==================== exc_ctrl_flat
exc_ctrl_flat, met2 routing:
Scale: 3 px per um. Cells faint in the background.
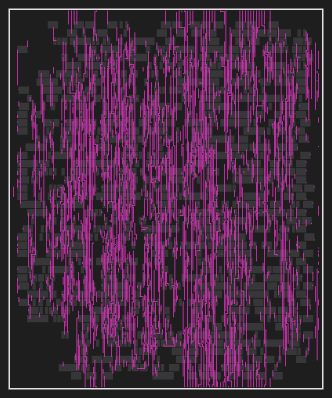

## src/rtl/exc_ctrl_if.sv

```systemverilog
// Exception controller bus: groups the pipeline-facing signals of exc_ctrl.
//   master : the pipeline side (drives M-stage info, interrupt lines, mtc0/mfc0/eret)
//   slave  : exc_ctrl (drives the flush request, EPC, mfc0 data, EXL and the FSM state)
// Handshake semantics: there is no valid/ready pair. IntReg is a combinational,
// single-cycle flush strobe; the pipeline registers clear on the same posedge
// that sees IntReg=1, and the controller commits its exception entry on that
// same edge, so no acknowledgement is needed.
interface exc_ctrl_if;
  logic [31:0] PC_M;
  logic        BD_M;
  logic        ExcValid_M;
  logic [4:0]  ExcCode_M;
  logic [5:0]  HWInt;
  logic        We;
  logic [4:0]  A1;
  logic [4:0]  A2;
  logic [31:0] DIn;
  logic        Eret_M;
  logic        IntReg;
  logic [31:0] EPC_out;
  logic [31:0] DOut;
  logic        Exl_out;
  logic        state_dbg;   // 0 = NORMAL, 1 = HANDLER

  modport master (
    output PC_M, BD_M, ExcValid_M, ExcCode_M, HWInt, We, A1, A2, DIn, Eret_M,
    input  IntReg, EPC_out, DOut, Exl_out, state_dbg
  );

  modport slave (
    input  PC_M, BD_M, ExcValid_M, ExcCode_M, HWInt, We, A1, A2, DIn, Eret_M,
    output IntReg, EPC_out, DOut, Exl_out, state_dbg
  );
endinterface

```

## src/rtl/exc_ctrl.sv

```systemverilog
// exc_ctrl: CP0-style exception/interrupt controller beside the M stage of a
// 5-stage MIPS pipeline. Holds SR(12), Cause(13), EPC(14), PRId(15).
// Ports:
//   clk    : system clock, all state on posedge
//   reset  : synchronous, active-high
//   bus    : exc_ctrl_if.slave (M-stage PC/BD/exception info, HWInt, mtc0/mfc0,
//            eret in; IntReg flush, EPC_out, DOut, Exl_out, state_dbg out)
module exc_ctrl #(
  parameter logic [31:0] PRID     = 32'h0000_2019,
  parameter logic [31:0] RESET_PC = 32'h0000_3000
) (
  input  logic       clk,
  input  logic       reset,
  exc_ctrl_if.slave  bus
);

  typedef enum logic {NORMAL = 1'b0, HANDLER = 1'b1} state_t;

  state_t      state_q;
  logic [5:0]  im_q;
  logic        exl_q;
  logic        ie_q;
  logic        bd_q;
  logic [5:0]  ip_q;
  logic [4:0]  exccode_q;
  logic [31:0] epc_q;
  logic [31:0] last_pc_q;

  logic        irq;
  logic        exc;
  logic        int_req;
  logic [31:0] epc_base_d;
  logic [31:0] epc_d;
  logic [4:0]  exccode_d;

  // EXL blocks both sources, so nothing nests until eret (or an mtc0) clears it.
  assign irq     = ie_q & ~exl_q & (|(bus.HWInt & im_q));
  assign exc     = bus.ExcValid_M & ~exl_q;
  assign int_req = irq | exc;

  // A bubble in M has PC 0; fall back to the last real PC seen so the
  // handler returns to an instruction that has not yet committed.
  assign epc_base_d = (bus.PC_M != 32'd0) ? bus.PC_M : last_pc_q;

  always_comb begin
    epc_d      = bus.BD_M ? (epc_base_d - 32'd4) : epc_base_d;
    epc_d[1:0] = 2'b00;
  end

  // Interrupts take priority and report code 0.
  assign exccode_d = irq ? 5'd0 : bus.ExcCode_M;

  always_ff @(posedge clk) begin
    if (reset) begin
      state_q   <= NORMAL;
      im_q      <= 6'd0;
      exl_q     <= 1'b0;
      ie_q      <= 1'b0;
      bd_q      <= 1'b0;
      ip_q      <= 6'd0;
      exccode_q <= 5'd0;
      epc_q     <= 32'd0;
      last_pc_q <= RESET_PC;
    end else begin
      ip_q <= bus.HWInt;
      if (int_req) begin
        // Entry: the flushed M instruction does not commit, so its mtc0 is dropped.
        exl_q     <= 1'b1;
        state_q   <= HANDLER;
        bd_q      <= bus.BD_M;
        exccode_q <= exccode_d;
        epc_q     <= epc_d;
      end else begin
        if (bus.PC_M != 32'd0) begin
          last_pc_q <= bus.PC_M;
        end
        if (bus.We && bus.A2 == 5'd12) begin
          im_q    <= bus.DIn[15:10];
          exl_q   <= bus.DIn[1];
          ie_q    <= bus.DIn[0];
          // Keep the FSM in step with EXL so a software clear cannot strand it.
          state_q <= bus.DIn[1] ? HANDLER : NORMAL;
        end
        if (bus.We && bus.A2 == 5'd14) begin
          epc_q <= {bus.DIn[31:2], 2'b00};
        end
        // Placed after the SR write so eret wins over a same-cycle EXL write.
        if (bus.Eret_M && exl_q) begin
          exl_q   <= 1'b0;
          state_q <= NORMAL;
        end
      end
    end
  end

  always_comb begin
    bus.DOut = 32'd0;
    case (bus.A1)
      5'd12:   bus.DOut = {16'd0, im_q, 8'd0, exl_q, ie_q};
      5'd13:   bus.DOut = {bd_q, 15'd0, ip_q, 3'd0, exccode_q, 2'b00};
      5'd14:   bus.DOut = epc_q;
      5'd15:   bus.DOut = PRID;
      default: bus.DOut = 32'd0;
    endcase
  end

  assign bus.IntReg    = int_req;
  assign bus.EPC_out   = epc_q;
  assign bus.Exl_out   = exl_q;
  assign bus.state_dbg = state_q;

endmodule

```

## src/flat_wrapper.sv

```systemverilog
// flat-port wrapper written by rule: the top's interface ports become plain ports
module exc_ctrl_flat 
#(
  parameter logic [31:0] PRID     = 32'h0000_2019,
  parameter logic [31:0] RESET_PC = 32'h0000_3000
)
  (clk, reset, bus_PC_M, bus_BD_M, bus_ExcValid_M, bus_ExcCode_M, bus_HWInt, bus_We, bus_A1, bus_A2, bus_DIn, bus_Eret_M, bus_IntReg, bus_EPC_out, bus_DOut, bus_Exl_out, bus_state_dbg);
  exc_ctrl_if bus_i ();
  input  logic clk;
  input  logic reset;
  input wire logic [$bits(bus_i.PC_M)-1:0] bus_PC_M;
  input wire logic [$bits(bus_i.BD_M)-1:0] bus_BD_M;
  input wire logic [$bits(bus_i.ExcValid_M)-1:0] bus_ExcValid_M;
  input wire logic [$bits(bus_i.ExcCode_M)-1:0] bus_ExcCode_M;
  input wire logic [$bits(bus_i.HWInt)-1:0] bus_HWInt;
  input wire logic [$bits(bus_i.We)-1:0] bus_We;
  input wire logic [$bits(bus_i.A1)-1:0] bus_A1;
  input wire logic [$bits(bus_i.A2)-1:0] bus_A2;
  input wire logic [$bits(bus_i.DIn)-1:0] bus_DIn;
  input wire logic [$bits(bus_i.Eret_M)-1:0] bus_Eret_M;
  output wire logic [$bits(bus_i.IntReg)-1:0] bus_IntReg;
  output wire logic [$bits(bus_i.EPC_out)-1:0] bus_EPC_out;
  output wire logic [$bits(bus_i.DOut)-1:0] bus_DOut;
  output wire logic [$bits(bus_i.Exl_out)-1:0] bus_Exl_out;
  output wire logic [$bits(bus_i.state_dbg)-1:0] bus_state_dbg;
  assign bus_i.PC_M = bus_PC_M;
  assign bus_i.BD_M = bus_BD_M;
  assign bus_i.ExcValid_M = bus_ExcValid_M;
  assign bus_i.ExcCode_M = bus_ExcCode_M;
  assign bus_i.HWInt = bus_HWInt;
  assign bus_i.We = bus_We;
  assign bus_i.A1 = bus_A1;
  assign bus_i.A2 = bus_A2;
  assign bus_i.DIn = bus_DIn;
  assign bus_i.Eret_M = bus_Eret_M;
  assign bus_IntReg = bus_i.IntReg;
  assign bus_EPC_out = bus_i.EPC_out;
  assign bus_DOut = bus_i.DOut;
  assign bus_Exl_out = bus_i.Exl_out;
  assign bus_state_dbg = bus_i.state_dbg;
  exc_ctrl #(.PRID(PRID), .RESET_PC(RESET_PC)) u_core (.clk(clk), .reset(reset), .bus(bus_i));
endmodule
```

## config.mk

```make
export PLATFORM = sky130hd
export DESIGN_NAME = exc_ctrl_flat
export DESIGN_NICKNAME = d
export VERILOG_FILES = /design/src/rtl/exc_ctrl_if.sv /design/src/rtl/exc_ctrl.sv /design/src/flat_wrapper.sv
export SDC_FILE = /design/constraint.sdc
export NUM_CORES = 1
export LEC_CHECK = 0
export ABC_AREA = 1
export ABC_CLOCK_PERIOD_IN_PS = 3760
export CORE_AREA = 2 2 102 124
export CTS_CLUSTER_SIZE = 20
export DETAILED_ROUTE_END_ITERATION = 10
export DIE_AREA = 0 0 104 126
export GPL_TIMING_DRIVEN = 0
export PLACE_DENSITY_LB_ADDON = 0.12
export SYNTH_ARGS = -nofsm -noshare
export SYNTH_HDL_FRONTEND = slang
export SYNTH_SLANG_ARGS = --single-unit
export TNS_END_PERCENT = 30
```

## constraint.sdc

```tcl
create_clock -name clk -period 3.76 [get_ports clk]
set_input_delay 0.752 -clock clk [delete_from_list [all_inputs] [get_ports clk]]
set_output_delay 0.752 -clock clk [all_outputs]
set_load 0.03 [all_outputs]
```

==================== simple_ram_bist
<file path="src/rtl/simple_ram_bist.sv">
// simple_ram_bist: built-in self-test initiator for a single-port synchronous RAM.
//
// On a START pulse (sampled only while idle or finished) it sweeps every address four times:
// write P(a), read-verify P(a), write ~P(a), read-verify ~P(a), where
// P(a) = SEED[DATAW-1:0] ^ a. Each read phase is followed by one drain cycle that compares
// the final read still in flight.
//
// Ports:
//   CLK, RST           clock (rising edge) and asynchronous active-high reset
//   START              begin test (ignored while BUSY)
//   BUSY/DONE/PASS     status; DONE and PASS hold until the next START or RST
//   ERRCNT             saturating count of mismatching reads
//   FADDR/FDATA        address and read data of the first mismatch
//   M_WEN/M_CEN/M_ADDR/M_DATi   RAM command outputs (all registered)
//   M_DATo             RAM read data, valid one cycle after the read address was presented
module simple_ram_bist #(
    parameter int unsigned DATAW = 32,
    parameter int unsigned DEPTH = 2**14,
    parameter logic [31:0] SEED  = 32'hA5A5_5A5A,
    parameter int unsigned ERRW  = 16,
    localparam int unsigned AW   = (DEPTH > 1) ? $clog2(DEPTH) : 1
) (
    input  logic             CLK,
    input  logic             RST,
    input  logic             START,
    output logic             BUSY,
    output logic             DONE,
    output logic             PASS,
    output logic [ERRW-1:0]  ERRCNT,
    output logic [AW-1:0]    FADDR,
    output logic [DATAW-1:0] FDATA,
    output logic             M_WEN,
    output logic             M_CEN,
    output logic [AW-1:0]    M_ADDR,
    output logic [DATAW-1:0] M_DATi,
    input  logic [DATAW-1:0] M_DATo
);

    typedef enum logic [2:0] {
        StIdle, StWr0, StRd0, StDrn0, StWr1, StRd1, StDrn1, StFin
    } state_t;

    localparam logic [AW-1:0]   LastAddr = AW'(DEPTH - 1);
    localparam logic [ERRW-1:0] ErrMax   = '1;

    function automatic logic [DATAW-1:0] pattern(input logic [AW-1:0] a, input logic inv);
        logic [DATAW-1:0] p;
        p = DATAW'(SEED) ^ DATAW'(a);
        return inv ? ~p : p;
    endfunction

    state_t           state_q, state_d;
    logic [AW-1:0]    addr_q, addr_d;
    logic             wen_q, wen_d;
    logic             cen_q, cen_d;
    logic [DATAW-1:0] dati_q, dati_d;
    logic             busy_q, busy_d;
    logic             done_q, done_d;
    logic             pass_q, pass_d;
    logic [ERRW-1:0]  errcnt_q, errcnt_d;
    logic [AW-1:0]    faddr_q, faddr_d;
    logic [DATAW-1:0] fdata_q, fdata_d;
    logic             found_q, found_d;
    // Read pipeline: the read presented this cycle is compared when its data returns.
    logic             pv_q, pv_d;
    logic [AW-1:0]    pa_q, pa_d;
    logic [DATAW-1:0] pe_q, pe_d;

    logic clear;
    logic last;
    logic mism;
    logic wr_next;
    logic rd_next;

    assign last = (addr_q == LastAddr);
    assign mism = pv_q && (M_DATo != pe_q);

    always_comb begin
        state_d = state_q;
        addr_d  = addr_q;
        clear   = 1'b0;
        unique case (state_q)
            StIdle, StFin: begin
                if (START) begin
                    state_d = StWr0;
                    addr_d  = '0;
                    clear   = 1'b1;
                end
            end
            StWr0: begin
                addr_d = last ? '0 : addr_q + AW'(1);
                if (last) state_d = StRd0;
            end
            StRd0: begin
                addr_d = last ? '0 : addr_q + AW'(1);
                if (last) state_d = StDrn0;
            end
            StDrn0: begin
                state_d = StWr1;
                addr_d  = '0;
            end
            StWr1: begin
                addr_d = last ? '0 : addr_q + AW'(1);
                if (last) state_d = StRd1;
            end
            StRd1: begin
                addr_d = last ? '0 : addr_q + AW'(1);
                if (last) state_d = StDrn1;
            end
            StDrn1: begin
                state_d = StFin;
                addr_d  = '0;
            end
            default: state_d = StIdle;
        endcase

        // Registered RAM command for the cycle after this edge.
        wr_next = (state_d == StWr0) || (state_d == StWr1);
        rd_next = (state_d == StRd0) || (state_d == StRd1);
        cen_d   = wr_next || rd_next;
        wen_d   = wr_next;
        dati_d  = wr_next ? pattern(addr_d, state_d == StWr1) : '0;
        busy_d  = (state_d != StIdle) && (state_d != StFin);

        pv_d = (state_q == StRd0) || (state_q == StRd1);
        pa_d = addr_q;
        pe_d = pattern(addr_q, state_q == StRd1);

        errcnt_d = errcnt_q;
        faddr_d  = faddr_q;
        fdata_d  = fdata_q;
        found_d  = found_q;
        if (clear) begin
            errcnt_d = '0;
            faddr_d  = '0;
            fdata_d  = '0;
            found_d  = 1'b0;
        end else if (mism) begin
            if (errcnt_q != ErrMax) errcnt_d = errcnt_q + ERRW'(1);
            if (!found_q) begin
                found_d = 1'b1;
                faddr_d = pa_q;
                fdata_d = M_DATo;
            end
        end

        // Uses the next error count so the final drain compare is reflected in PASS.
        done_d = (state_d == StFin);
        pass_d = done_d && (errcnt_d == '0);
    end

    always_ff @(posedge CLK or posedge RST) begin
        if (RST) begin
            state_q  <= StIdle;
            addr_q   <= '0;
            wen_q    <= 1'b0;
            cen_q    <= 1'b0;
            dati_q   <= '0;
            busy_q   <= 1'b0;
            done_q   <= 1'b0;
            pass_q   <= 1'b0;
            errcnt_q <= '0;
            faddr_q  <= '0;
            fdata_q  <= '0;
            found_q  <= 1'b0;
            pv_q     <= 1'b0;
            pa_q     <= '0;
            pe_q     <= '0;
        end else begin
            state_q  <= state_d;
            addr_q   <= addr_d;
            wen_q    <= wen_d;
            cen_q    <= cen_d;
            dati_q   <= dati_d;
            busy_q   <= busy_d;
            done_q   <= done_d;
            pass_q   <= pass_d;
            errcnt_q <= errcnt_d;
            faddr_q  <= faddr_d;
            fdata_q  <= fdata_d;
            found_q  <= found_d;
            pv_q     <= pv_d;
            pa_q     <= pa_d;
            pe_q     <= pe_d;
        end
    end

    assign BUSY   = busy_q;
    assign DONE   = done_q;
    assign PASS   = pass_q;
    assign ERRCNT = errcnt_q;
    assign FADDR  = faddr_q;
    assign FDATA  = fdata_q;
    assign M_WEN  = wen_q;
    assign M_CEN  = cen_q;
    assign M_ADDR = addr_q;
    assign M_DATi = dati_q;

endmodule

</file>
<file path="config.mk">
export PLATFORM = sky130hd
export DESIGN_NAME = simple_ram_bist
export DESIGN_NICKNAME = d
export VERILOG_FILES = /design/src/rtl/simple_ram_bist.sv
export SDC_FILE = /design/constraint.sdc
export NUM_CORES = 1
export LEC_CHECK = 0
export ABC_AREA = 1
export CORE_UTILIZATION = 38
export CTS_CLUSTER_DIAMETER = 60
export DETAILED_ROUTE_END_ITERATION = 6
export PLACE_DENSITY = 0.68
export SLEW_MARGIN = 20
export SYNTH_ARGS = -nofsm -noshare
export SYNTH_HDL_FRONTEND = slang
export SYNTH_SLANG_ARGS = --single-unit
export TNS_END_PERCENT = 50
</file>
<file path="constraint.sdc">
create_clock -name CLK -period 5.97 [get_ports CLK]
set_input_delay 1.194 -clock CLK [delete_from_list [all_inputs] [get_ports CLK]]
set_output_delay 1.194 -clock CLK [all_outputs]
set_load 0.005 [all_outputs]
</file>
==================== serial_rx_cubestate
### src/rtl/serial_rx_cubestate_pkg.sv
// Shared types and constants for the cubestate UART receiver: color codes,
// frame constants, and the bit-level and frame-level FSM encodings.
package serial_rx_cubestate_pkg;

  localparam int         CUBESTATE_W       = 162;
  localparam int         CLKS_PER_BIT_DEF  = 217;
  localparam logic [7:0] SYNC_BYTE_DEF     = 8'hA5;
  localparam int         PAYLOAD_BYTES_DEF = 21;

  typedef enum logic [2:0] {
    COLOR_W = 3'd0,
    COLOR_O = 3'd1,
    COLOR_G = 3'd2,
    COLOR_R = 3'd3,
    COLOR_B = 3'd4,
    COLOR_Y = 3'd5
  } color_e;

  typedef enum logic [1:0] {
    BIT_IDLE,
    BIT_START,
    BIT_DATA,
    BIT_STOP
  } bit_state_e;

  typedef enum logic [1:0] {
    FRM_HUNT,
    FRM_PAYLOAD,
    FRM_CHECK
  } frame_state_e;

  // True when every 3-bit sticker field holds a real color (0..5).
  function automatic logic colors_legal(input logic [CUBESTATE_W-1:0] state);
    logic ok;
    ok = 1'b1;
    for (int i = 0; i < CUBESTATE_W / 3; i++) begin
      if (state[3*i +: 3] > COLOR_Y) ok = 1'b0;
    end
    return ok;
  endfunction

endpackage

### src/rtl/serial_rx_cubestate_uart_rx_byte.sv
// 8N1 byte receiver: two-flop synchronizer on rx_pin, start-bit glitch
// rejection, and a stop-bit check that reports framing errors.
module uart_rx_byte
  import serial_rx_cubestate_pkg::*;
#(
  parameter int CLKS_PER_BIT = CLKS_PER_BIT_DEF
) (
  input  logic       clock,
  input  logic       reset_n,
  input  logic       rx_pin,
  output logic [7:0] data_byte,
  output logic       byte_strobe,
  output logic       framing_err,
  output logic       bit_busy
);

  localparam int                CNT_W     = $clog2(CLKS_PER_BIT);
  localparam logic [CNT_W-1:0]  HALF_LAST = CNT_W'(CLKS_PER_BIT / 2 - 1);
  localparam logic [CNT_W-1:0]  FULL_LAST = CNT_W'(CLKS_PER_BIT - 1);

  logic [1:0]       sync_q;
  logic             rx_sync;
  logic             rx_prev;
  bit_state_e       state;
  logic [CNT_W-1:0] clk_cnt;
  logic [2:0]       bit_idx;
  logic [7:0]       shift;

  assign rx_sync  = sync_q[1];
  assign bit_busy = (state != BIT_IDLE);

  // Synchronizer and edge-detect history idle high so reset never looks like a start bit.
  always_ff @(posedge clock or negedge reset_n) begin
    if (!reset_n) begin
      sync_q  <= 2'b11;
      rx_prev <= 1'b1;
    end else begin
      sync_q  <= {sync_q[0], rx_pin};
      rx_prev <= rx_sync;
    end
  end

  always_ff @(posedge clock or negedge reset_n) begin
    if (!reset_n) begin
      state       <= BIT_IDLE;
      clk_cnt     <= '0;
      bit_idx     <= '0;
      shift       <= '0;
      data_byte   <= '0;
      byte_strobe <= 1'b0;
      framing_err <= 1'b0;
    end else begin
      byte_strobe <= 1'b0;
      framing_err <= 1'b0;
      case (state)
        BIT_IDLE: begin
          if (rx_prev && !rx_sync) begin
            state   <= BIT_START;
            clk_cnt <= '0;
          end
        end
        BIT_START: begin
          if (clk_cnt == HALF_LAST) begin
            clk_cnt <= '0;
            bit_idx <= '0;
            state   <= rx_sync ? BIT_IDLE : BIT_DATA;
          end else begin
            clk_cnt <= clk_cnt + 1'b1;
          end
        end
        BIT_DATA: begin
          if (clk_cnt == FULL_LAST) begin
            clk_cnt <= '0;
            shift   <= {rx_sync, shift[7:1]};
            bit_idx <= bit_idx + 1'b1;
            if (bit_idx == 3'd7) state <= BIT_STOP;
          end else begin
            clk_cnt <= clk_cnt + 1'b1;
          end
        end
        BIT_STOP: begin
          // Decide at mid-stop and go idle right away so back-to-back bytes are caught.
          if (clk_cnt == FULL_LAST) begin
            clk_cnt <= '0;
            state   <= BIT_IDLE;
            if (rx_sync) begin
              data_byte   <= shift;
              byte_strobe <= 1'b1;
            end else begin
              framing_err <= 1'b1;
            end
          end else begin
            clk_cnt <= clk_cnt + 1'b1;
          end
        end
        default: state <= BIT_IDLE;
      endcase
    end
  end

endmodule

### src/rtl/serial_rx_cubestate.sv
// Receives a framed 162-bit cubestate (sync, 21 payload bytes, XOR checksum).
// Define CUBE_RX_COLOR_CHECK_EN to also reject frames holding sticker codes 6 or 7.
module serial_rx_cubestate
  import serial_rx_cubestate_pkg::*;
#(
  parameter int         CLKS_PER_BIT  = CLKS_PER_BIT_DEF,
  parameter logic [7:0] SYNC_BYTE     = SYNC_BYTE_DEF,
  parameter int         PAYLOAD_BYTES = PAYLOAD_BYTES_DEF
) (
  input  logic                   clock,
  input  logic                   reset_n,
  input  logic                   rx_pin,
  output logic [CUBESTATE_W-1:0] cubestate,
  output logic                   cube_valid,
  output logic                   frame_error,
  output logic                   busy,
  output logic [4:0]             byte_count
);

  localparam int         SHIFT_W    = 8 * PAYLOAD_BYTES;
  localparam logic [4:0] COUNT_MAX  = 5'(PAYLOAD_BYTES);
  localparam logic [4:0] COUNT_LAST = 5'(PAYLOAD_BYTES - 1);

  logic [7:0]         rx_byte;
  logic               rx_strobe;
  logic               rx_ferr;
  logic               bit_busy;
  frame_state_e       frame_state;
  logic [SHIFT_W-1:0] shift_reg;
  logic [7:0]         checksum_acc;
  logic               colors_ok;

  uart_rx_byte #(
    .CLKS_PER_BIT(CLKS_PER_BIT)
  ) u_byte_rx (
    .clock      (clock),
    .reset_n    (reset_n),
    .rx_pin     (rx_pin),
    .data_byte  (rx_byte),
    .byte_strobe(rx_strobe),
    .framing_err(rx_ferr),
    .bit_busy   (bit_busy)
  );

`ifdef CUBE_RX_COLOR_CHECK_EN
  assign colors_ok = colors_legal(shift_reg[CUBESTATE_W-1:0]);
`else
  assign colors_ok = 1'b1;
`endif

  assign busy = (frame_state != FRM_HUNT) || bit_busy;

  // Frame FSM; cube_valid and frame_error are one-cycle pulses a cycle after the byte strobe.
  always_ff @(posedge clock or negedge reset_n) begin
    if (!reset_n) begin
      frame_state  <= FRM_HUNT;
      shift_reg    <= '0;
      checksum_acc <= '0;
      byte_count   <= '0;
      cubestate    <= '0;
      cube_valid   <= 1'b0;
      frame_error  <= 1'b0;
    end else begin
      cube_valid  <= 1'b0;
      frame_error <= 1'b0;
      case (frame_state)
        FRM_HUNT: begin
          if (rx_strobe && rx_byte == SYNC_BYTE) begin
            byte_count   <= '0;
            checksum_acc <= '0;
            frame_state  <= FRM_PAYLOAD;
          end
        end
        FRM_PAYLOAD: begin
          if (rx_ferr) begin
            frame_error <= 1'b1;
            frame_state <= FRM_HUNT;
          end else if (rx_strobe) begin
            shift_reg    <= {shift_reg[SHIFT_W-9:0], rx_byte};
            checksum_acc <= checksum_acc ^ rx_byte;
            if (byte_count < COUNT_MAX) byte_count <= byte_count + 1'b1;
            if (byte_count == COUNT_LAST) frame_state <= FRM_CHECK;
          end
        end
        FRM_CHECK: begin
          if (rx_ferr) begin
            frame_error <= 1'b1;
            frame_state <= FRM_HUNT;
          end else if (rx_strobe) begin
            frame_state <= FRM_HUNT;
            if (rx_byte == checksum_acc && colors_ok) begin
              cubestate  <= shift_reg[CUBESTATE_W-1:0];
              cube_valid <= 1'b1;
            end else begin
              frame_error <= 1'b1;
            end
          end
        end
        default: frame_state <= FRM_HUNT;
      endcase
    end
  end

endmodule

### config.mk
export PLATFORM = sky130hd
export DESIGN_NAME = serial_rx_cubestate
export DESIGN_NICKNAME = d
export VERILOG_FILES = /design/src/rtl/serial_rx_cubestate_pkg.sv /design/src/rtl/serial_rx_cubestate_uart_rx_byte.sv /design/src/rtl/serial_rx_cubestate.sv
export SDC_FILE = /design/constraint.sdc
export NUM_CORES = 1
export LEC_CHECK = 0
export CORE_ASPECT_RATIO = 1.25
export CORE_MARGIN = 2
export CORE_UTILIZATION = 33
export CTS_BUF_LIST = sky130_fd_sc_hd__clkbuf_4
export DETAILED_ROUTE_END_ITERATION = 6
export PLACE_DENSITY_LB_ADDON = 0.25
export SYNTH_ARGS = -nofsm -noshare
export SYNTH_HDL_FRONTEND = slang
export SYNTH_SLANG_ARGS = --single-unit
### constraint.sdc
create_clock -name clock -period 3.1 [get_ports clock]
set_input_delay 0.465 -clock clock [delete_from_list [all_inputs] [get_ports clock]]
set_output_delay 0.465 -clock clock [all_outputs]
set_load 0.01 [all_outputs]
exc_ctrl_flat, I/O pins on the die edge:
Scale: 2 px per um. Pins as bars across the die edge, other pins in grey.
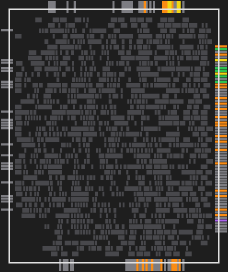
- bus_EPC_out: orange (pins 32; direction output; edge 18 east, 9 south, 5 north)
- bus_We: purple (pins 1; direction input; edge east)
- bus_A1: green (pins 5; direction input; edge east)
- bus_HWInt: yellow (pins 6; direction input; edge 4 north, 2 east)
port bufs: 154
Die X: 104 um
Die Height: 126 um

## Picture notes: 'met2 routing' of exc_ctrl_flat
- nets with wire on the layer: 852
- main direction: vertical
- wire length on this layer: 8960 um
- share of all routed wire: 48%
routed wire length: 18610 um
met2 Track Usage GR: 0.4857
via count: 6017

==> results.sh, exc_ctrl_flat <==
# physical design summary
export IMPL_rsz0062_at_grt="yes"
export IMPL_aoi_share=0.1807
export IMPL_crit_end="bus_DOut[19]"
export IMPL_reg2reg_from="u_core.im_q[2]$_SDFFE_PP0P_"
export IMPL_grt_max_degree=17
export IMPL_timing_final_crit_share=0.9689
export IMPL_comb_power_uw=582
export IMPL_grtUsageMet3=0.04555
export IMPL_ios=158
export IMPL_crit_type="input pin to output pin"
export IMPL_outcome="finished clean"
export IMPL_layout_drive_gt1_share=0.07618
export IMPL_maxSlewViolCount=0
export IMPL_ys_sh_xor=0.009960
export IMPL_fin_area_um2=7322
export IMPL_grt_use_met1=0.3591
export IMPL_crit_path_max_incr_delay_ns=0.70
export IMPL_grt_pass1_wl_um=29180
==> exc_ctrl_flat: layout make-up <==
type	count	area share
Multi-Input combinational cell	620	0.4084
Sequential cell	80	0.2187
Timing Repair Buffer	154	0.2105
Inverter	128	0.06613
Clock buffer	9	0.03076
Buffer	39	0.02905
Tap cell	161	0.02751
Clock inverter	7	0.008886
==> exc_ctrl_flat: sequential cells by signal, indices dropped and copies added, names as in the netlist <==
register and count:
u_core.ip_q 6, u_core.im_q 6, u_core.bd_q 1, u_core.bus.Exl_out 1
u_core.bus.EPC_out 30, u_core.ie_q 1, u_core.exccode_q 5, u_core.last_pc_q 30
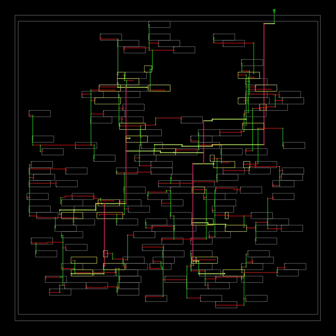
simple_ram_bist: the clock network
clock network power: 1.10 mW
Setup Skew: 0.01070 ns
CTS Buf Count: 17

==> results.sh, simple_ram_bist <==
# physical design summary
export IMPL_topRoutingLayerUsed="met4"
export IMPL_final_nets=891
export IMPL_drc=0
export IMPL_finalHoldViolCount=0
export IMPL_cap_violations=0
export IMPL_core_region_area_um2=16000
export IMPL_wl_um=15250
export IMPL_place_congestion=0.8333
export IMPL_reg2reg_depth=12
export IMPL_critPathCaptureType="flop"
export IMPL_synth_edff_count=0
export IMPL_cp_common_cell="nand2_1"
export IMPL_synth_area_top_cells="dfrtp_1, inv_1, nand2_1"
export IMPL_switchingPower_mw=1.612
export IMPL_combGateArea_um2=2182
export IMPL_synthFlopType="dfrtp_1"
export IMPL_clkLatencyLatePin_ns=0.42
export IMPL_largest_register_ffs=32
export IMPL_max_freq_ghz=0.2574
export IMPL_mux_share=0
export IMPL_grt_max_degree=83
export IMPL_dpl_cell_area_um2=7810
export IMPL_final_cell_mix="clkdlybuf4s50_1, inv_1, dfrtp_1"
export IMPL_power_leakage_nw=3.930
export IMPL_layout_drive_gt1_share=0.08083
export IMPL_arrival_ns=4.15
export IMPL_syn_to_final_growth_pct=34.63
export IMPL_cts_setup_buffers=0
export IMPL_die_x_um=130.4
export IMPL_outcome="finished clean"
export IMPL_ys_area_um2=6261
export IMPL_warnings=26
export IMPL_start_kind="input pin"
simple_ram_bist: area by class of cell:
type	instances	share of cell area
flip-flops and latches	132	0.3919
repair buffers	150	0.1772
clock inverters	12	0.02093
clock buffers	19	0.05255
multi-input cells	405	0.2589
well taps	216	0.03206
inverters	148	0.06650
simple_ram_bist: routing by layer:
layer / up-vias / GRT usage
met3: 14 / 0.05453
met2: 143 / 0.2938
met4: 0 / 0.06558
li1: 2526 / -
met5: - / 0
met1: 2318 / 0.2568
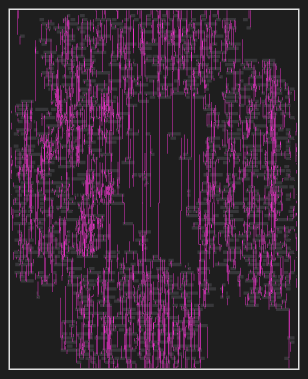
serial_rx_cubestate: met2 routing
Scale: 1.5 px per um. Cells faint in the background.
- share of all routed wire: 51%
- nets with wire on the layer: 1129
- main direction: vertical
- longest straight run: 111 um
- wire length on this layer: 16000 um

==> results.sh, serial_rx_cubestate <==
# physical design summary
export IMPL_outcome="finished clean"
export IMPL_cts_tree="done"
export IMPL_clkLatencyLatePin_ns=0.80
export IMPL_switching_share=0.2397
export IMPL_required_ns=2.63
export IMPL_dominant_cells="registers"
export IMPL_aoi_share=0.02711
export IMPL_ys_warn_count=0
export IMPL_start_kind="flop"
export IMPL_first_pass_iters=4
export IMPL_ys_sh_xor=0.004805
export IMPL_dp_slack_ns=0.6665
export IMPL_layout_nonclk_buf_frac=0.1076
export IMPL_comb_share=0.2697
export IMPL_whs_ns=0.1215
export IMPL_diodes=1
export IMPL_holdCritStartpoint="rx_pin"
export IMPL_worstHoldPathCells=1
export IMPL_ctsLongestPathBuffers=3
export IMPL_htree_levels=3
export IMPL_max_vdd_ir_drop_mv=0.2519
export IMPL_numCtsBuffers=96
export IMPL_max_slew_margin=0.5450
export IMPL_powerSeq_mw=4.94
export IMPL_ctsResizeCount=0
export IMPL_p_clk_frac=0.434
export IMPL_synth_edff_count=0
export IMPL_io_buffer_count=172
export IMPL_post_drt_wl_per_cell_um=17.47
export IMPL_layout_top_cell="dfrtp_1"
export IMPL_antenna_found_initial=1
export IMPL_yosysCellCount=933
export IMPL_syn_to_final_growth_pct=24.73
export IMPL_synth_net_count=950
export IMPL_min_path_type="input pin to flop"
export IMPL_nClkBuffers=132
export IMPL_crit_fanout=4
export IMPL_flop_count=375
export IMPL_switchingPower_mw=2.291
export IMPL_reg2reg_from="u_byte_rx.data_byte[2]$_DFFE_PN0P_"
export IMPL_clkCellAreaFrac=0.06425
export IMPL_synth_area_top_cells="dfrtp_1, mux2_2, ha_1"
export IMPL_drc=0
export IMPL_max_freq_ghz=0.3824
export IMPL_mux_share=0.2638
export IMPL_power_top_group="sequential cells"
export IMPL_cts_sinks=375
export IMPL_top_area_frac=0.6384
export IMPL_warnings=34
export IMPL_die_x_um=192.0
export IMPL_dpl_cell_area_um2=17010
export IMPL_hold_path_endpoint="u_byte_rx.sync_q[0]$_DFF_PN1_"
export IMPL_setup_tns_ns=0
serial_rx_cubestate: critical path, stage by stage (launching register included):
cell and delay [ns]:
dfrtp_1 0.35, inv_1 0.07, ha_1 0.28, nand2_1 0.10
clkdlybuf4s50_1 0.56
serial_rx_cubestate: what timing repair did:
action,CTS,global route
hold buffers,1,0
hold endpoints to repair,69,0
setup endpoints to repair,0,0
serial_rx_cubestate: metal layers:
metal | wire length, um | global-route usage
met1 | 13000 | 0.1685
met2 | 16000 | 0.2424
met3 | 1884 | 0.04272
met4 | 752 | 0.06408
met5 | 0 | 0

==> gallery <==
Cell classes on the final placement.
Plate I
Scale: 3 px per um. Fill, decap, tap and diode cells in grey.
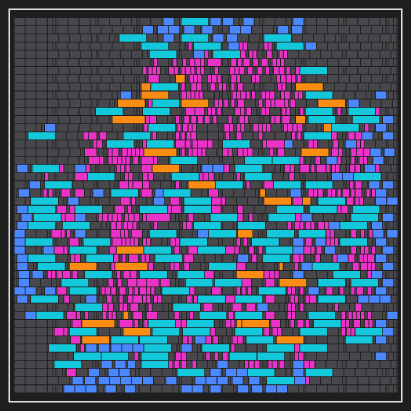
Plate II
Scale: 3 px per um. Fill, decap, tap and diode cells in grey.
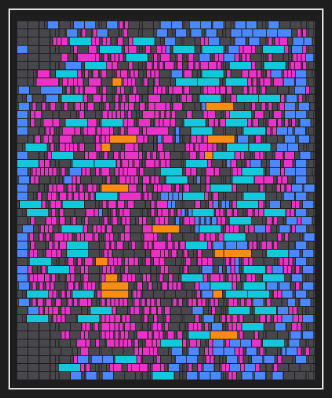
Plate III
Scale: 1.5 px per um. Fill, decap, tap and diode cells in grey.
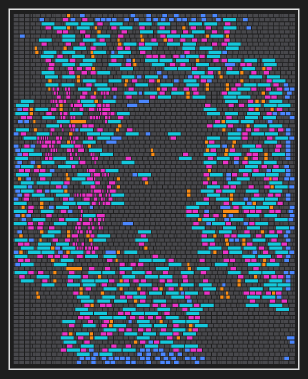
Of these, fewest sequential cells: Plate II
Of these, highest utilization: Plate II
- Plate III = serial_rx_cubestate
- Plate I = simple_ram_bist
- Plate II = exc_ctrl_flat

Key to Plate III:
- clock drivers and dummy loads: orange (cells 157; share of their area 6.7%)
- remaining buffers and delay cells: blue (cells 189; share of their area 11%)
- sequential cells: cyan (cells 375; share of their area 54%)
- combinational and other logic: magenta (cells 517; share of their area 28%)


==================== rail_gate_sequencer
rail_gate_sequencer, I/O pins on the die edge:
Scale: 3 px per um. Pins as bars across the die edge, other pins in grey.
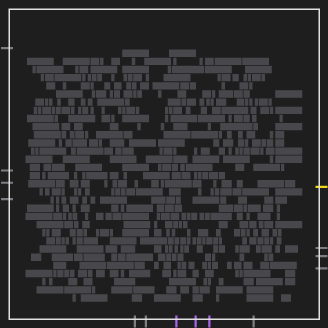

<file path="config.mk">
export PLATFORM = sky130hd
export DESIGN_NAME = rail_gate_sequencer
export DESIGN_NICKNAME = d
export VERILOG_FILES = /design/src/rtl/rail_gate_sequencer.sv
export SDC_FILE = /design/constraint.sdc
export NUM_CORES = 1
export LEC_CHECK = 0
export CORE_MARGIN = 5
export CORE_UTILIZATION = 53
export CTS_BUF_LIST = sky130_fd_sc_hd__clkbuf_4 sky130_fd_sc_hd__clkbuf_8 sky130_fd_sc_hd__clkbuf_16
export CTS_CLUSTER_DIAMETER = 60
export CTS_CLUSTER_SIZE = 24
export DETAILED_ROUTE_END_ITERATION = 8
export PLACE_DENSITY = 0.7
export SLEW_MARGIN = 10
export SYNTH_ARGS = -nofsm -noshare
export SYNTH_HDL_FRONTEND = slang
export SYNTH_SLANG_ARGS = --single-unit
</file>
<file path="constraint.sdc">
create_clock -name clk_100MHz -period 7.2 [get_ports clk_100MHz]
set_clock_uncertainty 0.1 [all_clocks]
set_input_delay 1.44 -clock clk_100MHz [delete_from_list [all_inputs] [get_ports clk_100MHz]]
set_output_delay 1.44 -clock clk_100MHz [all_outputs]
set_load 0.03 [all_outputs]
</file>
<file path="src/rtl/rail_gate_sequencer.sv">
// Level-crossing gate sequencer: conditions the track sensors and limit switches,
// runs the warn/lower/closed/hold/raise cycle with motion timeouts, drives lamps and motors.
module rail_gate_sequencer #(
  parameter int unsigned TICK_CYCLES        = 50_000_000,
  parameter int unsigned DEB_CYCLES         = 1_000_000,
  parameter int unsigned WARN_TICKS         = 10,
  parameter int unsigned MOVE_TIMEOUT_TICKS = 20,
  parameter int unsigned CLEAR_HOLD_TICKS   = 4
) (
  input  logic       clk_100MHz,
  input  logic       reset,
  input  logic       approach_in,
  input  logic       depart_in,
  input  logic       gate_down_lim,
  input  logic       gate_up_lim,
  output logic       motor_down,
  output logic       motor_up,
  output logic       LED1,
  output logic       LED2,
  output logic       fault,
  output logic [2:0] state_dbg
);

  localparam int unsigned PW = $clog2(TICK_CYCLES + 1);
  localparam int unsigned DW = $clog2(DEB_CYCLES + 1);
  localparam int unsigned TMR_MAX =
    (WARN_TICKS > MOVE_TIMEOUT_TICKS) ?
      ((WARN_TICKS > CLEAR_HOLD_TICKS) ? WARN_TICKS : CLEAR_HOLD_TICKS) :
      ((MOVE_TIMEOUT_TICKS > CLEAR_HOLD_TICKS) ? MOVE_TIMEOUT_TICKS : CLEAR_HOLD_TICKS);
  localparam int unsigned TW = $clog2(TMR_MAX + 1);

  typedef enum logic [2:0] {
    IDLE     = 3'd0,
    WARN     = 3'd1,
    LOWERING = 3'd2,
    CLOSED   = 3'd3,
    HOLD     = 3'd4,
    RAISING  = 3'd5,
    FAULT    = 3'd6
  } state_t;

  // Synchronizers sample continuously, so the limits are valid the moment reset lifts.
  logic [3:0] sync1, sync2;
  always_ff @(posedge clk_100MHz) begin
    sync1 <= {gate_up_lim, gate_down_lim, depart_in, approach_in};
    sync2 <= sync1;
  end

  logic up_lim, down_lim;
  assign down_lim = sync2[2];
  assign up_lim   = sync2[3];

  // Debounce approach (bit 0) and depart (bit 1); edge detect on the debounced levels.
  logic [1:0]    deb, deb_prev;
  logic [DW-1:0] deb_cnt [2];
  always_ff @(posedge clk_100MHz or posedge reset) begin
    if (reset) begin
      deb        <= '0;
      deb_prev   <= '0;
      deb_cnt[0] <= '0;
      deb_cnt[1] <= '0;
    end else begin
      deb_prev <= deb;
      for (int i = 0; i < 2; i++) begin
        if (sync2[i] == deb[i]) begin
          deb_cnt[i] <= '0;
        end else if (deb_cnt[i] == DW'(DEB_CYCLES - 1)) begin
          deb[i]     <= sync2[i];
          deb_cnt[i] <= '0;
        end else begin
          deb_cnt[i] <= deb_cnt[i] + DW'(1);
        end
      end
    end
  end

  logic approach_lvl, approach_rise_c, depart_rise_c;
  assign approach_lvl    = deb[0];
  assign approach_rise_c = deb[0] & ~deb_prev[0];
  assign depart_rise_c   = deb[1] & ~deb_prev[1];

  state_t        state, state_nxt;
  logic [TW-1:0] timer, timer_nxt;
  logic [PW-1:0] presc;
  logic          tick_c, timer_last_c, lamp_active_c, blink;

  assign tick_c        = (presc == PW'(TICK_CYCLES - 1));
  assign timer_last_c  = (timer <= TW'(1));
  assign lamp_active_c = state inside {WARN, LOWERING, CLOSED, HOLD, RAISING};

  // Next-state and timer reload/decrement; the both-limits check overrides everything.
  always_comb begin
    state_nxt = state;
    timer_nxt = timer;
    case (state)
      IDLE: begin
        if (approach_rise_c) begin
          state_nxt = WARN;
          timer_nxt = TW'(WARN_TICKS);
        end else if (!up_lim) begin
          state_nxt = RAISING;
          timer_nxt = TW'(MOVE_TIMEOUT_TICKS);
        end
      end
      WARN: begin
        if (tick_c) begin
          if (timer_last_c) begin
            state_nxt = LOWERING;
            timer_nxt = TW'(MOVE_TIMEOUT_TICKS);
          end else begin
            timer_nxt = timer - TW'(1);
          end
        end
      end
      LOWERING: begin
        if (down_lim) begin
          state_nxt = CLOSED;
        end else if (tick_c) begin
          if (timer_last_c) state_nxt = FAULT;
          else              timer_nxt = timer - TW'(1);
        end
      end
      CLOSED: begin
        if (depart_rise_c) begin
          state_nxt = HOLD;
          timer_nxt = TW'(CLEAR_HOLD_TICKS);
        end
      end
      HOLD: begin
        if (approach_lvl) begin
          state_nxt = CLOSED;
        end else if (tick_c) begin
          if (timer_last_c) begin
            state_nxt = RAISING;
            timer_nxt = TW'(MOVE_TIMEOUT_TICKS);
          end else begin
            timer_nxt = timer - TW'(1);
          end
        end
      end
      RAISING: begin
        if (approach_rise_c) begin
          state_nxt = LOWERING;
          timer_nxt = TW'(MOVE_TIMEOUT_TICKS);
        end else if (up_lim) begin
          state_nxt = IDLE;
        end else if (tick_c) begin
          if (timer_last_c) state_nxt = FAULT;
          else              timer_nxt = timer - TW'(1);
        end
      end
      FAULT:   state_nxt = FAULT;
      default: state_nxt = FAULT;
    endcase
    if (down_lim && up_lim) state_nxt = FAULT;
  end

  always_ff @(posedge clk_100MHz or posedge reset) begin
    if (reset) begin
      state <= IDLE;
      timer <= '0;
    end else begin
      state <= state_nxt;
      timer <= timer_nxt;
    end
  end

  // Prescaler realigns on every state change so each state's tick count is exact.
  always_ff @(posedge clk_100MHz or posedge reset) begin
    if (reset)                              presc <= '0;
    else if (state_nxt != state || tick_c)  presc <= '0;
    else                                    presc <= presc + PW'(1);
  end

  // Lamp phase: forced on when a warning starts, flips on every tick while active.
  always_ff @(posedge clk_100MHz or posedge reset) begin
    if (reset)                                   blink <= 1'b0;
    else if (state_nxt == WARN && state != WARN) blink <= 1'b1;
    else if (tick_c && lamp_active_c)            blink <= ~blink;
  end

  always_ff @(posedge clk_100MHz or posedge reset) begin
    if (reset) begin
      motor_down <= 1'b0;
      motor_up   <= 1'b0;
      LED1       <= 1'b0;
      LED2       <= 1'b0;
      fault      <= 1'b0;
    end else begin
      motor_down <= (state == LOWERING);
      motor_up   <= (state == RAISING);
      LED1       <= (state == FAULT) | (lamp_active_c & blink);
      LED2       <= (state == CLOSED) | (state == HOLD);
      fault      <= (state == FAULT);
    end
  end

  assign state_dbg = state;

endmodule

</file>
==================== logic_ops_pipe
## src/rtl/logic_ops_pipe.sv

```systemverilog
// -----------------------------------------------------------------------------
// logic_ops_pipe
//
// Pipelined bitwise / logical operator unit with an opcode-selected operation,
// a folding accumulator and a LATENCY-deep register pipeline.
//
// Ports
//   clk        rising-edge clock
//   rst_n      asynchronous active-low reset
//   in_valid   operand beat valid
//   in_ready   unit can accept a beat this cycle
//   op         opcode, sampled on accept
//   a, b       operands (WIDTH bits)
//   acc_first  on ACC_* ops, seed the accumulator with a instead of folding
//   out_valid  result valid
//   out_ready  consumer accepts result
//   result     operation result (WIDTH bits)
//   zero       result == 0, aligned with result
//
// Handshake: a beat transfers in on a clock edge where in_valid & in_ready,
// and a result transfers out on an edge where out_valid & out_ready. The
// whole pipeline moves together on advance = !out_valid | out_ready, and
// in_ready is exactly advance, so in_ready depends combinationally on
// out_ready (there is no skid buffer). While advance is low every stage
// holds, so result and zero stay stable while out_valid is high.
//
// Opcodes: 0 AND, 1 OR, 2 NAND, 3 NOR, 4 XOR, 5 XNOR, 6 NOT a, 7 BUF a,
//          8 LAND, 9 LOR, 10 RED_AND, 11 RED_OR, 12 RED_XOR (bit0 only),
//          13 ACC_AND, 14 ACC_OR, 15 ACC_XOR (fold a into accumulator).
// -----------------------------------------------------------------------------
module logic_ops_pipe #(
   parameter int WIDTH   = 8,   // >= 2
   parameter int LATENCY = 2    // 1..4
) (
   input  logic             clk,
   input  logic             rst_n,
   input  logic             in_valid,
   output logic             in_ready,
   input  logic [3:0]       op,
   input  logic [WIDTH-1:0] a,
   input  logic [WIDTH-1:0] b,
   input  logic             acc_first,
   output logic             out_valid,
   input  logic             out_ready,
   output logic [WIDTH-1:0] result,
   output logic             zero
);

   localparam logic [3:0] OP_AND     = 4'd0;
   localparam logic [3:0] OP_OR      = 4'd1;
   localparam logic [3:0] OP_NAND    = 4'd2;
   localparam logic [3:0] OP_NOR     = 4'd3;
   localparam logic [3:0] OP_XOR     = 4'd4;
   localparam logic [3:0] OP_XNOR    = 4'd5;
   localparam logic [3:0] OP_NOT     = 4'd6;
   localparam logic [3:0] OP_BUF     = 4'd7;
   localparam logic [3:0] OP_LAND    = 4'd8;
   localparam logic [3:0] OP_LOR     = 4'd9;
   localparam logic [3:0] OP_RED_AND = 4'd10;
   localparam logic [3:0] OP_RED_OR  = 4'd11;
   localparam logic [3:0] OP_RED_XOR = 4'd12;
   localparam logic [3:0] OP_ACC_AND = 4'd13;
   localparam logic [3:0] OP_ACC_OR  = 4'd14;
   localparam logic [3:0] OP_ACC_XOR = 4'd15;

   // Pipeline stage registers; index LATENCY-1 drives the outputs.
   logic             vld_q [LATENCY];
   logic [WIDTH-1:0] dat_q [LATENCY];
   logic             zro_q [LATENCY];

   logic [WIDTH-1:0] acc_q;
   logic [WIDTH-1:0] acc_d;

   logic             advance;
   logic             accept;
   logic [WIDTH-1:0] op_res;
   logic [WIDTH-1:0] fold_val;

   assign out_valid = vld_q[LATENCY-1];
   assign result    = dat_q[LATENCY-1];
   assign zero      = zro_q[LATENCY-1];

   assign advance   = !out_valid || out_ready;
   assign in_ready  = advance;
   assign accept    = in_valid && in_ready;

   // Operation and accumulator fold. The accumulator is updated at accept
   // time (not at output time) so consecutive ACC beats chain correctly no
   // matter how deep the pipeline is or how long it stalls.
   always_comb begin
      op_res   = '0;
      fold_val = a;
      acc_d    = acc_q;

      case (op)
         OP_ACC_AND: fold_val = acc_first ? a : (acc_q & a);
         OP_ACC_OR:  fold_val = acc_first ? a : (acc_q | a);
         OP_ACC_XOR: fold_val = acc_first ? a : (acc_q ^ a);
         default:    fold_val = a;
      endcase

      case (op)
         OP_AND:     op_res    = a & b;
         OP_OR:      op_res    = a | b;
         OP_NAND:    op_res    = ~(a & b);
         OP_NOR:     op_res    = ~(a | b);
         OP_XOR:     op_res    = a ^ b;
         OP_XNOR:    op_res    = ~(a ^ b);
         OP_NOT:     op_res    = ~a;
         OP_BUF:     op_res    = a;
         OP_LAND:    op_res[0] = (|a) && (|b);
         OP_LOR:     op_res[0] = (|a) || (|b);
         OP_RED_AND: op_res[0] = &a;
         OP_RED_OR:  op_res[0] = |a;
         OP_RED_XOR: op_res[0] = ^a;
         OP_ACC_AND,
         OP_ACC_OR,
         OP_ACC_XOR: begin
            op_res = fold_val;
            if (accept) begin
               acc_d = fold_val;
            end
         end
         default:    op_res    = '0;
      endcase
   end

   always_ff @(posedge clk or negedge rst_n) begin
      if (!rst_n) begin
         acc_q <= '0;
         for (int i = 0; i < LATENCY; i++) begin
            vld_q[i] <= 1'b0;
            dat_q[i] <= '0;
            zro_q[i] <= 1'b0;
         end
      end else begin
         acc_q <= acc_d;
         if (advance) begin
            // Bubbles enter stage 0 as all-zero data with zero flag low.
            vld_q[0] <= accept;
            dat_q[0] <= accept ? op_res : '0;
            zro_q[0] <= accept && (op_res == '0);
            for (int i = 1; i < LATENCY; i++) begin
               vld_q[i] <= vld_q[i-1];
               dat_q[i] <= dat_q[i-1];
               zro_q[i] <= zro_q[i-1];
            end
         end
      end
   end

endmodule

```

## config.mk

```make
export PLATFORM = sky130hd
export DESIGN_NAME = logic_ops_pipe
export DESIGN_NICKNAME = d
export VERILOG_FILES = /design/src/rtl/logic_ops_pipe.sv
export SDC_FILE = /design/constraint.sdc
export NUM_CORES = 1
export LEC_CHECK = 0
export ABC_AREA = 1
export CAP_MARGIN = 25
export CORE_ASPECT_RATIO = 0.8
export CORE_MARGIN = 10
export CORE_UTILIZATION = 46
export CTS_CLUSTER_DIAMETER = 200
export DETAILED_ROUTE_END_ITERATION = 16
export HOLD_SLACK_MARGIN = 0.15
export PLACE_DENSITY_LB_ADDON = 0.1
export SLEW_MARGIN = 5
export SYNTH_ARGS = -nofsm -noshare
export SYNTH_HDL_FRONTEND = slang
export SYNTH_SLANG_ARGS = --single-unit
export TNS_END_PERCENT = 30
```

## constraint.sdc

```tcl
create_clock -name clk -period 4.45 [get_ports clk]
set_input_delay 0.6675 -clock clk [delete_from_list [all_inputs] [get_ports clk]]
set_output_delay 0.6675 -clock clk [all_outputs]
set_load 0.01 [all_outputs]
```

rail_gate_sequencer, cell classes on the final placement:
Scale: 4 px per um. Fill, decap, tap and diode cells in grey.
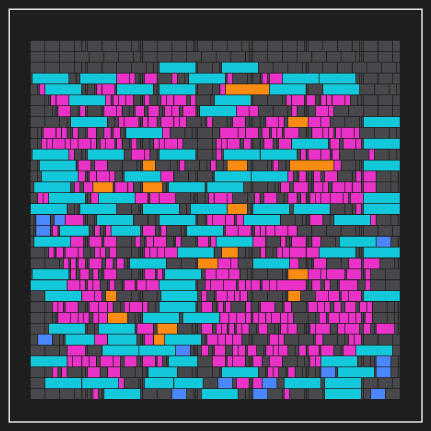
- sequential cells: cyan (cells 92; share of their area 46%)
- combinational and other logic: magenta (cells 377; share of their area 46%)
- remaining buffers and delay cells: blue (cells 14; share of their area 2.8%)
- clock drivers and dummy loads: orange (cells 16; share of their area 4.7%)
fraction of area in registers: 0.4522
fin util: 0.6027
Final Instance Area: 5002 um^2

About 'I/O pins on the die edge' of rail_gate_sequencer:
- state_dbg: purple (pins 3; direction output; edge south)
- fault: yellow (pins 1; direction output; edge east)
- all pins by edge: 6 south, 4 east, 4 west

==> results.sh, rail_gate_sequencer <==
# physical design summary
export IMPL_cts_sinks=92
export IMPL_crit_family="buffers and inverters"
export IMPL_timing_final_crit_share=0.4736
export IMPL_fin_crit_ns=3.410
export IMPL_antenna_found_initial=0
export IMPL_postSynth_asyncResetShare=0.9130
export IMPL_top_area_frac=0.4605
export IMPL_switchingPower_uw=210.0
export IMPL_min_path_type="flop to flop"
export IMPL_layout_top_cell="nor2_1"
export IMPL_outcome="finished clean"
export IMPL_ys_ff=92
export IMPL_ys_warn_count=0
export IMPL_post_drt_wl_per_cell_um=13.85
export IMPL_largest_register_ffs=40
export IMPL_stdcell_count=604
export IMPL_power_leakage_nw=2.128
export IMPL_cp_num_buf_inv=1
export IMPL_powerDensity_nw_per_um2=188.1
export IMPL_postSynthCellCount=482
export IMPL_finalHoldViolCount=0
export IMPL_ys_types=55
export IMPL_ctsLongestPathBuffers=2
export IMPL_ys_area_um2=4564
export IMPL_rows=33
export IMPL_critPathSlowestCell="clkdlybuf4s50_1"
export IMPL_dp_hpwl_um=5649
export IMPL_worst_pin_slew_ns=1.028
export IMPL_synth_area_top_cells="dfrtp_1, nor2_1, xor2_1"
export IMPL_largest_registers="deb_cnt (40), presc (26), timer (5)"
export IMPL_nClkBuffers=10
export IMPL_start_kind="flop"
export IMPL_combGateArea_um2=2186
==> rail_gate_sequencer: layer usage <==
| metal | global-route usage | vias to the layer above | wire (um) |
|---|---|---|---|
| met3 | 0.04127 | 8 | 229 |
| met1 | 0.2508 | 1620 | 4142 |
| met2 | 0.2944 | 35 | 3887 |
| met4 | 0.04880 | 0 | 106 |
| li1 | - | 1667 | - |
| met5 | 0 | - | 0 |
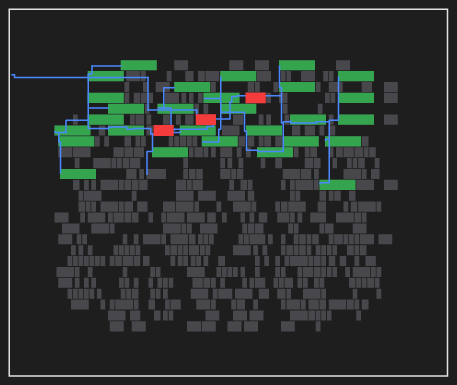
logic_ops_pipe: clock distribution
Scale: 4 px per um.
- flip-flops: green (count 28)
- clock wires: blue (length 319 um)
- clock drivers: red (count 3)
- routed clock nets: 4

==> results.sh, logic_ops_pipe <==
# physical design summary
export IMPL_crit_end="in_ready"
export IMPL_whs_ns=0.4484
export IMPL_final_nets=536
export IMPL_ys_area_um2=2925
export IMPL_crit_chain="clkdlybuf4s50_1 > nor2_2 > inv_1 > clkdlybuf4s50_1"
export IMPL_cap_violations=0
export IMPL_reg2reg_depth=9
export IMPL_die_area_um2=9969
export IMPL_ys_types=28
export IMPL_powerSeq_uw=308
export IMPL_die_y_um=91.33
export IMPL_cp_num_buf_inv=3
export IMPL_power_leakage_nw=1.776
export IMPL_cp_num_cells=4
export IMPL_holdCritStartpoint="vld_q[1]$_DFFE_PN0N_"
export IMPL_ys_sh_adder=0.1711
export IMPL_setup_tns_ns=0
export IMPL_first_pass_iters=5
export IMPL_critPathSlowestCell="clkdlybuf4s50_1"
export IMPL_outcome="finished clean"
export IMPL_ys_warn_count=0
export IMPL_drt_iter0_markers=261
export IMPL_crit_family="buffers and inverters"
export IMPL_crit_fanout=19
export IMPL_warnings=46
export IMPL_reg2reg_from="out_valid$_DFFE_PN0N_"
export IMPL_worstHoldPathCells=2
export IMPL_io_buffer_count=35
export IMPL_initCoreUtil=0.4846
export IMPL_fin_crit_ns=3.212
export IMPL_dpl_cell_area_um2=3271
export IMPL_logic_family="simple AND/OR/NAND/NOR gates"
export IMPL_wl_um=7529
export IMPL_dp_hpwl_um=6084
export IMPL_ys_ff=28
export IMPL_critPathLaunch="out_ready"
export IMPL_top_cell="nand2_1"
export IMPL_simple_gate_share=0.3747
export IMPL_switchingPower_uw=253.0
export IMPL_cts_setup_buffers=0
export IMPL_top_area_frac=0.2395
## logic_ops_pipe: routing by layer
layer | global-route usage | up-vias | part of all wire
met5 | 0 | - | 0
met4 | 0.02741 | 0 | 0.012
met3 | 0.02401 | 8 | 0.064
met2 | 0.2390 | 95 | 0.43
met1 | 0.2164 | 1298 | 0.49
li1 | - | 1466 | -
## logic_ops_pipe: area by class of cell
type | instances | area (um^2)
Multi-Input combinational cell | 337 | 1863
Sequential cell | 28 | 700.7
Inverter | 64 | 240.2
Tap cell | 81 | 101.3
Fill cell | 593 | 2711
Clock buffer | 4 | 55.05
Timing Repair Buffer | 37 | 365.4

==================== rf_write_scheduler
rf_write_scheduler, cell classes on the final placement:
Scale: 3 px per um. Fill, decap, tap and diode cells in grey.
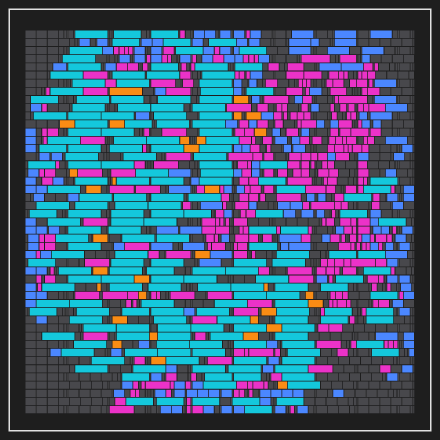

**config.mk**
```make
export PLATFORM = sky130hd
export DESIGN_NAME = rf_write_scheduler
export DESIGN_NICKNAME = d
export VERILOG_FILES = /design/src/rtl/rf_write_scheduler.sv
export SDC_FILE = /design/constraint.sdc
export NUM_CORES = 1
export LEC_CHECK = 0
export CORE_MARGIN = 5
export CORE_UTILIZATION = 51
export CTS_BUF_LIST = sky130_fd_sc_hd__clkbuf_8
export DETAILED_ROUTE_END_ITERATION = 7
export PLACE_DENSITY = 0.79
export SYNTH_ARGS = -nofsm -noshare
export SYNTH_HDL_FRONTEND = slang
export SYNTH_SLANG_ARGS = --single-unit
export TNS_END_PERCENT = 50
```
**constraint.sdc**
```tcl
create_clock -name clk -period 2.15 [get_ports clk]
set_input_delay 0.43 -clock clk [delete_from_list [all_inputs] [get_ports clk]]
set_output_delay 0.43 -clock clk [all_outputs]
set_load 0.05 [all_outputs]
```
**src/rtl/rf_write_scheduler.sv**
```systemverilog
// Arbitrates the single register-file write port between the WB stage (always wins)
// and a small FIFO of auxiliary writes drained into idle WB slots.
module rf_write_scheduler #(
  parameter int DEPTH    = 4,
  parameter int MAX_WAIT = 8,
  parameter int ADDR_W   = 4,
  parameter int DATA_W   = 32
) (
  input  logic                 clk,
  input  logic                 reset_n,
  input  logic                 wb_we,
  input  logic [ADDR_W-1:0]    wb_addr,
  input  logic [DATA_W-1:0]    wb_data,
  input  logic                 aux_valid,
  input  logic [ADDR_W-1:0]    aux_addr,
  input  logic [DATA_W-1:0]    aux_data,
  output logic                 aux_ready,
  input  logic                 flush,
  output logic                 rf_we,
  output logic [ADDR_W-1:0]    rf_addr,
  output logic [DATA_W-1:0]    rf_data,
  output logic [2**ADDR_W-1:0] pending_mask,
  output logic                 stall_req
);

  localparam int PTR_W  = $clog2(DEPTH);
  localparam int CNT_W  = PTR_W + 1;
  localparam int WAIT_W = $clog2(MAX_WAIT + 1);

  logic [PTR_W-1:0]  rd_ptr;
  logic [PTR_W-1:0]  wr_ptr;
  logic [CNT_W-1:0]  count;
  logic [DEPTH-1:0]  q_vld;
  logic [DEPTH-1:0]  q_vld_nxt;
  logic [DEPTH-1:0]  squash;
  logic [ADDR_W-1:0] q_addr [DEPTH];
  logic [DATA_W-1:0] q_data [DEPTH];
  logic [WAIT_W-1:0] wait_cnt;

  logic q_nonempty;
  logic head_vld;
  logic any_vld;
  logic push;
  logic pop;
  logic valid_pop;
  logic blocked;

  always_comb begin
    q_nonempty = (count != '0);
    head_vld   = q_nonempty && q_vld[rd_ptr];
    any_vld    = |q_vld;
    aux_ready  = (count < CNT_W'(DEPTH)) && !flush;
    push       = aux_valid && aux_ready;
    // Invalid (squashed) heads retire even under a WB write; valid heads wait for a free slot.
    pop        = !flush && q_nonempty && (!wb_we || !q_vld[rd_ptr]);
    valid_pop  = pop && q_vld[rd_ptr];
    blocked    = head_vld && wb_we;
  end

  // A WB write supersedes any older queued write to the same register.
  always_comb begin
    squash = '0;
    for (int i = 0; i < DEPTH; i++) begin
      if (wb_we && q_vld[i] && (q_addr[i] == wb_addr)) squash[i] = 1'b1;
    end
  end

  always_comb begin
    q_vld_nxt = q_vld & ~squash;
    if (pop)  q_vld_nxt[rd_ptr] = 1'b0;
    if (push) q_vld_nxt[wr_ptr] = 1'b1;
    if (flush) q_vld_nxt = '0;
  end

  always_comb begin
    pending_mask = '0;
    for (int i = 0; i < DEPTH; i++) begin
      if (q_vld[i]) pending_mask[q_addr[i]] = 1'b1;
    end
  end

  // Queue control state
  always_ff @(posedge clk or negedge reset_n) begin
    if (!reset_n) begin
      rd_ptr <= '0;
      wr_ptr <= '0;
      count  <= '0;
      q_vld  <= '0;
    end else begin
      q_vld <= q_vld_nxt;
      if (flush) begin
        rd_ptr <= '0;
        wr_ptr <= '0;
        count  <= '0;
      end else begin
        if (push) wr_ptr <= wr_ptr + PTR_W'(1);
        if (pop)  rd_ptr <= rd_ptr + PTR_W'(1);
        if (push && !pop)      count <= count + CNT_W'(1);
        else if (!push && pop) count <= count - CNT_W'(1);
      end
    end
  end

  // Queue payload carries no reset; its valid bits guard it.
  always_ff @(posedge clk) begin
    if (push) begin
      q_addr[wr_ptr] <= aux_addr;
      q_data[wr_ptr] <= aux_data;
    end
  end

  // Write port stage
  always_ff @(posedge clk or negedge reset_n) begin
    if (!reset_n) begin
      rf_we   <= 1'b0;
      rf_addr <= '0;
      rf_data <= '0;
    end else if (wb_we) begin
      rf_we   <= 1'b1;
      rf_addr <= wb_addr;
      rf_data <= wb_data;
    end else if (valid_pop) begin
      rf_we   <= 1'b1;
      rf_addr <= q_addr[rd_ptr];
      rf_data <= q_data[rd_ptr];
    end else begin
      rf_we   <= 1'b0;
    end
  end

  // Starvation tracking: stall fires on the MAX_WAIT-th consecutive blocked cycle.
  always_ff @(posedge clk or negedge reset_n) begin
    if (!reset_n) begin
      wait_cnt  <= '0;
      stall_req <= 1'b0;
    end else if (flush || valid_pop) begin
      wait_cnt  <= '0;
      stall_req <= 1'b0;
    end else if (!any_vld) begin
      wait_cnt  <= '0;
    end else if (blocked) begin
      if (wait_cnt >= WAIT_W'(MAX_WAIT - 1)) stall_req <= 1'b1;
      if (wait_cnt != WAIT_W'(MAX_WAIT))     wait_cnt  <= wait_cnt + WAIT_W'(1);
    end
  end

endmodule

```
==================== mul_div_unit
--- src/rtl/mdu_pkg.sv ---
// mdu_pkg: op codes, FSM states and limits shared by the multiply/divide unit
package mdu_pkg;

    localparam int MUL_LAT_MAX = 15;

    typedef enum logic [2:0] {
        MD_MULT  = 3'd0,
        MD_MULTU = 3'd1,
        MD_DIV   = 3'd2,
        MD_DIVU  = 3'd3,
        MD_MTHI  = 3'd4,
        MD_MTLO  = 3'd5
    } md_op_e;

    typedef enum logic [2:0] {
        ST_IDLE,
        ST_MUL,
        ST_DIV_LOAD,
        ST_DIV_ITER,
        ST_DIV_FIX
    } state_e;

endpackage

--- src/rtl/div_core.sv ---
// div_core: unsigned restoring divider, one quotient bit per cycle, WIDTH cycles
module div_core #(
    parameter int WIDTH = 32
) (
    input  logic             clk,
    input  logic             reset,
    input  logic             start,
    input  logic             cancel,
    input  logic [WIDTH-1:0] dividend,
    input  logic [WIDTH-1:0] divisor,
    output logic [WIDTH-1:0] quotient,
    output logic [WIDTH-1:0] remainder,
    output logic             done
);
    localparam int CW = $clog2(WIDTH + 1);

    logic             run;
    logic [CW-1:0]    cnt;
    logic [WIDTH-1:0] dvs;
    logic [WIDTH:0]   trial;
    logic [WIDTH:0]   diff;

    assign trial = {remainder, quotient[WIDTH-1]};
    assign diff  = trial - {1'b0, dvs};

    // load operands on start, then shift-subtract; a borrow in diff means restore
    always_ff @(posedge clk or posedge reset) begin
        if (reset) begin
            run       <= 1'b0;
            cnt       <= '0;
            dvs       <= '0;
            quotient  <= '0;
            remainder <= '0;
            done      <= 1'b0;
        end else begin
            done <= 1'b0;
            if (cancel) begin
                run <= 1'b0;
            end else if (start) begin
                run       <= 1'b1;
                cnt       <= CW'(WIDTH);
                dvs       <= divisor;
                quotient  <= dividend;
                remainder <= '0;
            end else if (run) begin
                remainder <= diff[WIDTH] ? trial[WIDTH-1:0] : diff[WIDTH-1:0];
                quotient  <= {quotient[WIDTH-2:0], ~diff[WIDTH]};
                cnt       <= cnt - 1'b1;
                if (cnt == CW'(1)) begin
                    run  <= 1'b0;
                    done <= 1'b1;
                end
            end
        end
    end

endmodule

--- src/rtl/mul_div_unit.sv ---
// mul_div_unit: multi-cycle MULT/MULTU/DIV/DIVU/MTHI/MTLO engine owning HI/LO
module mul_div_unit
    import mdu_pkg::*;
#(
    parameter int WIDTH   = 32,
    parameter int MUL_LAT = 4
) (
    input  logic             clk,
    input  logic             reset,
    input  logic             start,
    input  logic [2:0]       op,
    input  logic [WIDTH-1:0] a,
    input  logic [WIDTH-1:0] b,
    input  logic             cancel,
    input  logic             rd_hi,
    output logic [WIDTH-1:0] rd_data,
    output logic             busy,
    output logic             stall,
    output logic             done,
    output logic [WIDTH-1:0] hi,
    output logic [WIDTH-1:0] lo
);
    localparam int CW = $clog2((WIDTH > MUL_LAT_MAX ? WIDTH : MUL_LAT_MAX) + 1);

    state_e             state;
    logic [CW-1:0]      cnt;
    logic [2*WIDTH-1:0] prod;
    logic [WIDTH-1:0]   opa, opb, mag_a, mag_b, quo, rem, quo_fix, rem_fix;
    logic               sgn, neg_a, neg_b, mul_sgn, div_done;

    assign mul_sgn = (op == MD_MULT);
    assign neg_a   = sgn & opa[WIDTH-1];
    assign neg_b   = sgn & opb[WIDTH-1];
    assign mag_a   = neg_a ? -opa : opa;
    assign mag_b   = neg_b ? -opb : opb;
    assign quo_fix = (neg_a ^ neg_b) ? -quo : quo;
    assign rem_fix = neg_a ? -rem : rem;
    assign busy    = (state != ST_IDLE);
    assign stall   = busy | (start & ~cancel & (op inside {MD_MULT, MD_MULTU, MD_DIV, MD_DIVU}));
    assign rd_data = rd_hi ? hi : lo;

    div_core #(.WIDTH(WIDTH)) u_div (
        .clk(clk),
        .reset(reset),
        .start(state == ST_DIV_LOAD),
        .cancel(cancel),
        .dividend(mag_a),
        .divisor(mag_b),
        .quotient(quo),
        .remainder(rem),
        .done(div_done)
    );

    // control FSM: issue, latency counting, sign fix-up and HI/LO write-back; cancel wins over all
    always_ff @(posedge clk or posedge reset) begin
        if (reset) begin
            state <= ST_IDLE;
            cnt   <= '0;
            prod  <= '0;
            opa   <= '0;
            opb   <= '0;
            sgn   <= 1'b0;
            hi    <= '0;
            lo    <= '0;
            done  <= 1'b0;
        end else begin
            done <= 1'b0;
            if (cancel) begin
                state <= ST_IDLE;
            end else begin
                case (state)
                    ST_IDLE: if (start) begin
                        case (op)
                            MD_MULT, MD_MULTU: begin
                                prod  <= {{WIDTH{mul_sgn & a[WIDTH-1]}}, a} *
                                         {{WIDTH{mul_sgn & b[WIDTH-1]}}, b};
                                cnt   <= CW'(MUL_LAT);
                                state <= ST_MUL;
                            end
                            MD_DIV, MD_DIVU: begin
                                opa   <= a;
                                opb   <= b;
                                sgn   <= (op == MD_DIV);
                                state <= ST_DIV_LOAD;
                            end
                            MD_MTHI: hi <= a;
                            MD_MTLO: lo <= a;
                            default: ;
                        endcase
                    end
                    ST_MUL: begin
                        if (cnt == CW'(1)) begin
                            {hi, lo} <= prod;
                            done     <= 1'b1;
                            state    <= ST_IDLE;
                        end else begin
                            cnt <= cnt - 1'b1;
                        end
                    end
                    ST_DIV_LOAD: begin
                        cnt   <= CW'(WIDTH);
                        state <= ST_DIV_ITER;
                    end
                    ST_DIV_ITER: begin
                        if (cnt == CW'(1)) state <= ST_DIV_FIX;
                        else cnt <= cnt - 1'b1;
                    end
                    ST_DIV_FIX: if (div_done) begin
                        lo    <= (opb == '0) ? '1 : quo_fix;
                        hi    <= (opb == '0) ? opa : rem_fix;
                        done  <= 1'b1;
                        state <= ST_IDLE;
                    end
                    default: state <= ST_IDLE;
                endcase
            end
        end
    end

endmodule

--- config.mk ---
export PLATFORM = sky130hd
export DESIGN_NAME = mul_div_unit
export DESIGN_NICKNAME = d
export VERILOG_FILES = /design/src/rtl/mdu_pkg.sv /design/src/rtl/div_core.sv /design/src/rtl/mul_div_unit.sv
export SDC_FILE = /design/constraint.sdc
export NUM_CORES = 2
export LEC_CHECK = 0
export CORE_MARGIN = 2
export CORE_UTILIZATION = 65
export DETAILED_ROUTE_END_ITERATION = 10
export GPL_TIMING_DRIVEN = 0
export PLACE_DENSITY_LB_ADDON = 0.12
export SKIP_CTS_REPAIR_TIMING = 1
export SYNTH_ARGS = -nofsm -noshare
export SYNTH_HDL_FRONTEND = slang
export SYNTH_SLANG_ARGS = --single-unit
--- constraint.sdc ---
create_clock -name clk -period 13.5 [get_ports clk]
set_clock_uncertainty 0.15 [all_clocks]
set_input_delay 1.35 -clock clk [delete_from_list [all_inputs] [get_ports clk]]
set_output_delay 1.35 -clock clk [all_outputs]
set_load 0.02 [all_outputs]
==================== apb_i2c_bus_arbiter
## config.mk

```make
export PLATFORM = sky130hd
export DESIGN_NAME = apb_i2c_bus_arbiter
export DESIGN_NICKNAME = d
export VERILOG_FILES = /design/src/rtl/apb_i2c_bus_arbiter.sv
export SDC_FILE = /design/constraint.sdc
export NUM_CORES = 1
export LEC_CHECK = 0
export CORE_UTILIZATION = 39
export DETAILED_ROUTE_END_ITERATION = 10
export PLACE_DENSITY = 0.92
export SETUP_SLACK_MARGIN = 0.2
export SLEW_MARGIN = 20
export SYNTH_ARGS = -nofsm -noshare
export SYNTH_HDL_FRONTEND = slang
export SYNTH_SLANG_ARGS = --single-unit
```

## constraint.sdc

```tcl
create_clock -name HCLK -period 4.4 [get_ports HCLK]
set_input_delay 1.1 -clock HCLK [delete_from_list [all_inputs] [get_ports HCLK]]
set_output_delay 1.1 -clock HCLK [all_outputs]
set_load 0.1 [all_outputs]
```

## src/rtl/apb_i2c_bus_arbiter.sv

```systemverilog
// Round-robin arbiter that shares one APB master port among NUM_REQ requesters.
// It sequences SETUP/ACCESS, returns read data and error status, and aborts stalled transfers.
module apb_i2c_bus_arbiter #(
  parameter int NUM_REQ        = 2,
  parameter int APB_ADDR_WIDTH = 12,
  parameter int TIMEOUT_CYCLES = 255
) (
  input  logic                              HCLK,
  input  logic                              HRESET,
  input  logic [NUM_REQ-1:0]                req_valid,
  input  logic [NUM_REQ-1:0]                req_write,
  input  logic [NUM_REQ*APB_ADDR_WIDTH-1:0] req_addr,
  input  logic [NUM_REQ*32-1:0]             req_wdata,
  output logic [NUM_REQ-1:0]                req_ready,
  output logic [NUM_REQ-1:0]                rsp_valid,
  output logic [31:0]                       rsp_rdata,
  output logic                              rsp_err,
  output logic                              busy_o,
  output logic                              PSEL,
  output logic                              PENABLE,
  output logic                              PWRITE,
  output logic [APB_ADDR_WIDTH-1:0]         PADDR,
  output logic [31:0]                       PWDATA,
  input  logic [31:0]                       PRDATA,
  input  logic                              PREADY,
  input  logic                              PSLVERR
);

  localparam int IDX_W = (NUM_REQ > 1) ? $clog2(NUM_REQ) : 1;
  localparam int CNT_W = (TIMEOUT_CYCLES > 0) ? $clog2(TIMEOUT_CYCLES + 1) : 1;
  localparam logic [IDX_W:0]       NREQ_V   = (IDX_W + 1)'(NUM_REQ);
  localparam logic [CNT_W-1:0]     TO_V     = CNT_W'(TIMEOUT_CYCLES);
  localparam logic [CNT_W-1:0]     CNT_MAX  = {CNT_W{1'b1}};
  localparam logic [NUM_REQ-1:0]   ONE_HOT0 = NUM_REQ'(1);
  localparam logic                 TO_EN    = (TIMEOUT_CYCLES != 0);

  typedef enum logic [1:0] {
    ST_IDLE   = 2'd0,
    ST_SETUP  = 2'd1,
    ST_ACCESS = 2'd2
  } state_e;

  state_e                    state_q, state_d;
  logic [IDX_W-1:0]          rr_ptr_q, rr_ptr_d;
  logic [IDX_W-1:0]          win_q, win_d;
  logic [CNT_W-1:0]          cnt_q, cnt_d;
  logic                      psel_q, psel_d;
  logic                      penable_q, penable_d;
  logic                      pwrite_q, pwrite_d;
  logic [APB_ADDR_WIDTH-1:0] paddr_q, paddr_d;
  logic [31:0]               pwdata_q, pwdata_d;
  logic [NUM_REQ-1:0]        rsp_valid_q, rsp_valid_d;
  logic [31:0]               rsp_rdata_q, rsp_rdata_d;
  logic                      rsp_err_q, rsp_err_d;
  logic                      busy_q, busy_d;

  logic [APB_ADDR_WIDTH-1:0] addr_arr_s [NUM_REQ];
  logic [31:0]               wdata_arr_s [NUM_REQ];
  logic [IDX_W:0]            cand_s;
  logic [IDX_W:0]            rr_sum_s;
  logic [IDX_W-1:0]          win_s;
  logic [IDX_W-1:0]          rr_nxt_s;
  logic                      grant_s;
  logic                      arb_en_s;
  logic                      accept_s;
  logic                      timeout_hit_s;

  for (genvar g = 0; g < NUM_REQ; g++) begin : g_unpack
    assign addr_arr_s[g]  = req_addr[g*APB_ADDR_WIDTH +: APB_ADDR_WIDTH];
    assign wdata_arr_s[g] = req_wdata[g*32 +: 32];
  end

  // Round-robin search: first valid requester at or after rr_ptr, wrapping modulo NUM_REQ.
  always_comb begin
    grant_s  = 1'b0;
    win_s    = '0;
    cand_s   = '0;
    for (int i = 0; i < NUM_REQ; i++) begin
      cand_s = {1'b0, rr_ptr_q} + (IDX_W + 1)'(i);
      cand_s = (cand_s >= NREQ_V) ? (cand_s - NREQ_V) : cand_s;
      if (!grant_s && req_valid[cand_s[IDX_W-1:0]]) begin
        grant_s = 1'b1;
        win_s   = cand_s[IDX_W-1:0];
      end else begin
        win_s   = win_s;
      end
    end
    rr_sum_s      = {1'b0, win_s} + (IDX_W + 1)'(1);
    rr_nxt_s      = (rr_sum_s >= NREQ_V) ? '0 : rr_sum_s[IDX_W-1:0];
    arb_en_s      = (state_q == ST_IDLE) && !HRESET;
    accept_s      = arb_en_s && grant_s;
    timeout_hit_s = TO_EN && (cnt_q == TO_V);
    req_ready     = accept_s ? (ONE_HOT0 << win_s) : '0;
  end

  // State register and all datapath flops.
  always_ff @(posedge HCLK or posedge HRESET) begin
    if (HRESET) begin
      state_q     <= ST_IDLE;
      rr_ptr_q    <= '0;
      win_q       <= '0;
      cnt_q       <= '0;
      psel_q      <= 1'b0;
      penable_q   <= 1'b0;
      pwrite_q    <= 1'b0;
      paddr_q     <= '0;
      pwdata_q    <= 32'h0000_0000;
      rsp_valid_q <= '0;
      rsp_rdata_q <= 32'h0000_0000;
      rsp_err_q   <= 1'b0;
      busy_q      <= 1'b0;
    end else begin
      state_q     <= state_d;
      rr_ptr_q    <= rr_ptr_d;
      win_q       <= win_d;
      cnt_q       <= cnt_d;
      psel_q      <= psel_d;
      penable_q   <= penable_d;
      pwrite_q    <= pwrite_d;
      paddr_q     <= paddr_d;
      pwdata_q    <= pwdata_d;
      rsp_valid_q <= rsp_valid_d;
      rsp_rdata_q <= rsp_rdata_d;
      rsp_err_q   <= rsp_err_d;
      busy_q      <= busy_d;
    end
  end

  // Next-state logic; PREADY only matters in ACCESS.
  always_comb begin
    state_d = state_q;
    case (state_q)
      ST_IDLE: begin
        if (accept_s) begin
          state_d = ST_SETUP;
        end else begin
          state_d = ST_IDLE;
        end
      end
      ST_SETUP:  state_d = ST_ACCESS;
      ST_ACCESS: begin
        if (PREADY || timeout_hit_s) begin
          state_d = ST_IDLE;
        end else begin
          state_d = ST_ACCESS;
        end
      end
      default:   state_d = ST_IDLE;
    endcase
  end

  // Output and datapath next values; APB controls follow the next state so they are registered.
  always_comb begin
    rr_ptr_d    = rr_ptr_q;
    win_d       = win_q;
    cnt_d       = cnt_q;
    pwrite_d    = pwrite_q;
    paddr_d     = paddr_q;
    pwdata_d    = pwdata_q;
    rsp_valid_d = '0;
    rsp_rdata_d = rsp_rdata_q;
    rsp_err_d   = rsp_err_q;
    psel_d      = (state_d != ST_IDLE);
    penable_d   = (state_d == ST_ACCESS);
    busy_d      = (state_d != ST_IDLE);
    case (state_q)
      ST_IDLE: begin
        if (accept_s) begin
          pwrite_d = req_write[win_s];
          paddr_d  = addr_arr_s[win_s];
          pwdata_d = wdata_arr_s[win_s];
          win_d    = win_s;
          rr_ptr_d = rr_nxt_s;
          cnt_d    = '0;
        end else begin
          cnt_d    = cnt_q;
        end
      end
      ST_SETUP: begin
        cnt_d = '0;
      end
      ST_ACCESS: begin
        if (PREADY) begin
          rsp_valid_d = ONE_HOT0 << win_q;
          rsp_rdata_d = pwrite_q ? 32'h0000_0000 : PRDATA;
          rsp_err_d   = PSLVERR;
        end else if (timeout_hit_s) begin
          rsp_valid_d = ONE_HOT0 << win_q;
          rsp_rdata_d = 32'h0000_0000;
          rsp_err_d   = 1'b1;
        end else if (cnt_q != CNT_MAX) begin
          cnt_d = cnt_q + CNT_W'(1);
        end else begin
          cnt_d = cnt_q;
        end
      end
      default: begin
        rsp_valid_d = '0;
      end
    endcase
  end

  assign rsp_valid = rsp_valid_q;
  assign rsp_rdata = rsp_rdata_q;
  assign rsp_err   = rsp_err_q;
  assign busy_o    = busy_q;
  assign PSEL      = psel_q;
  assign PENABLE   = penable_q;
  assign PWRITE    = pwrite_q;
  assign PADDR     = paddr_q;
  assign PWDATA    = pwdata_q;

endmodule

```


==> notes/layouts.md <==
Pictures saved along the way, in no particular order.

Clock distribution.
panel A
Scale: 2 px per um.
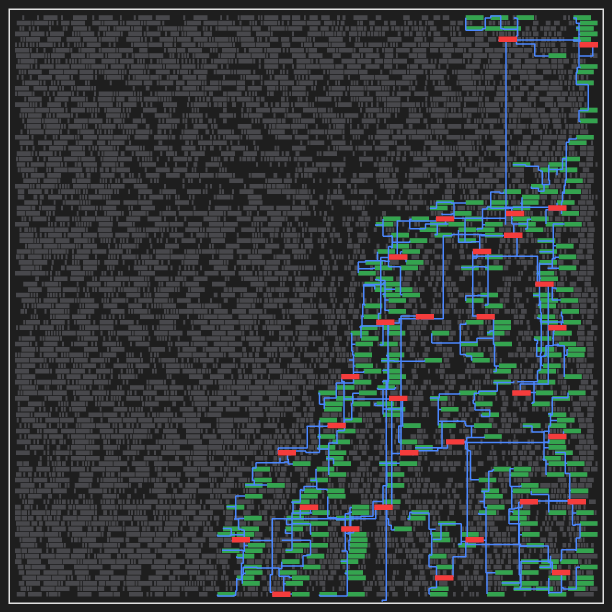
panel B
Scale: 6 px per um.
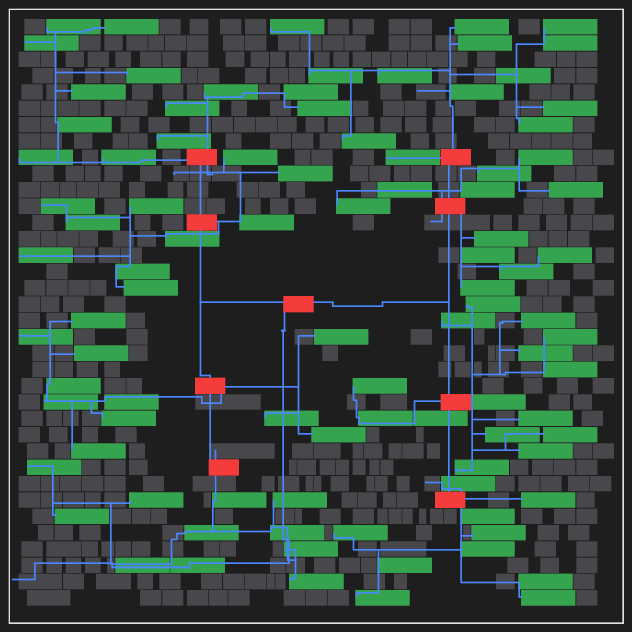
panel C
Scale: 4 px per um.
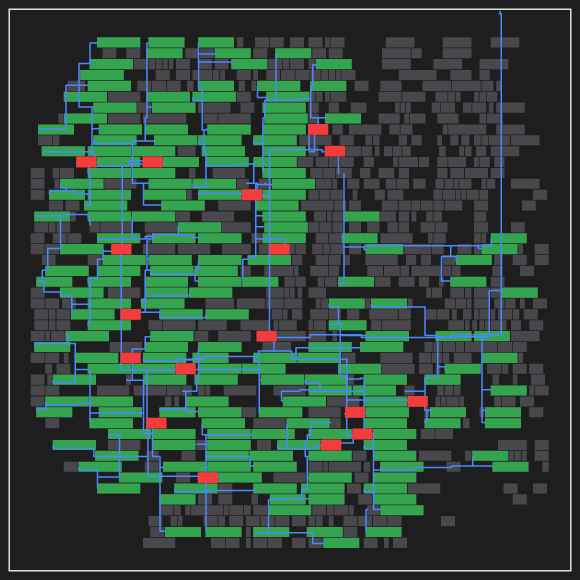
The one with the fewest sequential cells is panel B.
- panel C = rf_write_scheduler
- panel B = apb_i2c_bus_arbiter
- panel A = mul_div_unit

Key to panel A:
- clock drivers: red (count 31)
- flip-flops: green (count 307)
- clock wires: blue (length 4170 um)
- routed clock nets: 32

mul_div_unit, cell classes on the final placement:
Scale: 1 px per um. Fill, decap, tap and diode cells in grey.
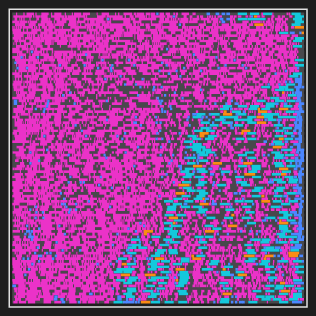
- clock drivers and dummy loads: orange (cells 58; share of their area 2.0%)
- combinational and other logic: magenta (cells 5433; share of their area 80%)
- sequential cells: cyan (cells 307; share of their area 13%)
- remaining buffers and delay cells: blue (cells 506; share of their area 4.8%)

==> results.sh, mul_div_unit <==
# physical design summary
export IMPL_htree_levels=1
export IMPL_final_cell_mix="inv_1, fa_1, nand2_1"
export IMPL_comb_share=0.7052
export IMPL_reg2reg_depth=15
export IMPL_reg2reg_from="u_div.quotient[31]$_DFFE_PP0P_"
export IMPL_stdcell_count=7468
export IMPL_maxSlewViolCount=27
export IMPL_regArea_um2=7682
export IMPL_yosysCellCount=6126
export IMPL_ctsLongestPathBuffers=3
export IMPL_layout_drive_gt1_share=0.03395
export IMPL_vias_per_cell=6.194
export IMPL_fin_util=0.6995
export IMPL_ys_area_um2=55490
export IMPL_logic_family="adder cells"
export IMPL_ys_warn_count=0
export IMPL_nClkBuffers=37
export IMPL_num_vias=46260
export IMPL_required_ns=13.83
export IMPL_clkCellAreaFrac=0.01905
export IMPL_rsz0062_at_grt="no"
export IMPL_drt_iter0_markers=5328
export IMPL_violations="max-capacitance violations, max-slew violations"
export IMPL_initCoreUtil=0.6538
export IMPL_largest_register_ffs=64
export IMPL_synth_net_count=7576
export IMPL_grt_overflow_total=0
export IMPL_ys_sh_adder=0.4630
export IMPL_outcome="complete, but fails checks"
export IMPL_timing_final_crit_share=0.9236
export IMPL_n_all_inverters=1179
export IMPL_ys_sh_xor=0.03519
export IMPL_place_congestion=1.096
export IMPL_layout_top_cell="inv_1"
export IMPL_cap_violations=3
export IMPL_crit_type="input pin to flop"
export IMPL_crit_path_max_incr_delay_ns=0.83
[mul_div_unit: per-layer routing]
metal / GRT usage / routed length (um)
met3: 0.1635 / 29800
met4: 0.3230 / 17120
met5: 0 / 103
met1: 0.6251 / 74140
met2: 0.6857 / 85390
[mul_div_unit: critical path: cells and delay by family]
kind,cells,cell delay [ns]
AOI/OAI and AO/OA,7,1.99
xor gates and xnor gates,1,0.55
adders and majority gates,9,4.75
and+or+nand+nor,4,1.21
buffers and inverters,9,2.88
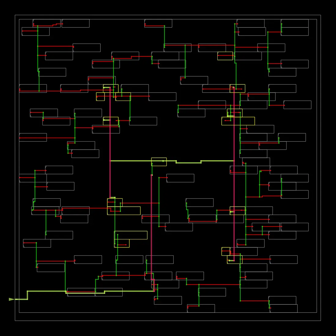
apb_i2c_bus_arbiter: the clock network
Clock Sinks: 94
Setup Skew: 0.01204 ns

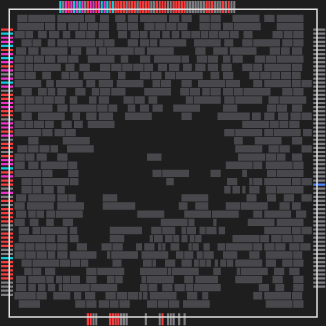
apb_i2c_bus_arbiter: I/O pins on the die edge
Scale: 3 px per um. Pins as bars across the die edge, other pins in grey.
- PSLVERR: blue (pins 1; direction input; edge east)
- req_wdata: red (pins 64; direction input; edge 29 north, 28 west, 7 south)
- req_addr: magenta (pins 24; direction input; edge 16 west, 8 north)
- PADDR: cyan (pins 12; direction output; edge 6 west, 6 north)
- all pins by edge: 66 west, 64 north, 64 east, 19 south
Die Height: 102.1 um
Die X: 102.1 um
port bufs: 212

==> results.sh, apb_i2c_bus_arbiter <==
# physical design summary
export IMPL_outcome="finished clean"
export IMPL_grt_max_degree=95
export IMPL_grt_pass1_vias=3425
export IMPL_topRoutingLayerUsed="met4"
export IMPL_htree_levels=3
export IMPL_place_congestion=0.7473
export IMPL_final_nets=632
export IMPL_cts_setup_buffers=0
export IMPL_synthFlopType="dfrtp_1"
export IMPL_vias_per_cell=5.285
export IMPL_grt_busiest_layer="met2"
export IMPL_yosysSeqAreaShare=0.6024
export IMPL_comb_share=0.2200
export IMPL_postSynth_asyncResetShare=1.000
export IMPL_ant_nets=0
export IMPL_grt_usage=0.2147
export IMPL_ys_ff=94
export IMPL_mux_share=0.005127
export IMPL_hold_path_endpoint="rsp_valid[0]$_DFF_PP0_"
export IMPL_logic_family="AND-OR/OR-AND gates"
export IMPL_wl_met3_um=1033
export IMPL_dp_cells=625
export IMPL_drt_iter0_markers=112
export IMPL_core_region_area_um2=9729
export IMPL_nMultiInputCombCells=175
export IMPL_aoi_share=0.2977
export IMPL_timing_final_ws_setup_ns=0.9468
export IMPL_top_cell="dfrtp_1"
export IMPL_regArea_um2=2352
export IMPL_rows=36
export IMPL_grt_use_met1=0.2626
export IMPL_drc=0
export IMPL_finalHoldViolCount=0
export IMPL_required_ns=3.30
export IMPL_taps=133
export IMPL_clkCellAreaFrac=0.04019
apb_i2c_bus_arbiter: state kept, by name, indices dropped and copies added, names as in the netlist, 2 cells and up:
signal	count
rsp_valid	2
PADDR	12
cnt_q	8
PWDATA	32
rsp_rdata	32
state_q	2
apb_i2c_bus_arbiter: critical path: stages:
cell	delay, ns
clkdlybuf4s50_1	0.52
nor3_2	0.27
o21ai_4	0.11
a21oi_4	0.16
buf_12	0.19
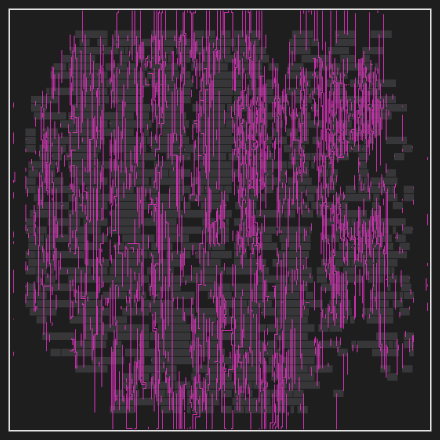
rf_write_scheduler: met2 routing
Scale: 3 px per um. Cells faint in the background.
- longest straight run: 54.1 um
- nets with wire on the layer: 758
met2 Track Usage GR: 0.3639
via count: 5649
routed wire length: 20740 um

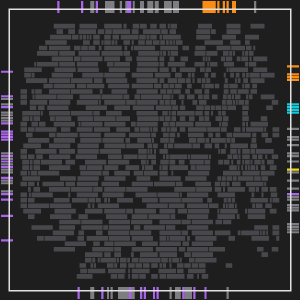
rf_write_scheduler: I/O pins on the die edge
Scale: 2 px per um. Pins as bars across the die edge, other pins in grey.
- pending_mask: orange (pins 16; direction output; edge 12 north, 4 east)
- aux_data: purple (pins 32; direction input; edge 16 west, 10 south, 5 north, 1 east)
- wb_addr: cyan (pins 4; direction input; edge east)
- aux_ready: yellow (pins 1; direction output; edge east)
- all pins by edge: 42 north, 31 south, 30 west, 29 east

About 'cell classes on the final placement' of rf_write_scheduler:
- remaining buffers and delay cells: blue (cells 196; share of their area 19%)
- clock drivers and dummy loads: orange (cells 32; share of their area 3.3%)
- combinational and other logic: magenta (cells 340; share of their area 27%)
- sequential cells: cyan (cells 197; share of their area 51%)

==> results.sh, rf_write_scheduler <==
# physical design summary
export IMPL_io_buffer_count=131
export IMPL_ys_warn_count=0
export IMPL_layout_top_cell="edfxtp_1"
export IMPL_grt_overflow_total=0
export IMPL_max_freq_ghz=0.4231
export IMPL_timing_final_crit_share=1.099
export IMPL_clkLatencyLatePin_ns=0.45
export IMPL_ys_types=49
export IMPL_core_region_area_um2=16580
export IMPL_final_nets=840
export IMPL_simple_gate_share=0.06807
export IMPL_drc=0
export IMPL_mux_share=0.1446
export IMPL_top_area_frac=0.5016
export IMPL_ctsLongestPathBuffers=2
export IMPL_cts_setup_buffers=11
export IMPL_dominant_cells="registers"
export IMPL_nClkBuffers=17
export IMPL_aoi_share=0.07039
export IMPL_numCtsBuffers=17
export IMPL_holdCritStartpoint="rf_data[2]$_DFFE_PN0P_"
export IMPL_arrival_ns=1.93
export IMPL_place_congestion=0.9187
export IMPL_fin_crit_ns=2.364
export IMPL_outcome="complete, but fails checks"
export IMPL_critPathCaptureType="output pin"
export IMPL_n_all_inverters=18
export IMPL_fin_util=0.6905
export IMPL_min_path_type="flop to flop"
export IMPL_top_cell="edfxtp_1"
export IMPL_ios=132
export IMPL_grt_usage=0.2164
export IMPL_first_pass_iters=5
export IMPL_synth_net_count=658
export IMPL_reg2reg_from="rd_ptr[0]$_DFFE_PN0P_"
export IMPL_violations="negative setup slack"
export IMPL_grt_pass1_vias=5910
export IMPL_yosysSeqAreaShare=0.6554
export IMPL_synthFlopType="edfxtp_1"
export IMPL_fin_area_um2=11450
export IMPL_combGateArea_um2=2932
export IMPL_antenna_found_initial=0
export IMPL_synth_edff_count=144
export IMPL_whs_ns=0.4880
export IMPL_crit_end="pending_mask[1]"
export IMPL_yosysCellCount=570
export IMPL_comb_share=0.2560
export IMPL_ys_sh_adder=0.01684
export IMPL_initCoreUtil=0.5198
export IMPL_setup_viol=16
export IMPL_timing_final_ws_setup_ns=-0.2135
export IMPL_post_drt_wl_per_cell_um=21.06
export IMPL_ys_ff=197
## rf_write_scheduler: sequential cells by signal (all words and copies together) (netlist names), 3 cells and up
name and count:
rf_data 32, rf_addr 4, q_data 128, wait_cnt 4, count 3, q_addr 16
q_vld 4
## rf_write_scheduler: worst max-delay path, cell delays in order (launching register included)
cell	delay, ns
edfxtp_1	0.44
buf_6	0.16
nand3b_1	0.27
o32ai_2	0.25
a211o_1	0.21
buf_12	0.16

==================== rotate_req_scheduler
rotate_req_scheduler, I/O pins on the die edge:
Scale: 2 px per um. Pins as bars across the die edge, other pins in grey.
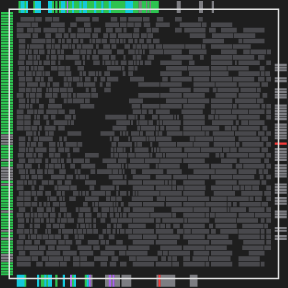

File: src/rtl/rotate_req_scheduler.sv
// ---------------------------------------------------------------------------
// rotate_req_scheduler
//
// Lets NUM_REQ requesters share one pipelined rotate-left barrel shifter that
// sits outside this block. Each cycle a round-robin arbiter picks at most one
// requester and sends its operand and rotate amount to the shifter. A tag
// pipeline of {valid, id} moves in lockstep with the shifter, so each shifter
// output can be matched to the requester that issued it. Results wait in a
// first-word-fall-through response FIFO. A credit counter limits the number of
// in-flight plus buffered operations to FIFO_DEPTH, so a stalled consumer can
// never cause a shifter result to be dropped.
//
// Ports
//   clk             : single clock, rising edge
//   reset           : synchronous, active-high
//   req_valid       : [NUM_REQ]            per-requester request valid
//   req_ready       : [NUM_REQ]            per-requester accept, one-hot or zero
//   req_data        : [NUM_REQ*DATA_WIDTH] operands, requester i at slice i
//   req_amount      : [NUM_REQ*SA_W]       rotate amounts, requester i at slice i
//   sh_data_in      : [DATA_WIDTH]         to shifter data_in (0 when idle)
//   sh_shift_amount : [SA_W]               to shifter shift_amount (0 when idle)
//   sh_data_out     : [DATA_WIDTH]         from shifter data_out
//   rsp_valid       : response available (FIFO not empty)
//   rsp_ready       : downstream accepts the response
//   rsp_data        : [DATA_WIDTH]         rotated result at the FIFO head
//   rsp_id          : [ID_W]               originating requester of that result
// ---------------------------------------------------------------------------
module rotate_req_scheduler #(
  parameter int DATA_WIDTH = 32,
  parameter int NUM_STAGES = 1,
  parameter int NUM_REQ    = 4,
  parameter int FIFO_DEPTH = 4,
  localparam int SA_W = ($clog2(DATA_WIDTH) > 1) ? $clog2(DATA_WIDTH) : 1,
  localparam int ID_W = ($clog2(NUM_REQ) > 1) ? $clog2(NUM_REQ) : 1
) (
  input  logic                          clk,
  input  logic                          reset,
  input  logic [NUM_REQ-1:0]            req_valid,
  output logic [NUM_REQ-1:0]            req_ready,
  input  logic [NUM_REQ*DATA_WIDTH-1:0] req_data,
  input  logic [NUM_REQ*SA_W-1:0]       req_amount,
  output logic [DATA_WIDTH-1:0]         sh_data_in,
  output logic [SA_W-1:0]               sh_shift_amount,
  input  logic [DATA_WIDTH-1:0]         sh_data_out,
  output logic                          rsp_valid,
  input  logic                          rsp_ready,
  output logic [DATA_WIDTH-1:0]         rsp_data,
  output logic [ID_W-1:0]               rsp_id
);

  // A shifter depth of 0 is treated as a single stage.
  localparam int S     = (NUM_STAGES < 1) ? 1 : NUM_STAGES;
  localparam int CNT_W = $clog2(FIFO_DEPTH + 1);
  localparam int PTR_W = (FIFO_DEPTH > 1) ? $clog2(FIFO_DEPTH) : 1;

  localparam logic [ID_W-1:0]  LAST_ID   = ID_W'(NUM_REQ - 1);
  localparam logic [CNT_W-1:0] DEPTH_CNT = CNT_W'(FIFO_DEPTH);
  localparam logic [PTR_W-1:0] LAST_PTR  = PTR_W'(FIFO_DEPTH - 1);

  // Arbitration and credit state
  logic [ID_W-1:0]  last_grant_q, last_grant_d;
  logic [CNT_W-1:0] credit_cnt_q, credit_cnt_d;

  // Tag pipeline that runs alongside the shifter
  logic [S-1:0]           tag_valid_q, tag_valid_d;
  logic [S-1:0][ID_W-1:0] tag_id_q, tag_id_d;

  // Response FIFO
  logic [FIFO_DEPTH-1:0][DATA_WIDTH-1:0] fifo_data_q, fifo_data_d;
  logic [FIFO_DEPTH-1:0][ID_W-1:0]       fifo_id_q, fifo_id_d;
  logic [PTR_W-1:0]                      wr_ptr_q, wr_ptr_d;
  logic [PTR_W-1:0]                      rd_ptr_q, rd_ptr_d;
  logic [CNT_W-1:0]                      fifo_cnt_q, fifo_cnt_d;

  // Combinational helpers
  logic                  win_found;
  logic [ID_W-1:0]       win_id;
  logic [DATA_WIDTH-1:0] win_data;
  logic [SA_W-1:0]       win_amount;
  logic                  credit_avail;
  logic                  issue;
  logic                  fifo_push;
  logic                  fifo_pop;

  function automatic logic [PTR_W-1:0] ptr_inc(input logic [PTR_W-1:0] p);
    return (p == LAST_PTR) ? '0 : p + 1'b1;
  endfunction

  // Round-robin search starting just after last_grant. The first loop finds
  // the lowest valid index above the pointer. If it finds none, the second
  // loop wraps around and takes the lowest valid index at or below the pointer.
  // This gives the order last_grant+1, +2, ... modulo NUM_REQ without any
  // modulo arithmetic. With NUM_REQ=1, the second loop alone selects the
  // single requester.
  always_comb begin
    win_found  = 1'b0;
    win_id     = '0;
    win_data   = '0;
    win_amount = '0;
    for (int j = 0; j < NUM_REQ; j++) begin
      if (!win_found && req_valid[j] && (ID_W'(j) > last_grant_q)) begin
        win_found  = 1'b1;
        win_id     = ID_W'(j);
        win_data   = req_data[j*DATA_WIDTH +: DATA_WIDTH];
        win_amount = req_amount[j*SA_W +: SA_W];
      end
    end
    for (int j = 0; j < NUM_REQ; j++) begin
      if (!win_found && req_valid[j] && (ID_W'(j) <= last_grant_q)) begin
        win_found  = 1'b1;
        win_id     = ID_W'(j);
        win_data   = req_data[j*DATA_WIDTH +: DATA_WIDTH];
        win_amount = req_amount[j*SA_W +: SA_W];
      end
    end
  end

  // Issue happens only when a credit is free. A pop in the same cycle does not
  // free a credit. Issue is also held off while reset is asserted. Otherwise a
  // requester could see an accept for an operation whose tag the reset is about
  // to clear, and that operation would be lost without notice.
  always_comb begin
    credit_avail    = (credit_cnt_q < DEPTH_CNT);
    issue           = win_found && credit_avail && !reset;
    req_ready       = '0;
    sh_data_in      = '0;
    sh_shift_amount = '0;
    for (int j = 0; j < NUM_REQ; j++) begin
      if (issue && (win_id == ID_W'(j))) begin
        req_ready[j] = 1'b1;
      end
    end
    if (issue) begin
      sh_data_in      = win_data;
      sh_shift_amount = win_amount;
    end
  end

  // The pointer moves to the winner only when an operation is actually issued.
  // A requester that wins but is blocked by credits keeps its priority.
  // Credits count operations in the shifter plus entries in the FIFO.
  always_comb begin
    last_grant_d = issue ? win_id : last_grant_q;
    credit_cnt_d = credit_cnt_q;
    unique case ({issue, fifo_pop})
      2'b10:   credit_cnt_d = credit_cnt_q + 1'b1;
      2'b01:   credit_cnt_d = credit_cnt_q - 1'b1;
      default: credit_cnt_d = credit_cnt_q;
    endcase
  end

  // The tag pipeline advances every cycle, with no stall, exactly like the
  // shifter. Stage 0 captures this cycle's issue and winner. The last stage
  // lines up with sh_data_out.
  always_comb begin
    tag_valid_d    = '0;
    tag_id_d       = '0;
    tag_valid_d[0] = issue;
    tag_id_d[0]    = win_id;
    for (int i = 1; i < S; i++) begin
      tag_valid_d[i] = tag_valid_q[i-1];
      tag_id_d[i]    = tag_id_q[i-1];
    end
  end

  // FWFT response FIFO. A push from the last tag stage becomes visible one
  // cycle later, because there is no bypass around the storage. Push and pop
  // in the same cycle are both performed. The head outputs are forced to zero
  // while the FIFO is empty, so the storage itself needs no reset.
  always_comb begin
    fifo_push   = tag_valid_q[S-1];
    rsp_valid   = (fifo_cnt_q != '0);
    fifo_pop    = rsp_valid && rsp_ready;
    fifo_data_d = fifo_data_q;
    fifo_id_d   = fifo_id_q;
    wr_ptr_d    = wr_ptr_q;
    rd_ptr_d    = rd_ptr_q;
    fifo_cnt_d  = fifo_cnt_q;
    if (fifo_push) begin
      fifo_data_d[wr_ptr_q] = sh_data_out;
      fifo_id_d[wr_ptr_q]   = tag_id_q[S-1];
      wr_ptr_d              = ptr_inc(wr_ptr_q);
    end
    if (fifo_pop) begin
      rd_ptr_d = ptr_inc(rd_ptr_q);
    end
    unique case ({fifo_push, fifo_pop})
      2'b10:   fifo_cnt_d = fifo_cnt_q + 1'b1;
      2'b01:   fifo_cnt_d = fifo_cnt_q - 1'b1;
      default: fifo_cnt_d = fifo_cnt_q;
    endcase
    rsp_data = rsp_valid ? fifo_data_q[rd_ptr_q] : '0;
    rsp_id   = rsp_valid ? fifo_id_q[rd_ptr_q] : '0;
  end

  // Control state. Reset discards everything in flight. Clearing the credit
  // count returns all of those credits, and the pointer is set so that
  // requester 0 has first priority.
  always_ff @(posedge clk) begin
    if (reset) begin
      last_grant_q <= LAST_ID;
      credit_cnt_q <= '0;
      tag_valid_q  <= '0;
      tag_id_q     <= '0;
      wr_ptr_q     <= '0;
      rd_ptr_q     <= '0;
      fifo_cnt_q   <= '0;
    end else begin
      last_grant_q <= last_grant_d;
      credit_cnt_q <= credit_cnt_d;
      tag_valid_q  <= tag_valid_d;
      tag_id_q     <= tag_id_d;
      wr_ptr_q     <= wr_ptr_d;
      rd_ptr_q     <= rd_ptr_d;
      fifo_cnt_q   <= fifo_cnt_d;
    end
  end

  // FIFO storage is not reset. Its contents are only visible while the count
  // says they are valid.
  always_ff @(posedge clk) begin
    fifo_data_q <= fifo_data_d;
    fifo_id_q   <= fifo_id_d;
  end

  // The credit scheme guarantees that a capture never finds the FIFO full and
  // that a pop never happens with no credit outstanding. If either occurs, the
  // accounting is broken.
  always_ff @(posedge clk) begin
    if (!reset) begin
      assert (!(fifo_push && (fifo_cnt_q == DEPTH_CNT)));
      assert (!(fifo_pop && (credit_cnt_q == '0)));
    end
  end

endmodule
File: config.mk
export PLATFORM = sky130hd
export DESIGN_NAME = rotate_req_scheduler
export DESIGN_NICKNAME = d
export VERILOG_FILES = /design/src/rtl/rotate_req_scheduler.sv
export SDC_FILE = /design/constraint.sdc
export NUM_CORES = 1
export LEC_CHECK = 0
export CAP_MARGIN = 30
export CORE_MARGIN = 3
export CORE_UTILIZATION = 50
export CTS_CLUSTER_DIAMETER = 200
export DETAILED_ROUTE_END_ITERATION = 8
export HOLD_SLACK_MARGIN = 0.08
export PLACE_DENSITY = 0.86
export SYNTH_ARGS = -nofsm -noshare
export SYNTH_HDL_FRONTEND = slang
export SYNTH_SLANG_ARGS = --single-unit
File: constraint.sdc
create_clock -name clk -period 4.25 [get_ports clk]
set_clock_uncertainty 0.05 [all_clocks]
set_input_delay 0.85 -clock clk [delete_from_list [all_inputs] [get_ports clk]]
set_output_delay 0.85 -clock clk [all_outputs]
set_load 0.1 [all_outputs]
==================== bogey_counter_flat
`src/rtl/bogey_counter_if.sv`:
```
// Purpose : bundles the sensor, clear and count signals of one counting point.
// Latency : n/a (wires only).
// Backpressure: none; sensors are free-running levels, counts are plain registers.
//
// Ports (master = stimulus/consumer side, slave = bogey_counter):
//   Sensor_a, Sensor_b : raw wheel sensors, 1 = wheel present
//   Clear              : single-cycle pulse that zeroes counts and Dir_err
//   Count_a2b/b2a      : saturating per-direction bogey counts
//   Dir_err            : sticky fault flag
//   Busy               : decoder is mid-sequence
interface bogey_counter_if #(
  parameter int COUNT_W = 4
);
  logic               Sensor_a;
  logic               Sensor_b;
  logic               Clear;
  logic [COUNT_W-1:0] Count_a2b;
  logic [COUNT_W-1:0] Count_b2a;
  logic               Dir_err;
  logic               Busy;

  modport master (
    output Sensor_a, Sensor_b, Clear,
    input  Count_a2b, Count_b2a, Dir_err, Busy
  );

  modport slave (
    input  Sensor_a, Sensor_b, Clear,
    output Count_a2b, Count_b2a, Dir_err, Busy
  );
endinterface

```
`src/rtl/bogey_counter.sv`:
```
// Purpose : counting point; conditions two wheel sensors, decodes travel direction, keeps saturating counts.
// Latency : raw release of the last sensor -> count change in 2 + DEBOUNCE_CYCLES + 1 cycles.
// Backpressure: none; Clear is honoured every cycle, a fault entry beats a coincident Clear.
//
// Ports:
//   Clk      : system clock, rising edge
//   Reset_n  : asynchronous active-low reset
//   bus      : bogey_counter_if.slave (Sensor_a, Sensor_b, Clear in; Count_a2b, Count_b2a, Dir_err, Busy out)
module bogey_counter #(
  parameter int COUNT_W         = 4,
  parameter int DEBOUNCE_CYCLES = 8,
  parameter int TIMEOUT_CYCLES  = 4096
) (
  input  logic           Clk,
  input  logic           Reset_n,
  bogey_counter_if.slave bus
);

  localparam int DB_W = (DEBOUNCE_CYCLES > 1) ? $clog2(DEBOUNCE_CYCLES) : 1;
  localparam int TM_W = $clog2(TIMEOUT_CYCLES + 1);

  localparam logic [DB_W-1:0]    DB_LAST = DB_W'(DEBOUNCE_CYCLES - 1);
  localparam logic [TM_W-1:0]    TM_LAST = TM_W'(TIMEOUT_CYCLES - 1);
  localparam logic [TM_W-1:0]    TM_MAX  = '1;
  localparam logic [COUNT_W-1:0] CNT_MAX = '1;
  localparam logic [COUNT_W-1:0] CNT_ONE = COUNT_W'(1);

  typedef enum logic [3:0] {
    IDLE      = 4'd0,
    A_FIRST   = 4'd1,
    A_BOTH    = 4'd2,
    A_LAST    = 4'd3,
    B_FIRST   = 4'd4,
    B_BOTH    = 4'd5,
    B_LAST    = 4'd6,
    FAULT     = 4'd7,
    WAIT_IDLE = 4'd8
  } state_t;

  // Bit 1 carries sensor A, bit 0 sensor B, so the pair reads as {a,b}.
  logic [1:0]      sens_meta;
  logic [1:0]      sens_sync;
  logic [1:0]      sens_filt;
  logic [DB_W-1:0] db_cnt [2];

  state_t          state_q;
  state_t          state_n;
  logic [TM_W-1:0] tmr_q;
  logic            timed_state;
  logic            inc_a2b;
  logic            inc_b2a;

  logic [COUNT_W-1:0] cnt_a2b_q;
  logic [COUNT_W-1:0] cnt_b2a_q;
  logic               dir_err_q;

  // ---------------------------------------------------------------------
  // Two-flop synchroniser for both raw sensors.
  // ---------------------------------------------------------------------
  always_ff @(posedge Clk or negedge Reset_n) begin
    if (!Reset_n) begin
      sens_meta <= '0;
      sens_sync <= '0;
    end else begin
      sens_meta <= {bus.Sensor_a, bus.Sensor_b};
      sens_sync <= sens_meta;
    end
  end

  // ---------------------------------------------------------------------
  // Debounce: the filtered value follows the synchronised value only after
  // DEBOUNCE_CYCLES consecutive cycles of disagreement. A single agreeing
  // cycle restarts the count, so bounces shorter than the window vanish.
  // ---------------------------------------------------------------------
  always_ff @(posedge Clk or negedge Reset_n) begin
    if (!Reset_n) begin
      sens_filt <= '0;
      db_cnt[0] <= '0;
      db_cnt[1] <= '0;
    end else begin
      for (int i = 0; i < 2; i++) begin
        if (sens_sync[i] == sens_filt[i]) begin
          db_cnt[i] <= '0;
        end else if (db_cnt[i] == DB_LAST) begin
          sens_filt[i] <= sens_sync[i];
          db_cnt[i]    <= '0;
        end else begin
          db_cnt[i] <= db_cnt[i] + DB_W'(1);
        end
      end
    end
  end

  // ---------------------------------------------------------------------
  // Decode FSM: state register and dwell timer.
  // ---------------------------------------------------------------------
  always_ff @(posedge Clk or negedge Reset_n) begin
    if (!Reset_n) begin
      state_q <= IDLE;
      tmr_q   <= '0;
    end else begin
      state_q <= state_n;
      if (state_n != state_q) begin
        tmr_q <= '0;
      end else if (tmr_q != TM_MAX) begin
        tmr_q <= tmr_q + TM_W'(1);
      end
    end
  end

  // IDLE and WAIT_IDLE may legitimately last forever; FAULT leaves anyway.
  assign timed_state = (state_q != IDLE) && (state_q != WAIT_IDLE) && (state_q != FAULT);

  always_comb begin
    state_n = state_q;
    inc_a2b = 1'b0;
    inc_b2a = 1'b0;

    case (state_q)
      IDLE: begin
        case (sens_filt)
          2'b10:   state_n = A_FIRST;
          2'b01:   state_n = B_FIRST;
          2'b11:   state_n = FAULT;
          default: state_n = IDLE;
        endcase
      end

      // A side: wheel covers A, then both, then only B.
      A_FIRST: begin
        case (sens_filt)
          2'b11:   state_n = A_BOTH;
          2'b00:   state_n = IDLE;      // wheel backed off, nothing counted
          2'b01:   state_n = FAULT;
          default: state_n = A_FIRST;
        endcase
      end
      A_BOTH: begin
        case (sens_filt)
          2'b01:   state_n = A_LAST;
          2'b10:   state_n = A_FIRST;   // rocking back onto A only
          2'b00:   state_n = FAULT;
          default: state_n = A_BOTH;
        endcase
      end
      A_LAST: begin
        case (sens_filt)
          2'b00: begin
            state_n = IDLE;
            inc_a2b = 1'b1;
          end
          2'b11:   state_n = A_BOTH;
          2'b10:   state_n = FAULT;
          default: state_n = A_LAST;
        endcase
      end

      // B side: mirror image with the sensors swapped.
      B_FIRST: begin
        case (sens_filt)
          2'b11:   state_n = B_BOTH;
          2'b00:   state_n = IDLE;
          2'b10:   state_n = FAULT;
          default: state_n = B_FIRST;
        endcase
      end
      B_BOTH: begin
        case (sens_filt)
          2'b10:   state_n = B_LAST;
          2'b01:   state_n = B_FIRST;
          2'b00:   state_n = FAULT;
          default: state_n = B_BOTH;
        endcase
      end
      B_LAST: begin
        case (sens_filt)
          2'b00: begin
            state_n = IDLE;
            inc_b2a = 1'b1;
          end
          2'b11:   state_n = B_BOTH;
          2'b01:   state_n = FAULT;
          default: state_n = B_LAST;
        endcase
      end

      FAULT: state_n = WAIT_IDLE;

      // Only a fully clear track re-arms the decoder.
      WAIT_IDLE: begin
        if (sens_filt == 2'b00) begin
          state_n = IDLE;
        end
      end

      default: state_n = IDLE;
    endcase

    // A stuck wheel (or a dead sensor) must not hold the decoder forever.
    if (timed_state && (state_n == state_q) && (tmr_q == TM_LAST)) begin
      state_n = FAULT;
    end
  end

  // ---------------------------------------------------------------------
  // Counts and fault flag. Clear zeroes everything but still lets a
  // coincident increment land (count becomes 1) and a coincident fault
  // entry win (Dir_err stays set).
  // ---------------------------------------------------------------------
  always_ff @(posedge Clk or negedge Reset_n) begin
    if (!Reset_n) begin
      cnt_a2b_q <= '0;
      cnt_b2a_q <= '0;
    end else if (bus.Clear) begin
      cnt_a2b_q <= inc_a2b ? CNT_ONE : '0;
      cnt_b2a_q <= inc_b2a ? CNT_ONE : '0;
    end else begin
      if (inc_a2b && (cnt_a2b_q != CNT_MAX)) begin
        cnt_a2b_q <= cnt_a2b_q + CNT_ONE;
      end
      if (inc_b2a && (cnt_b2a_q != CNT_MAX)) begin
        cnt_b2a_q <= cnt_b2a_q + CNT_ONE;
      end
    end
  end

  // FAULT lasts exactly one cycle, so state_n == FAULT marks the entry edge.
  always_ff @(posedge Clk or negedge Reset_n) begin
    if (!Reset_n) begin
      dir_err_q <= 1'b0;
    end else if (state_n == FAULT) begin
      dir_err_q <= 1'b1;
    end else if (bus.Clear) begin
      dir_err_q <= 1'b0;
    end
  end

  assign bus.Count_a2b = cnt_a2b_q;
  assign bus.Count_b2a = cnt_b2a_q;
  assign bus.Dir_err   = dir_err_q;
  assign bus.Busy      = (state_q != IDLE);

endmodule

```
`src/flat_wrapper.sv`:
```
// flat-port wrapper written by rule: the top's interface ports become plain ports
module bogey_counter_flat 
#(
  parameter int COUNT_W         = 4,
  parameter int DEBOUNCE_CYCLES = 8,
  parameter int TIMEOUT_CYCLES  = 4096
)
  (Clk, Reset_n, bus_Sensor_a, bus_Sensor_b, bus_Clear, bus_Count_a2b, bus_Count_b2a, bus_Dir_err, bus_Busy);
  bogey_counter_if #(.COUNT_W(COUNT_W)) bus_i ();
  input  logic Clk;
  input  logic Reset_n;
  input wire logic [$bits(bus_i.Sensor_a)-1:0] bus_Sensor_a;
  input wire logic [$bits(bus_i.Sensor_b)-1:0] bus_Sensor_b;
  input wire logic [$bits(bus_i.Clear)-1:0] bus_Clear;
  output wire logic [$bits(bus_i.Count_a2b)-1:0] bus_Count_a2b;
  output wire logic [$bits(bus_i.Count_b2a)-1:0] bus_Count_b2a;
  output wire logic [$bits(bus_i.Dir_err)-1:0] bus_Dir_err;
  output wire logic [$bits(bus_i.Busy)-1:0] bus_Busy;
  assign bus_i.Sensor_a = bus_Sensor_a;
  assign bus_i.Sensor_b = bus_Sensor_b;
  assign bus_i.Clear = bus_Clear;
  assign bus_Count_a2b = bus_i.Count_a2b;
  assign bus_Count_b2a = bus_i.Count_b2a;
  assign bus_Dir_err = bus_i.Dir_err;
  assign bus_Busy = bus_i.Busy;
  bogey_counter #(.COUNT_W(COUNT_W), .DEBOUNCE_CYCLES(DEBOUNCE_CYCLES), .TIMEOUT_CYCLES(TIMEOUT_CYCLES)) u_core (.Clk(Clk), .Reset_n(Reset_n), .bus(bus_i));
endmodule
```
`config.mk`:
```
export PLATFORM = sky130hd
export DESIGN_NAME = bogey_counter_flat
export DESIGN_NICKNAME = d
export VERILOG_FILES = /design/src/rtl/bogey_counter_if.sv /design/src/rtl/bogey_counter.sv /design/src/flat_wrapper.sv
export SDC_FILE = /design/constraint.sdc
export NUM_CORES = 1
export LEC_CHECK = 0
export CORE_UTILIZATION = 55
export DETAILED_ROUTE_END_ITERATION = 8
export MAX_ROUTING_LAYER = met4
export PLACE_DENSITY = 0.79
export SLEW_MARGIN = 20
export SYNTH_ARGS = -nofsm -noshare
export SYNTH_HDL_FRONTEND = slang
export SYNTH_SLANG_ARGS = --single-unit
```
`constraint.sdc`:
```
create_clock -name Clk -period 6.81 [get_ports Clk]
set_input_delay 1.362 -clock Clk [delete_from_list [all_inputs] [get_ports Clk]]
set_output_delay 1.362 -clock Clk [all_outputs]
set_load 0.03 [all_outputs]
```

==> notes/layouts.md <==
Pictures saved along the way, in no particular order.

Cell classes on the final placement.
image #1
Scale: 6 px per um. Fill, decap, tap and diode cells in grey.
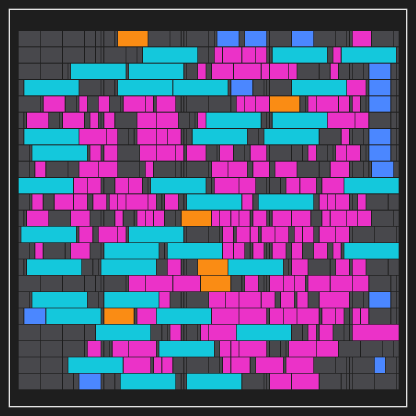
image #2
Scale: 3 px per um. Fill, decap, tap and diode cells in grey.
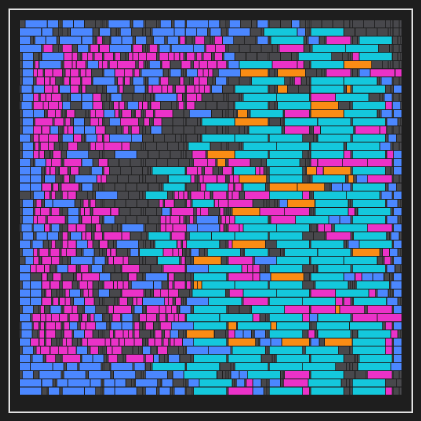
image #1 -> bogey_counter_flat
image #2 -> rotate_req_scheduler
Of these, most cells: image #2
Of these, largest die: image #2

Key to image #1:
- clock drivers and dummy loads: orange (cells 6; share of their area 3.4%)
- remaining buffers and delay cells: blue (cells 14; share of their area 5.6%)
- combinational and other logic: magenta (cells 178; share of their area 51%)
- sequential cells: cyan (cells 38; share of their area 40%)

bogey_counter_flat, met2 routing:
Scale: 6 px per um. Cells faint in the background.
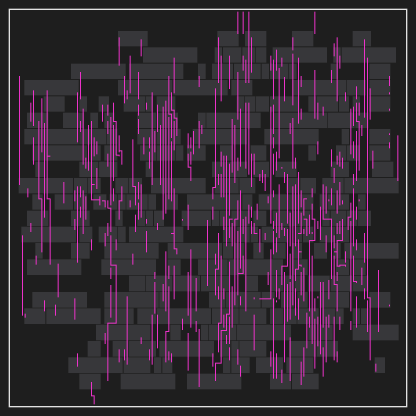
- share of all routed wire: 45%
- main direction: vertical
- longest straight run: 40.0 um
- nets with wire on the layer: 211

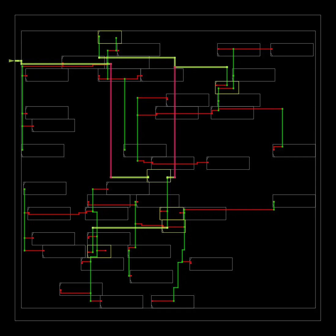
bogey_counter_flat: the clock network
CTS Buf Count: 5
clock buf count: 6

==> results.sh, bogey_counter_flat <==
# physical design summary
export IMPL_postSynthCellCount=225
export IMPL_fillers=321
export IMPL_holdCritStartpoint="u_core.sens_meta[0]$_DFF_PN0_"
export IMPL_layout_drive_gt1_share=0.08475
export IMPL_rsz0062_at_grt="no"
export IMPL_synth_net_count=245
export IMPL_r2r_end="u_core.tmr_q[12]$_DFFE_PN0P_"
export IMPL_grt_pass1_vias=1563
export IMPL_ys_ff=38
export IMPL_core_region_area_um2=3799
export IMPL_timing_final_ws_setup_ns=3.370
export IMPL_postSynthAreaPerCell_um2=10.01
export IMPL_reg2reg_from="u_core.sens_filt[1]$_DFFE_PN0P_"
export IMPL_fin_area_um2=2455
export IMPL_grt_use_met1=0.2754
export IMPL_fin_crit_ns=3.440
export IMPL_syn_cell_area_um2=2252
export IMPL_crit_chain="or4_1 > clkdlybuf4s50_1"
export IMPL_die_x_um=65.99
export IMPL_yosysCellCount=225
export IMPL_power_total_uw=759.7
export IMPL_dp_hpwl_um=2739
export IMPL_outcome="finished clean"
-- bogey_counter_flat: power by group --
group	total, mW	switching, mW	internal (mW)
Combinational	0.305	0.179	0.126
Sequential	0.301	0.0431	0.258
Clock	0.154	0.0755	0.0781
-- bogey_counter_flat: area by class of cell --
cell class              count  area [um^2]  area share
repair buffers             14        135.1     0.05505
clock buffers               6        82.58     0.03364
flip-flops and latches     38        950.9      0.3874
inverters                   8        30.03     0.01223
multi-input cells         170         1196      0.4873
well taps                  48        60.06     0.02446
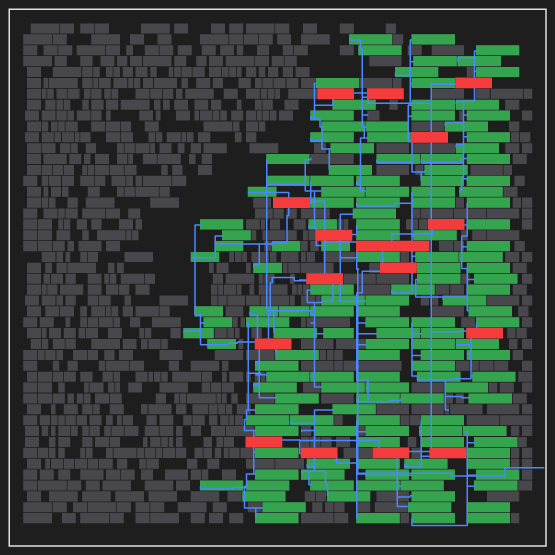
rotate_req_scheduler: clock distribution
Scale: 4 px per um.
- flip-flops: green (count 151)
- clock wires: blue (length 1530 um)
- clock drivers: red (count 17)
- routed clock nets: 18

About 'I/O pins on the die edge' of rotate_req_scheduler:
- sh_data_in: cyan (pins 32; direction output; edge 21 north, 11 south)
- rsp_id: red (pins 2; direction output; edge 1 south, 1 east)
- req_data: green (pins 128; direction input; edge 80 west, 41 north, 7 south)
- sh_shift_amount: purple (pins 5; direction output; edge 4 south, 1 north)

==> results.sh, rotate_req_scheduler <==
# physical design summary
export IMPL_cp_num_buf_inv=3
export IMPL_syn_to_final_growth_pct=49.23
export IMPL_critPathCaptureType="output pin"
export IMPL_hold_buffers=0
export IMPL_synth_area_top_cells="edfxtp_1, mux4_2, a221oi_1"
export IMPL_crit_chain="clkdlybuf4s50_1 > nor2_1 > a211oi_4 > buf_12 > o21ai_1 > o21bai_1 > o32ai_1 > buf_12"
export IMPL_dp_hpwl_um=17480
export IMPL_finalHoldViolCount=0
export IMPL_rows=46
export IMPL_power_top_group="combinational cells"
export IMPL_layout_top_cell="clkdlybuf4s50_1"
export IMPL_postSynthCellCount=676
export IMPL_grt_max_degree=42
export IMPL_drt_iter0_markers=632
export IMPL_core_region_area_um2=15940
export IMPL_outcome="finished clean"
## rotate_req_scheduler: layout make-up
type | instances | area share
Antenna cell | 1 | 0.0002052
Clock buffer | 19 | 0.03551
Clock inverter | 13 | 0.01467
Inverter | 15 | 0.004618
Multi-Input combinational cell | 444 | 0.2939
Sequential cell | 151 | 0.3599
Tap cell | 216 | 0.02217
Timing Repair Buffer | 289 | 0.2691
## rotate_req_scheduler: routing by layer
layer,GRT usage,vias up,share of wire
met3,0.07689,73,0.090
met2,0.5233,463,0.52
li1,-,3203,-
met5,0,-,0
met4,0.1234,0,0.040
met1,0.3470,3552,0.35


==> layout pictures side by side <==
The clock network.
shot_01.png
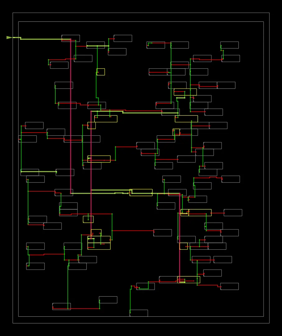
shot_02.png
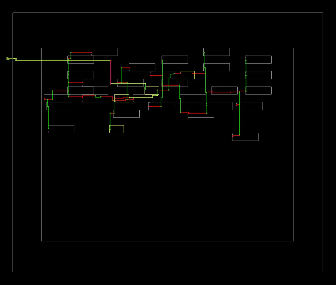
shot_03.png
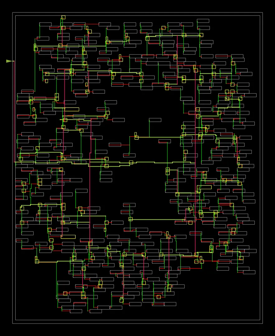
shot_04.png
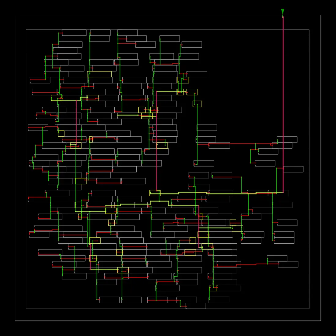
shot_05.png
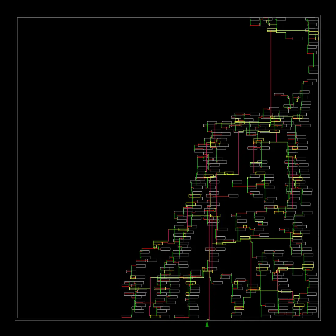
shot_06.png
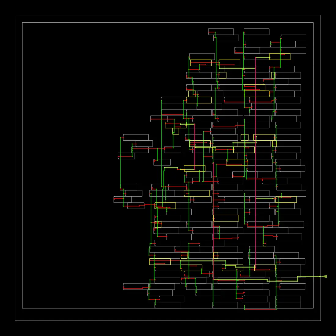
| picture | from |
|---|---|
| shot_02.png | logic_ops_pipe |
| shot_04.png | rf_write_scheduler |
| shot_01.png | exc_ctrl_flat |
| shot_06.png | rotate_req_scheduler |
| shot_05.png | mul_div_unit |
| shot_03.png | serial_rx_cubestate |


==> notes/layouts.md <==
Pictures saved along the way, in no particular order.

I/O pins on the die edge.
(a)
Scale: 1 px per um. Pins as bars across the die edge, other pins in grey.
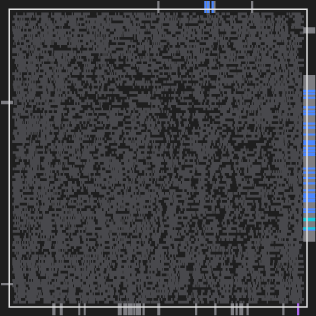
(b)
Scale: 4 px per um. Pins as bars across the die edge, other pins in grey.
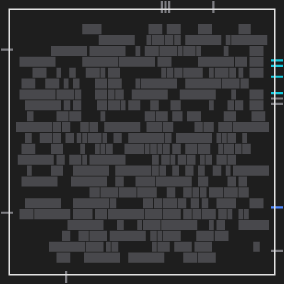
(c)
Scale: 1 px per um. Pins as bars across the die edge, other pins in grey.
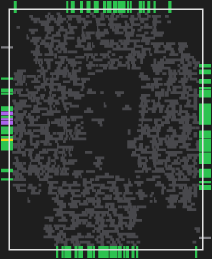
(d)
Scale: 2 px per um. Pins as bars across the die edge, other pins in grey.
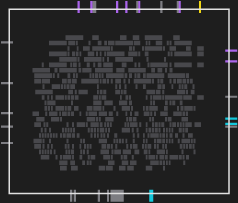
(e)
Scale: 2 px per um. Pins as bars across the die edge, other pins in grey.
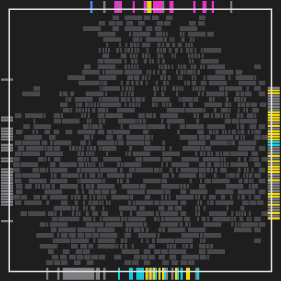
(d) comes from logic_ops_pipe.
(c) comes from serial_rx_cubestate.
(a) comes from mul_div_unit.
(e) comes from simple_ram_bist.
(b) comes from bogey_counter_flat.
Of these, fewest pins: (b)
Of these, largest die: (a)

Power figures rest on the tool's default switching activity, not on a simulated workload.
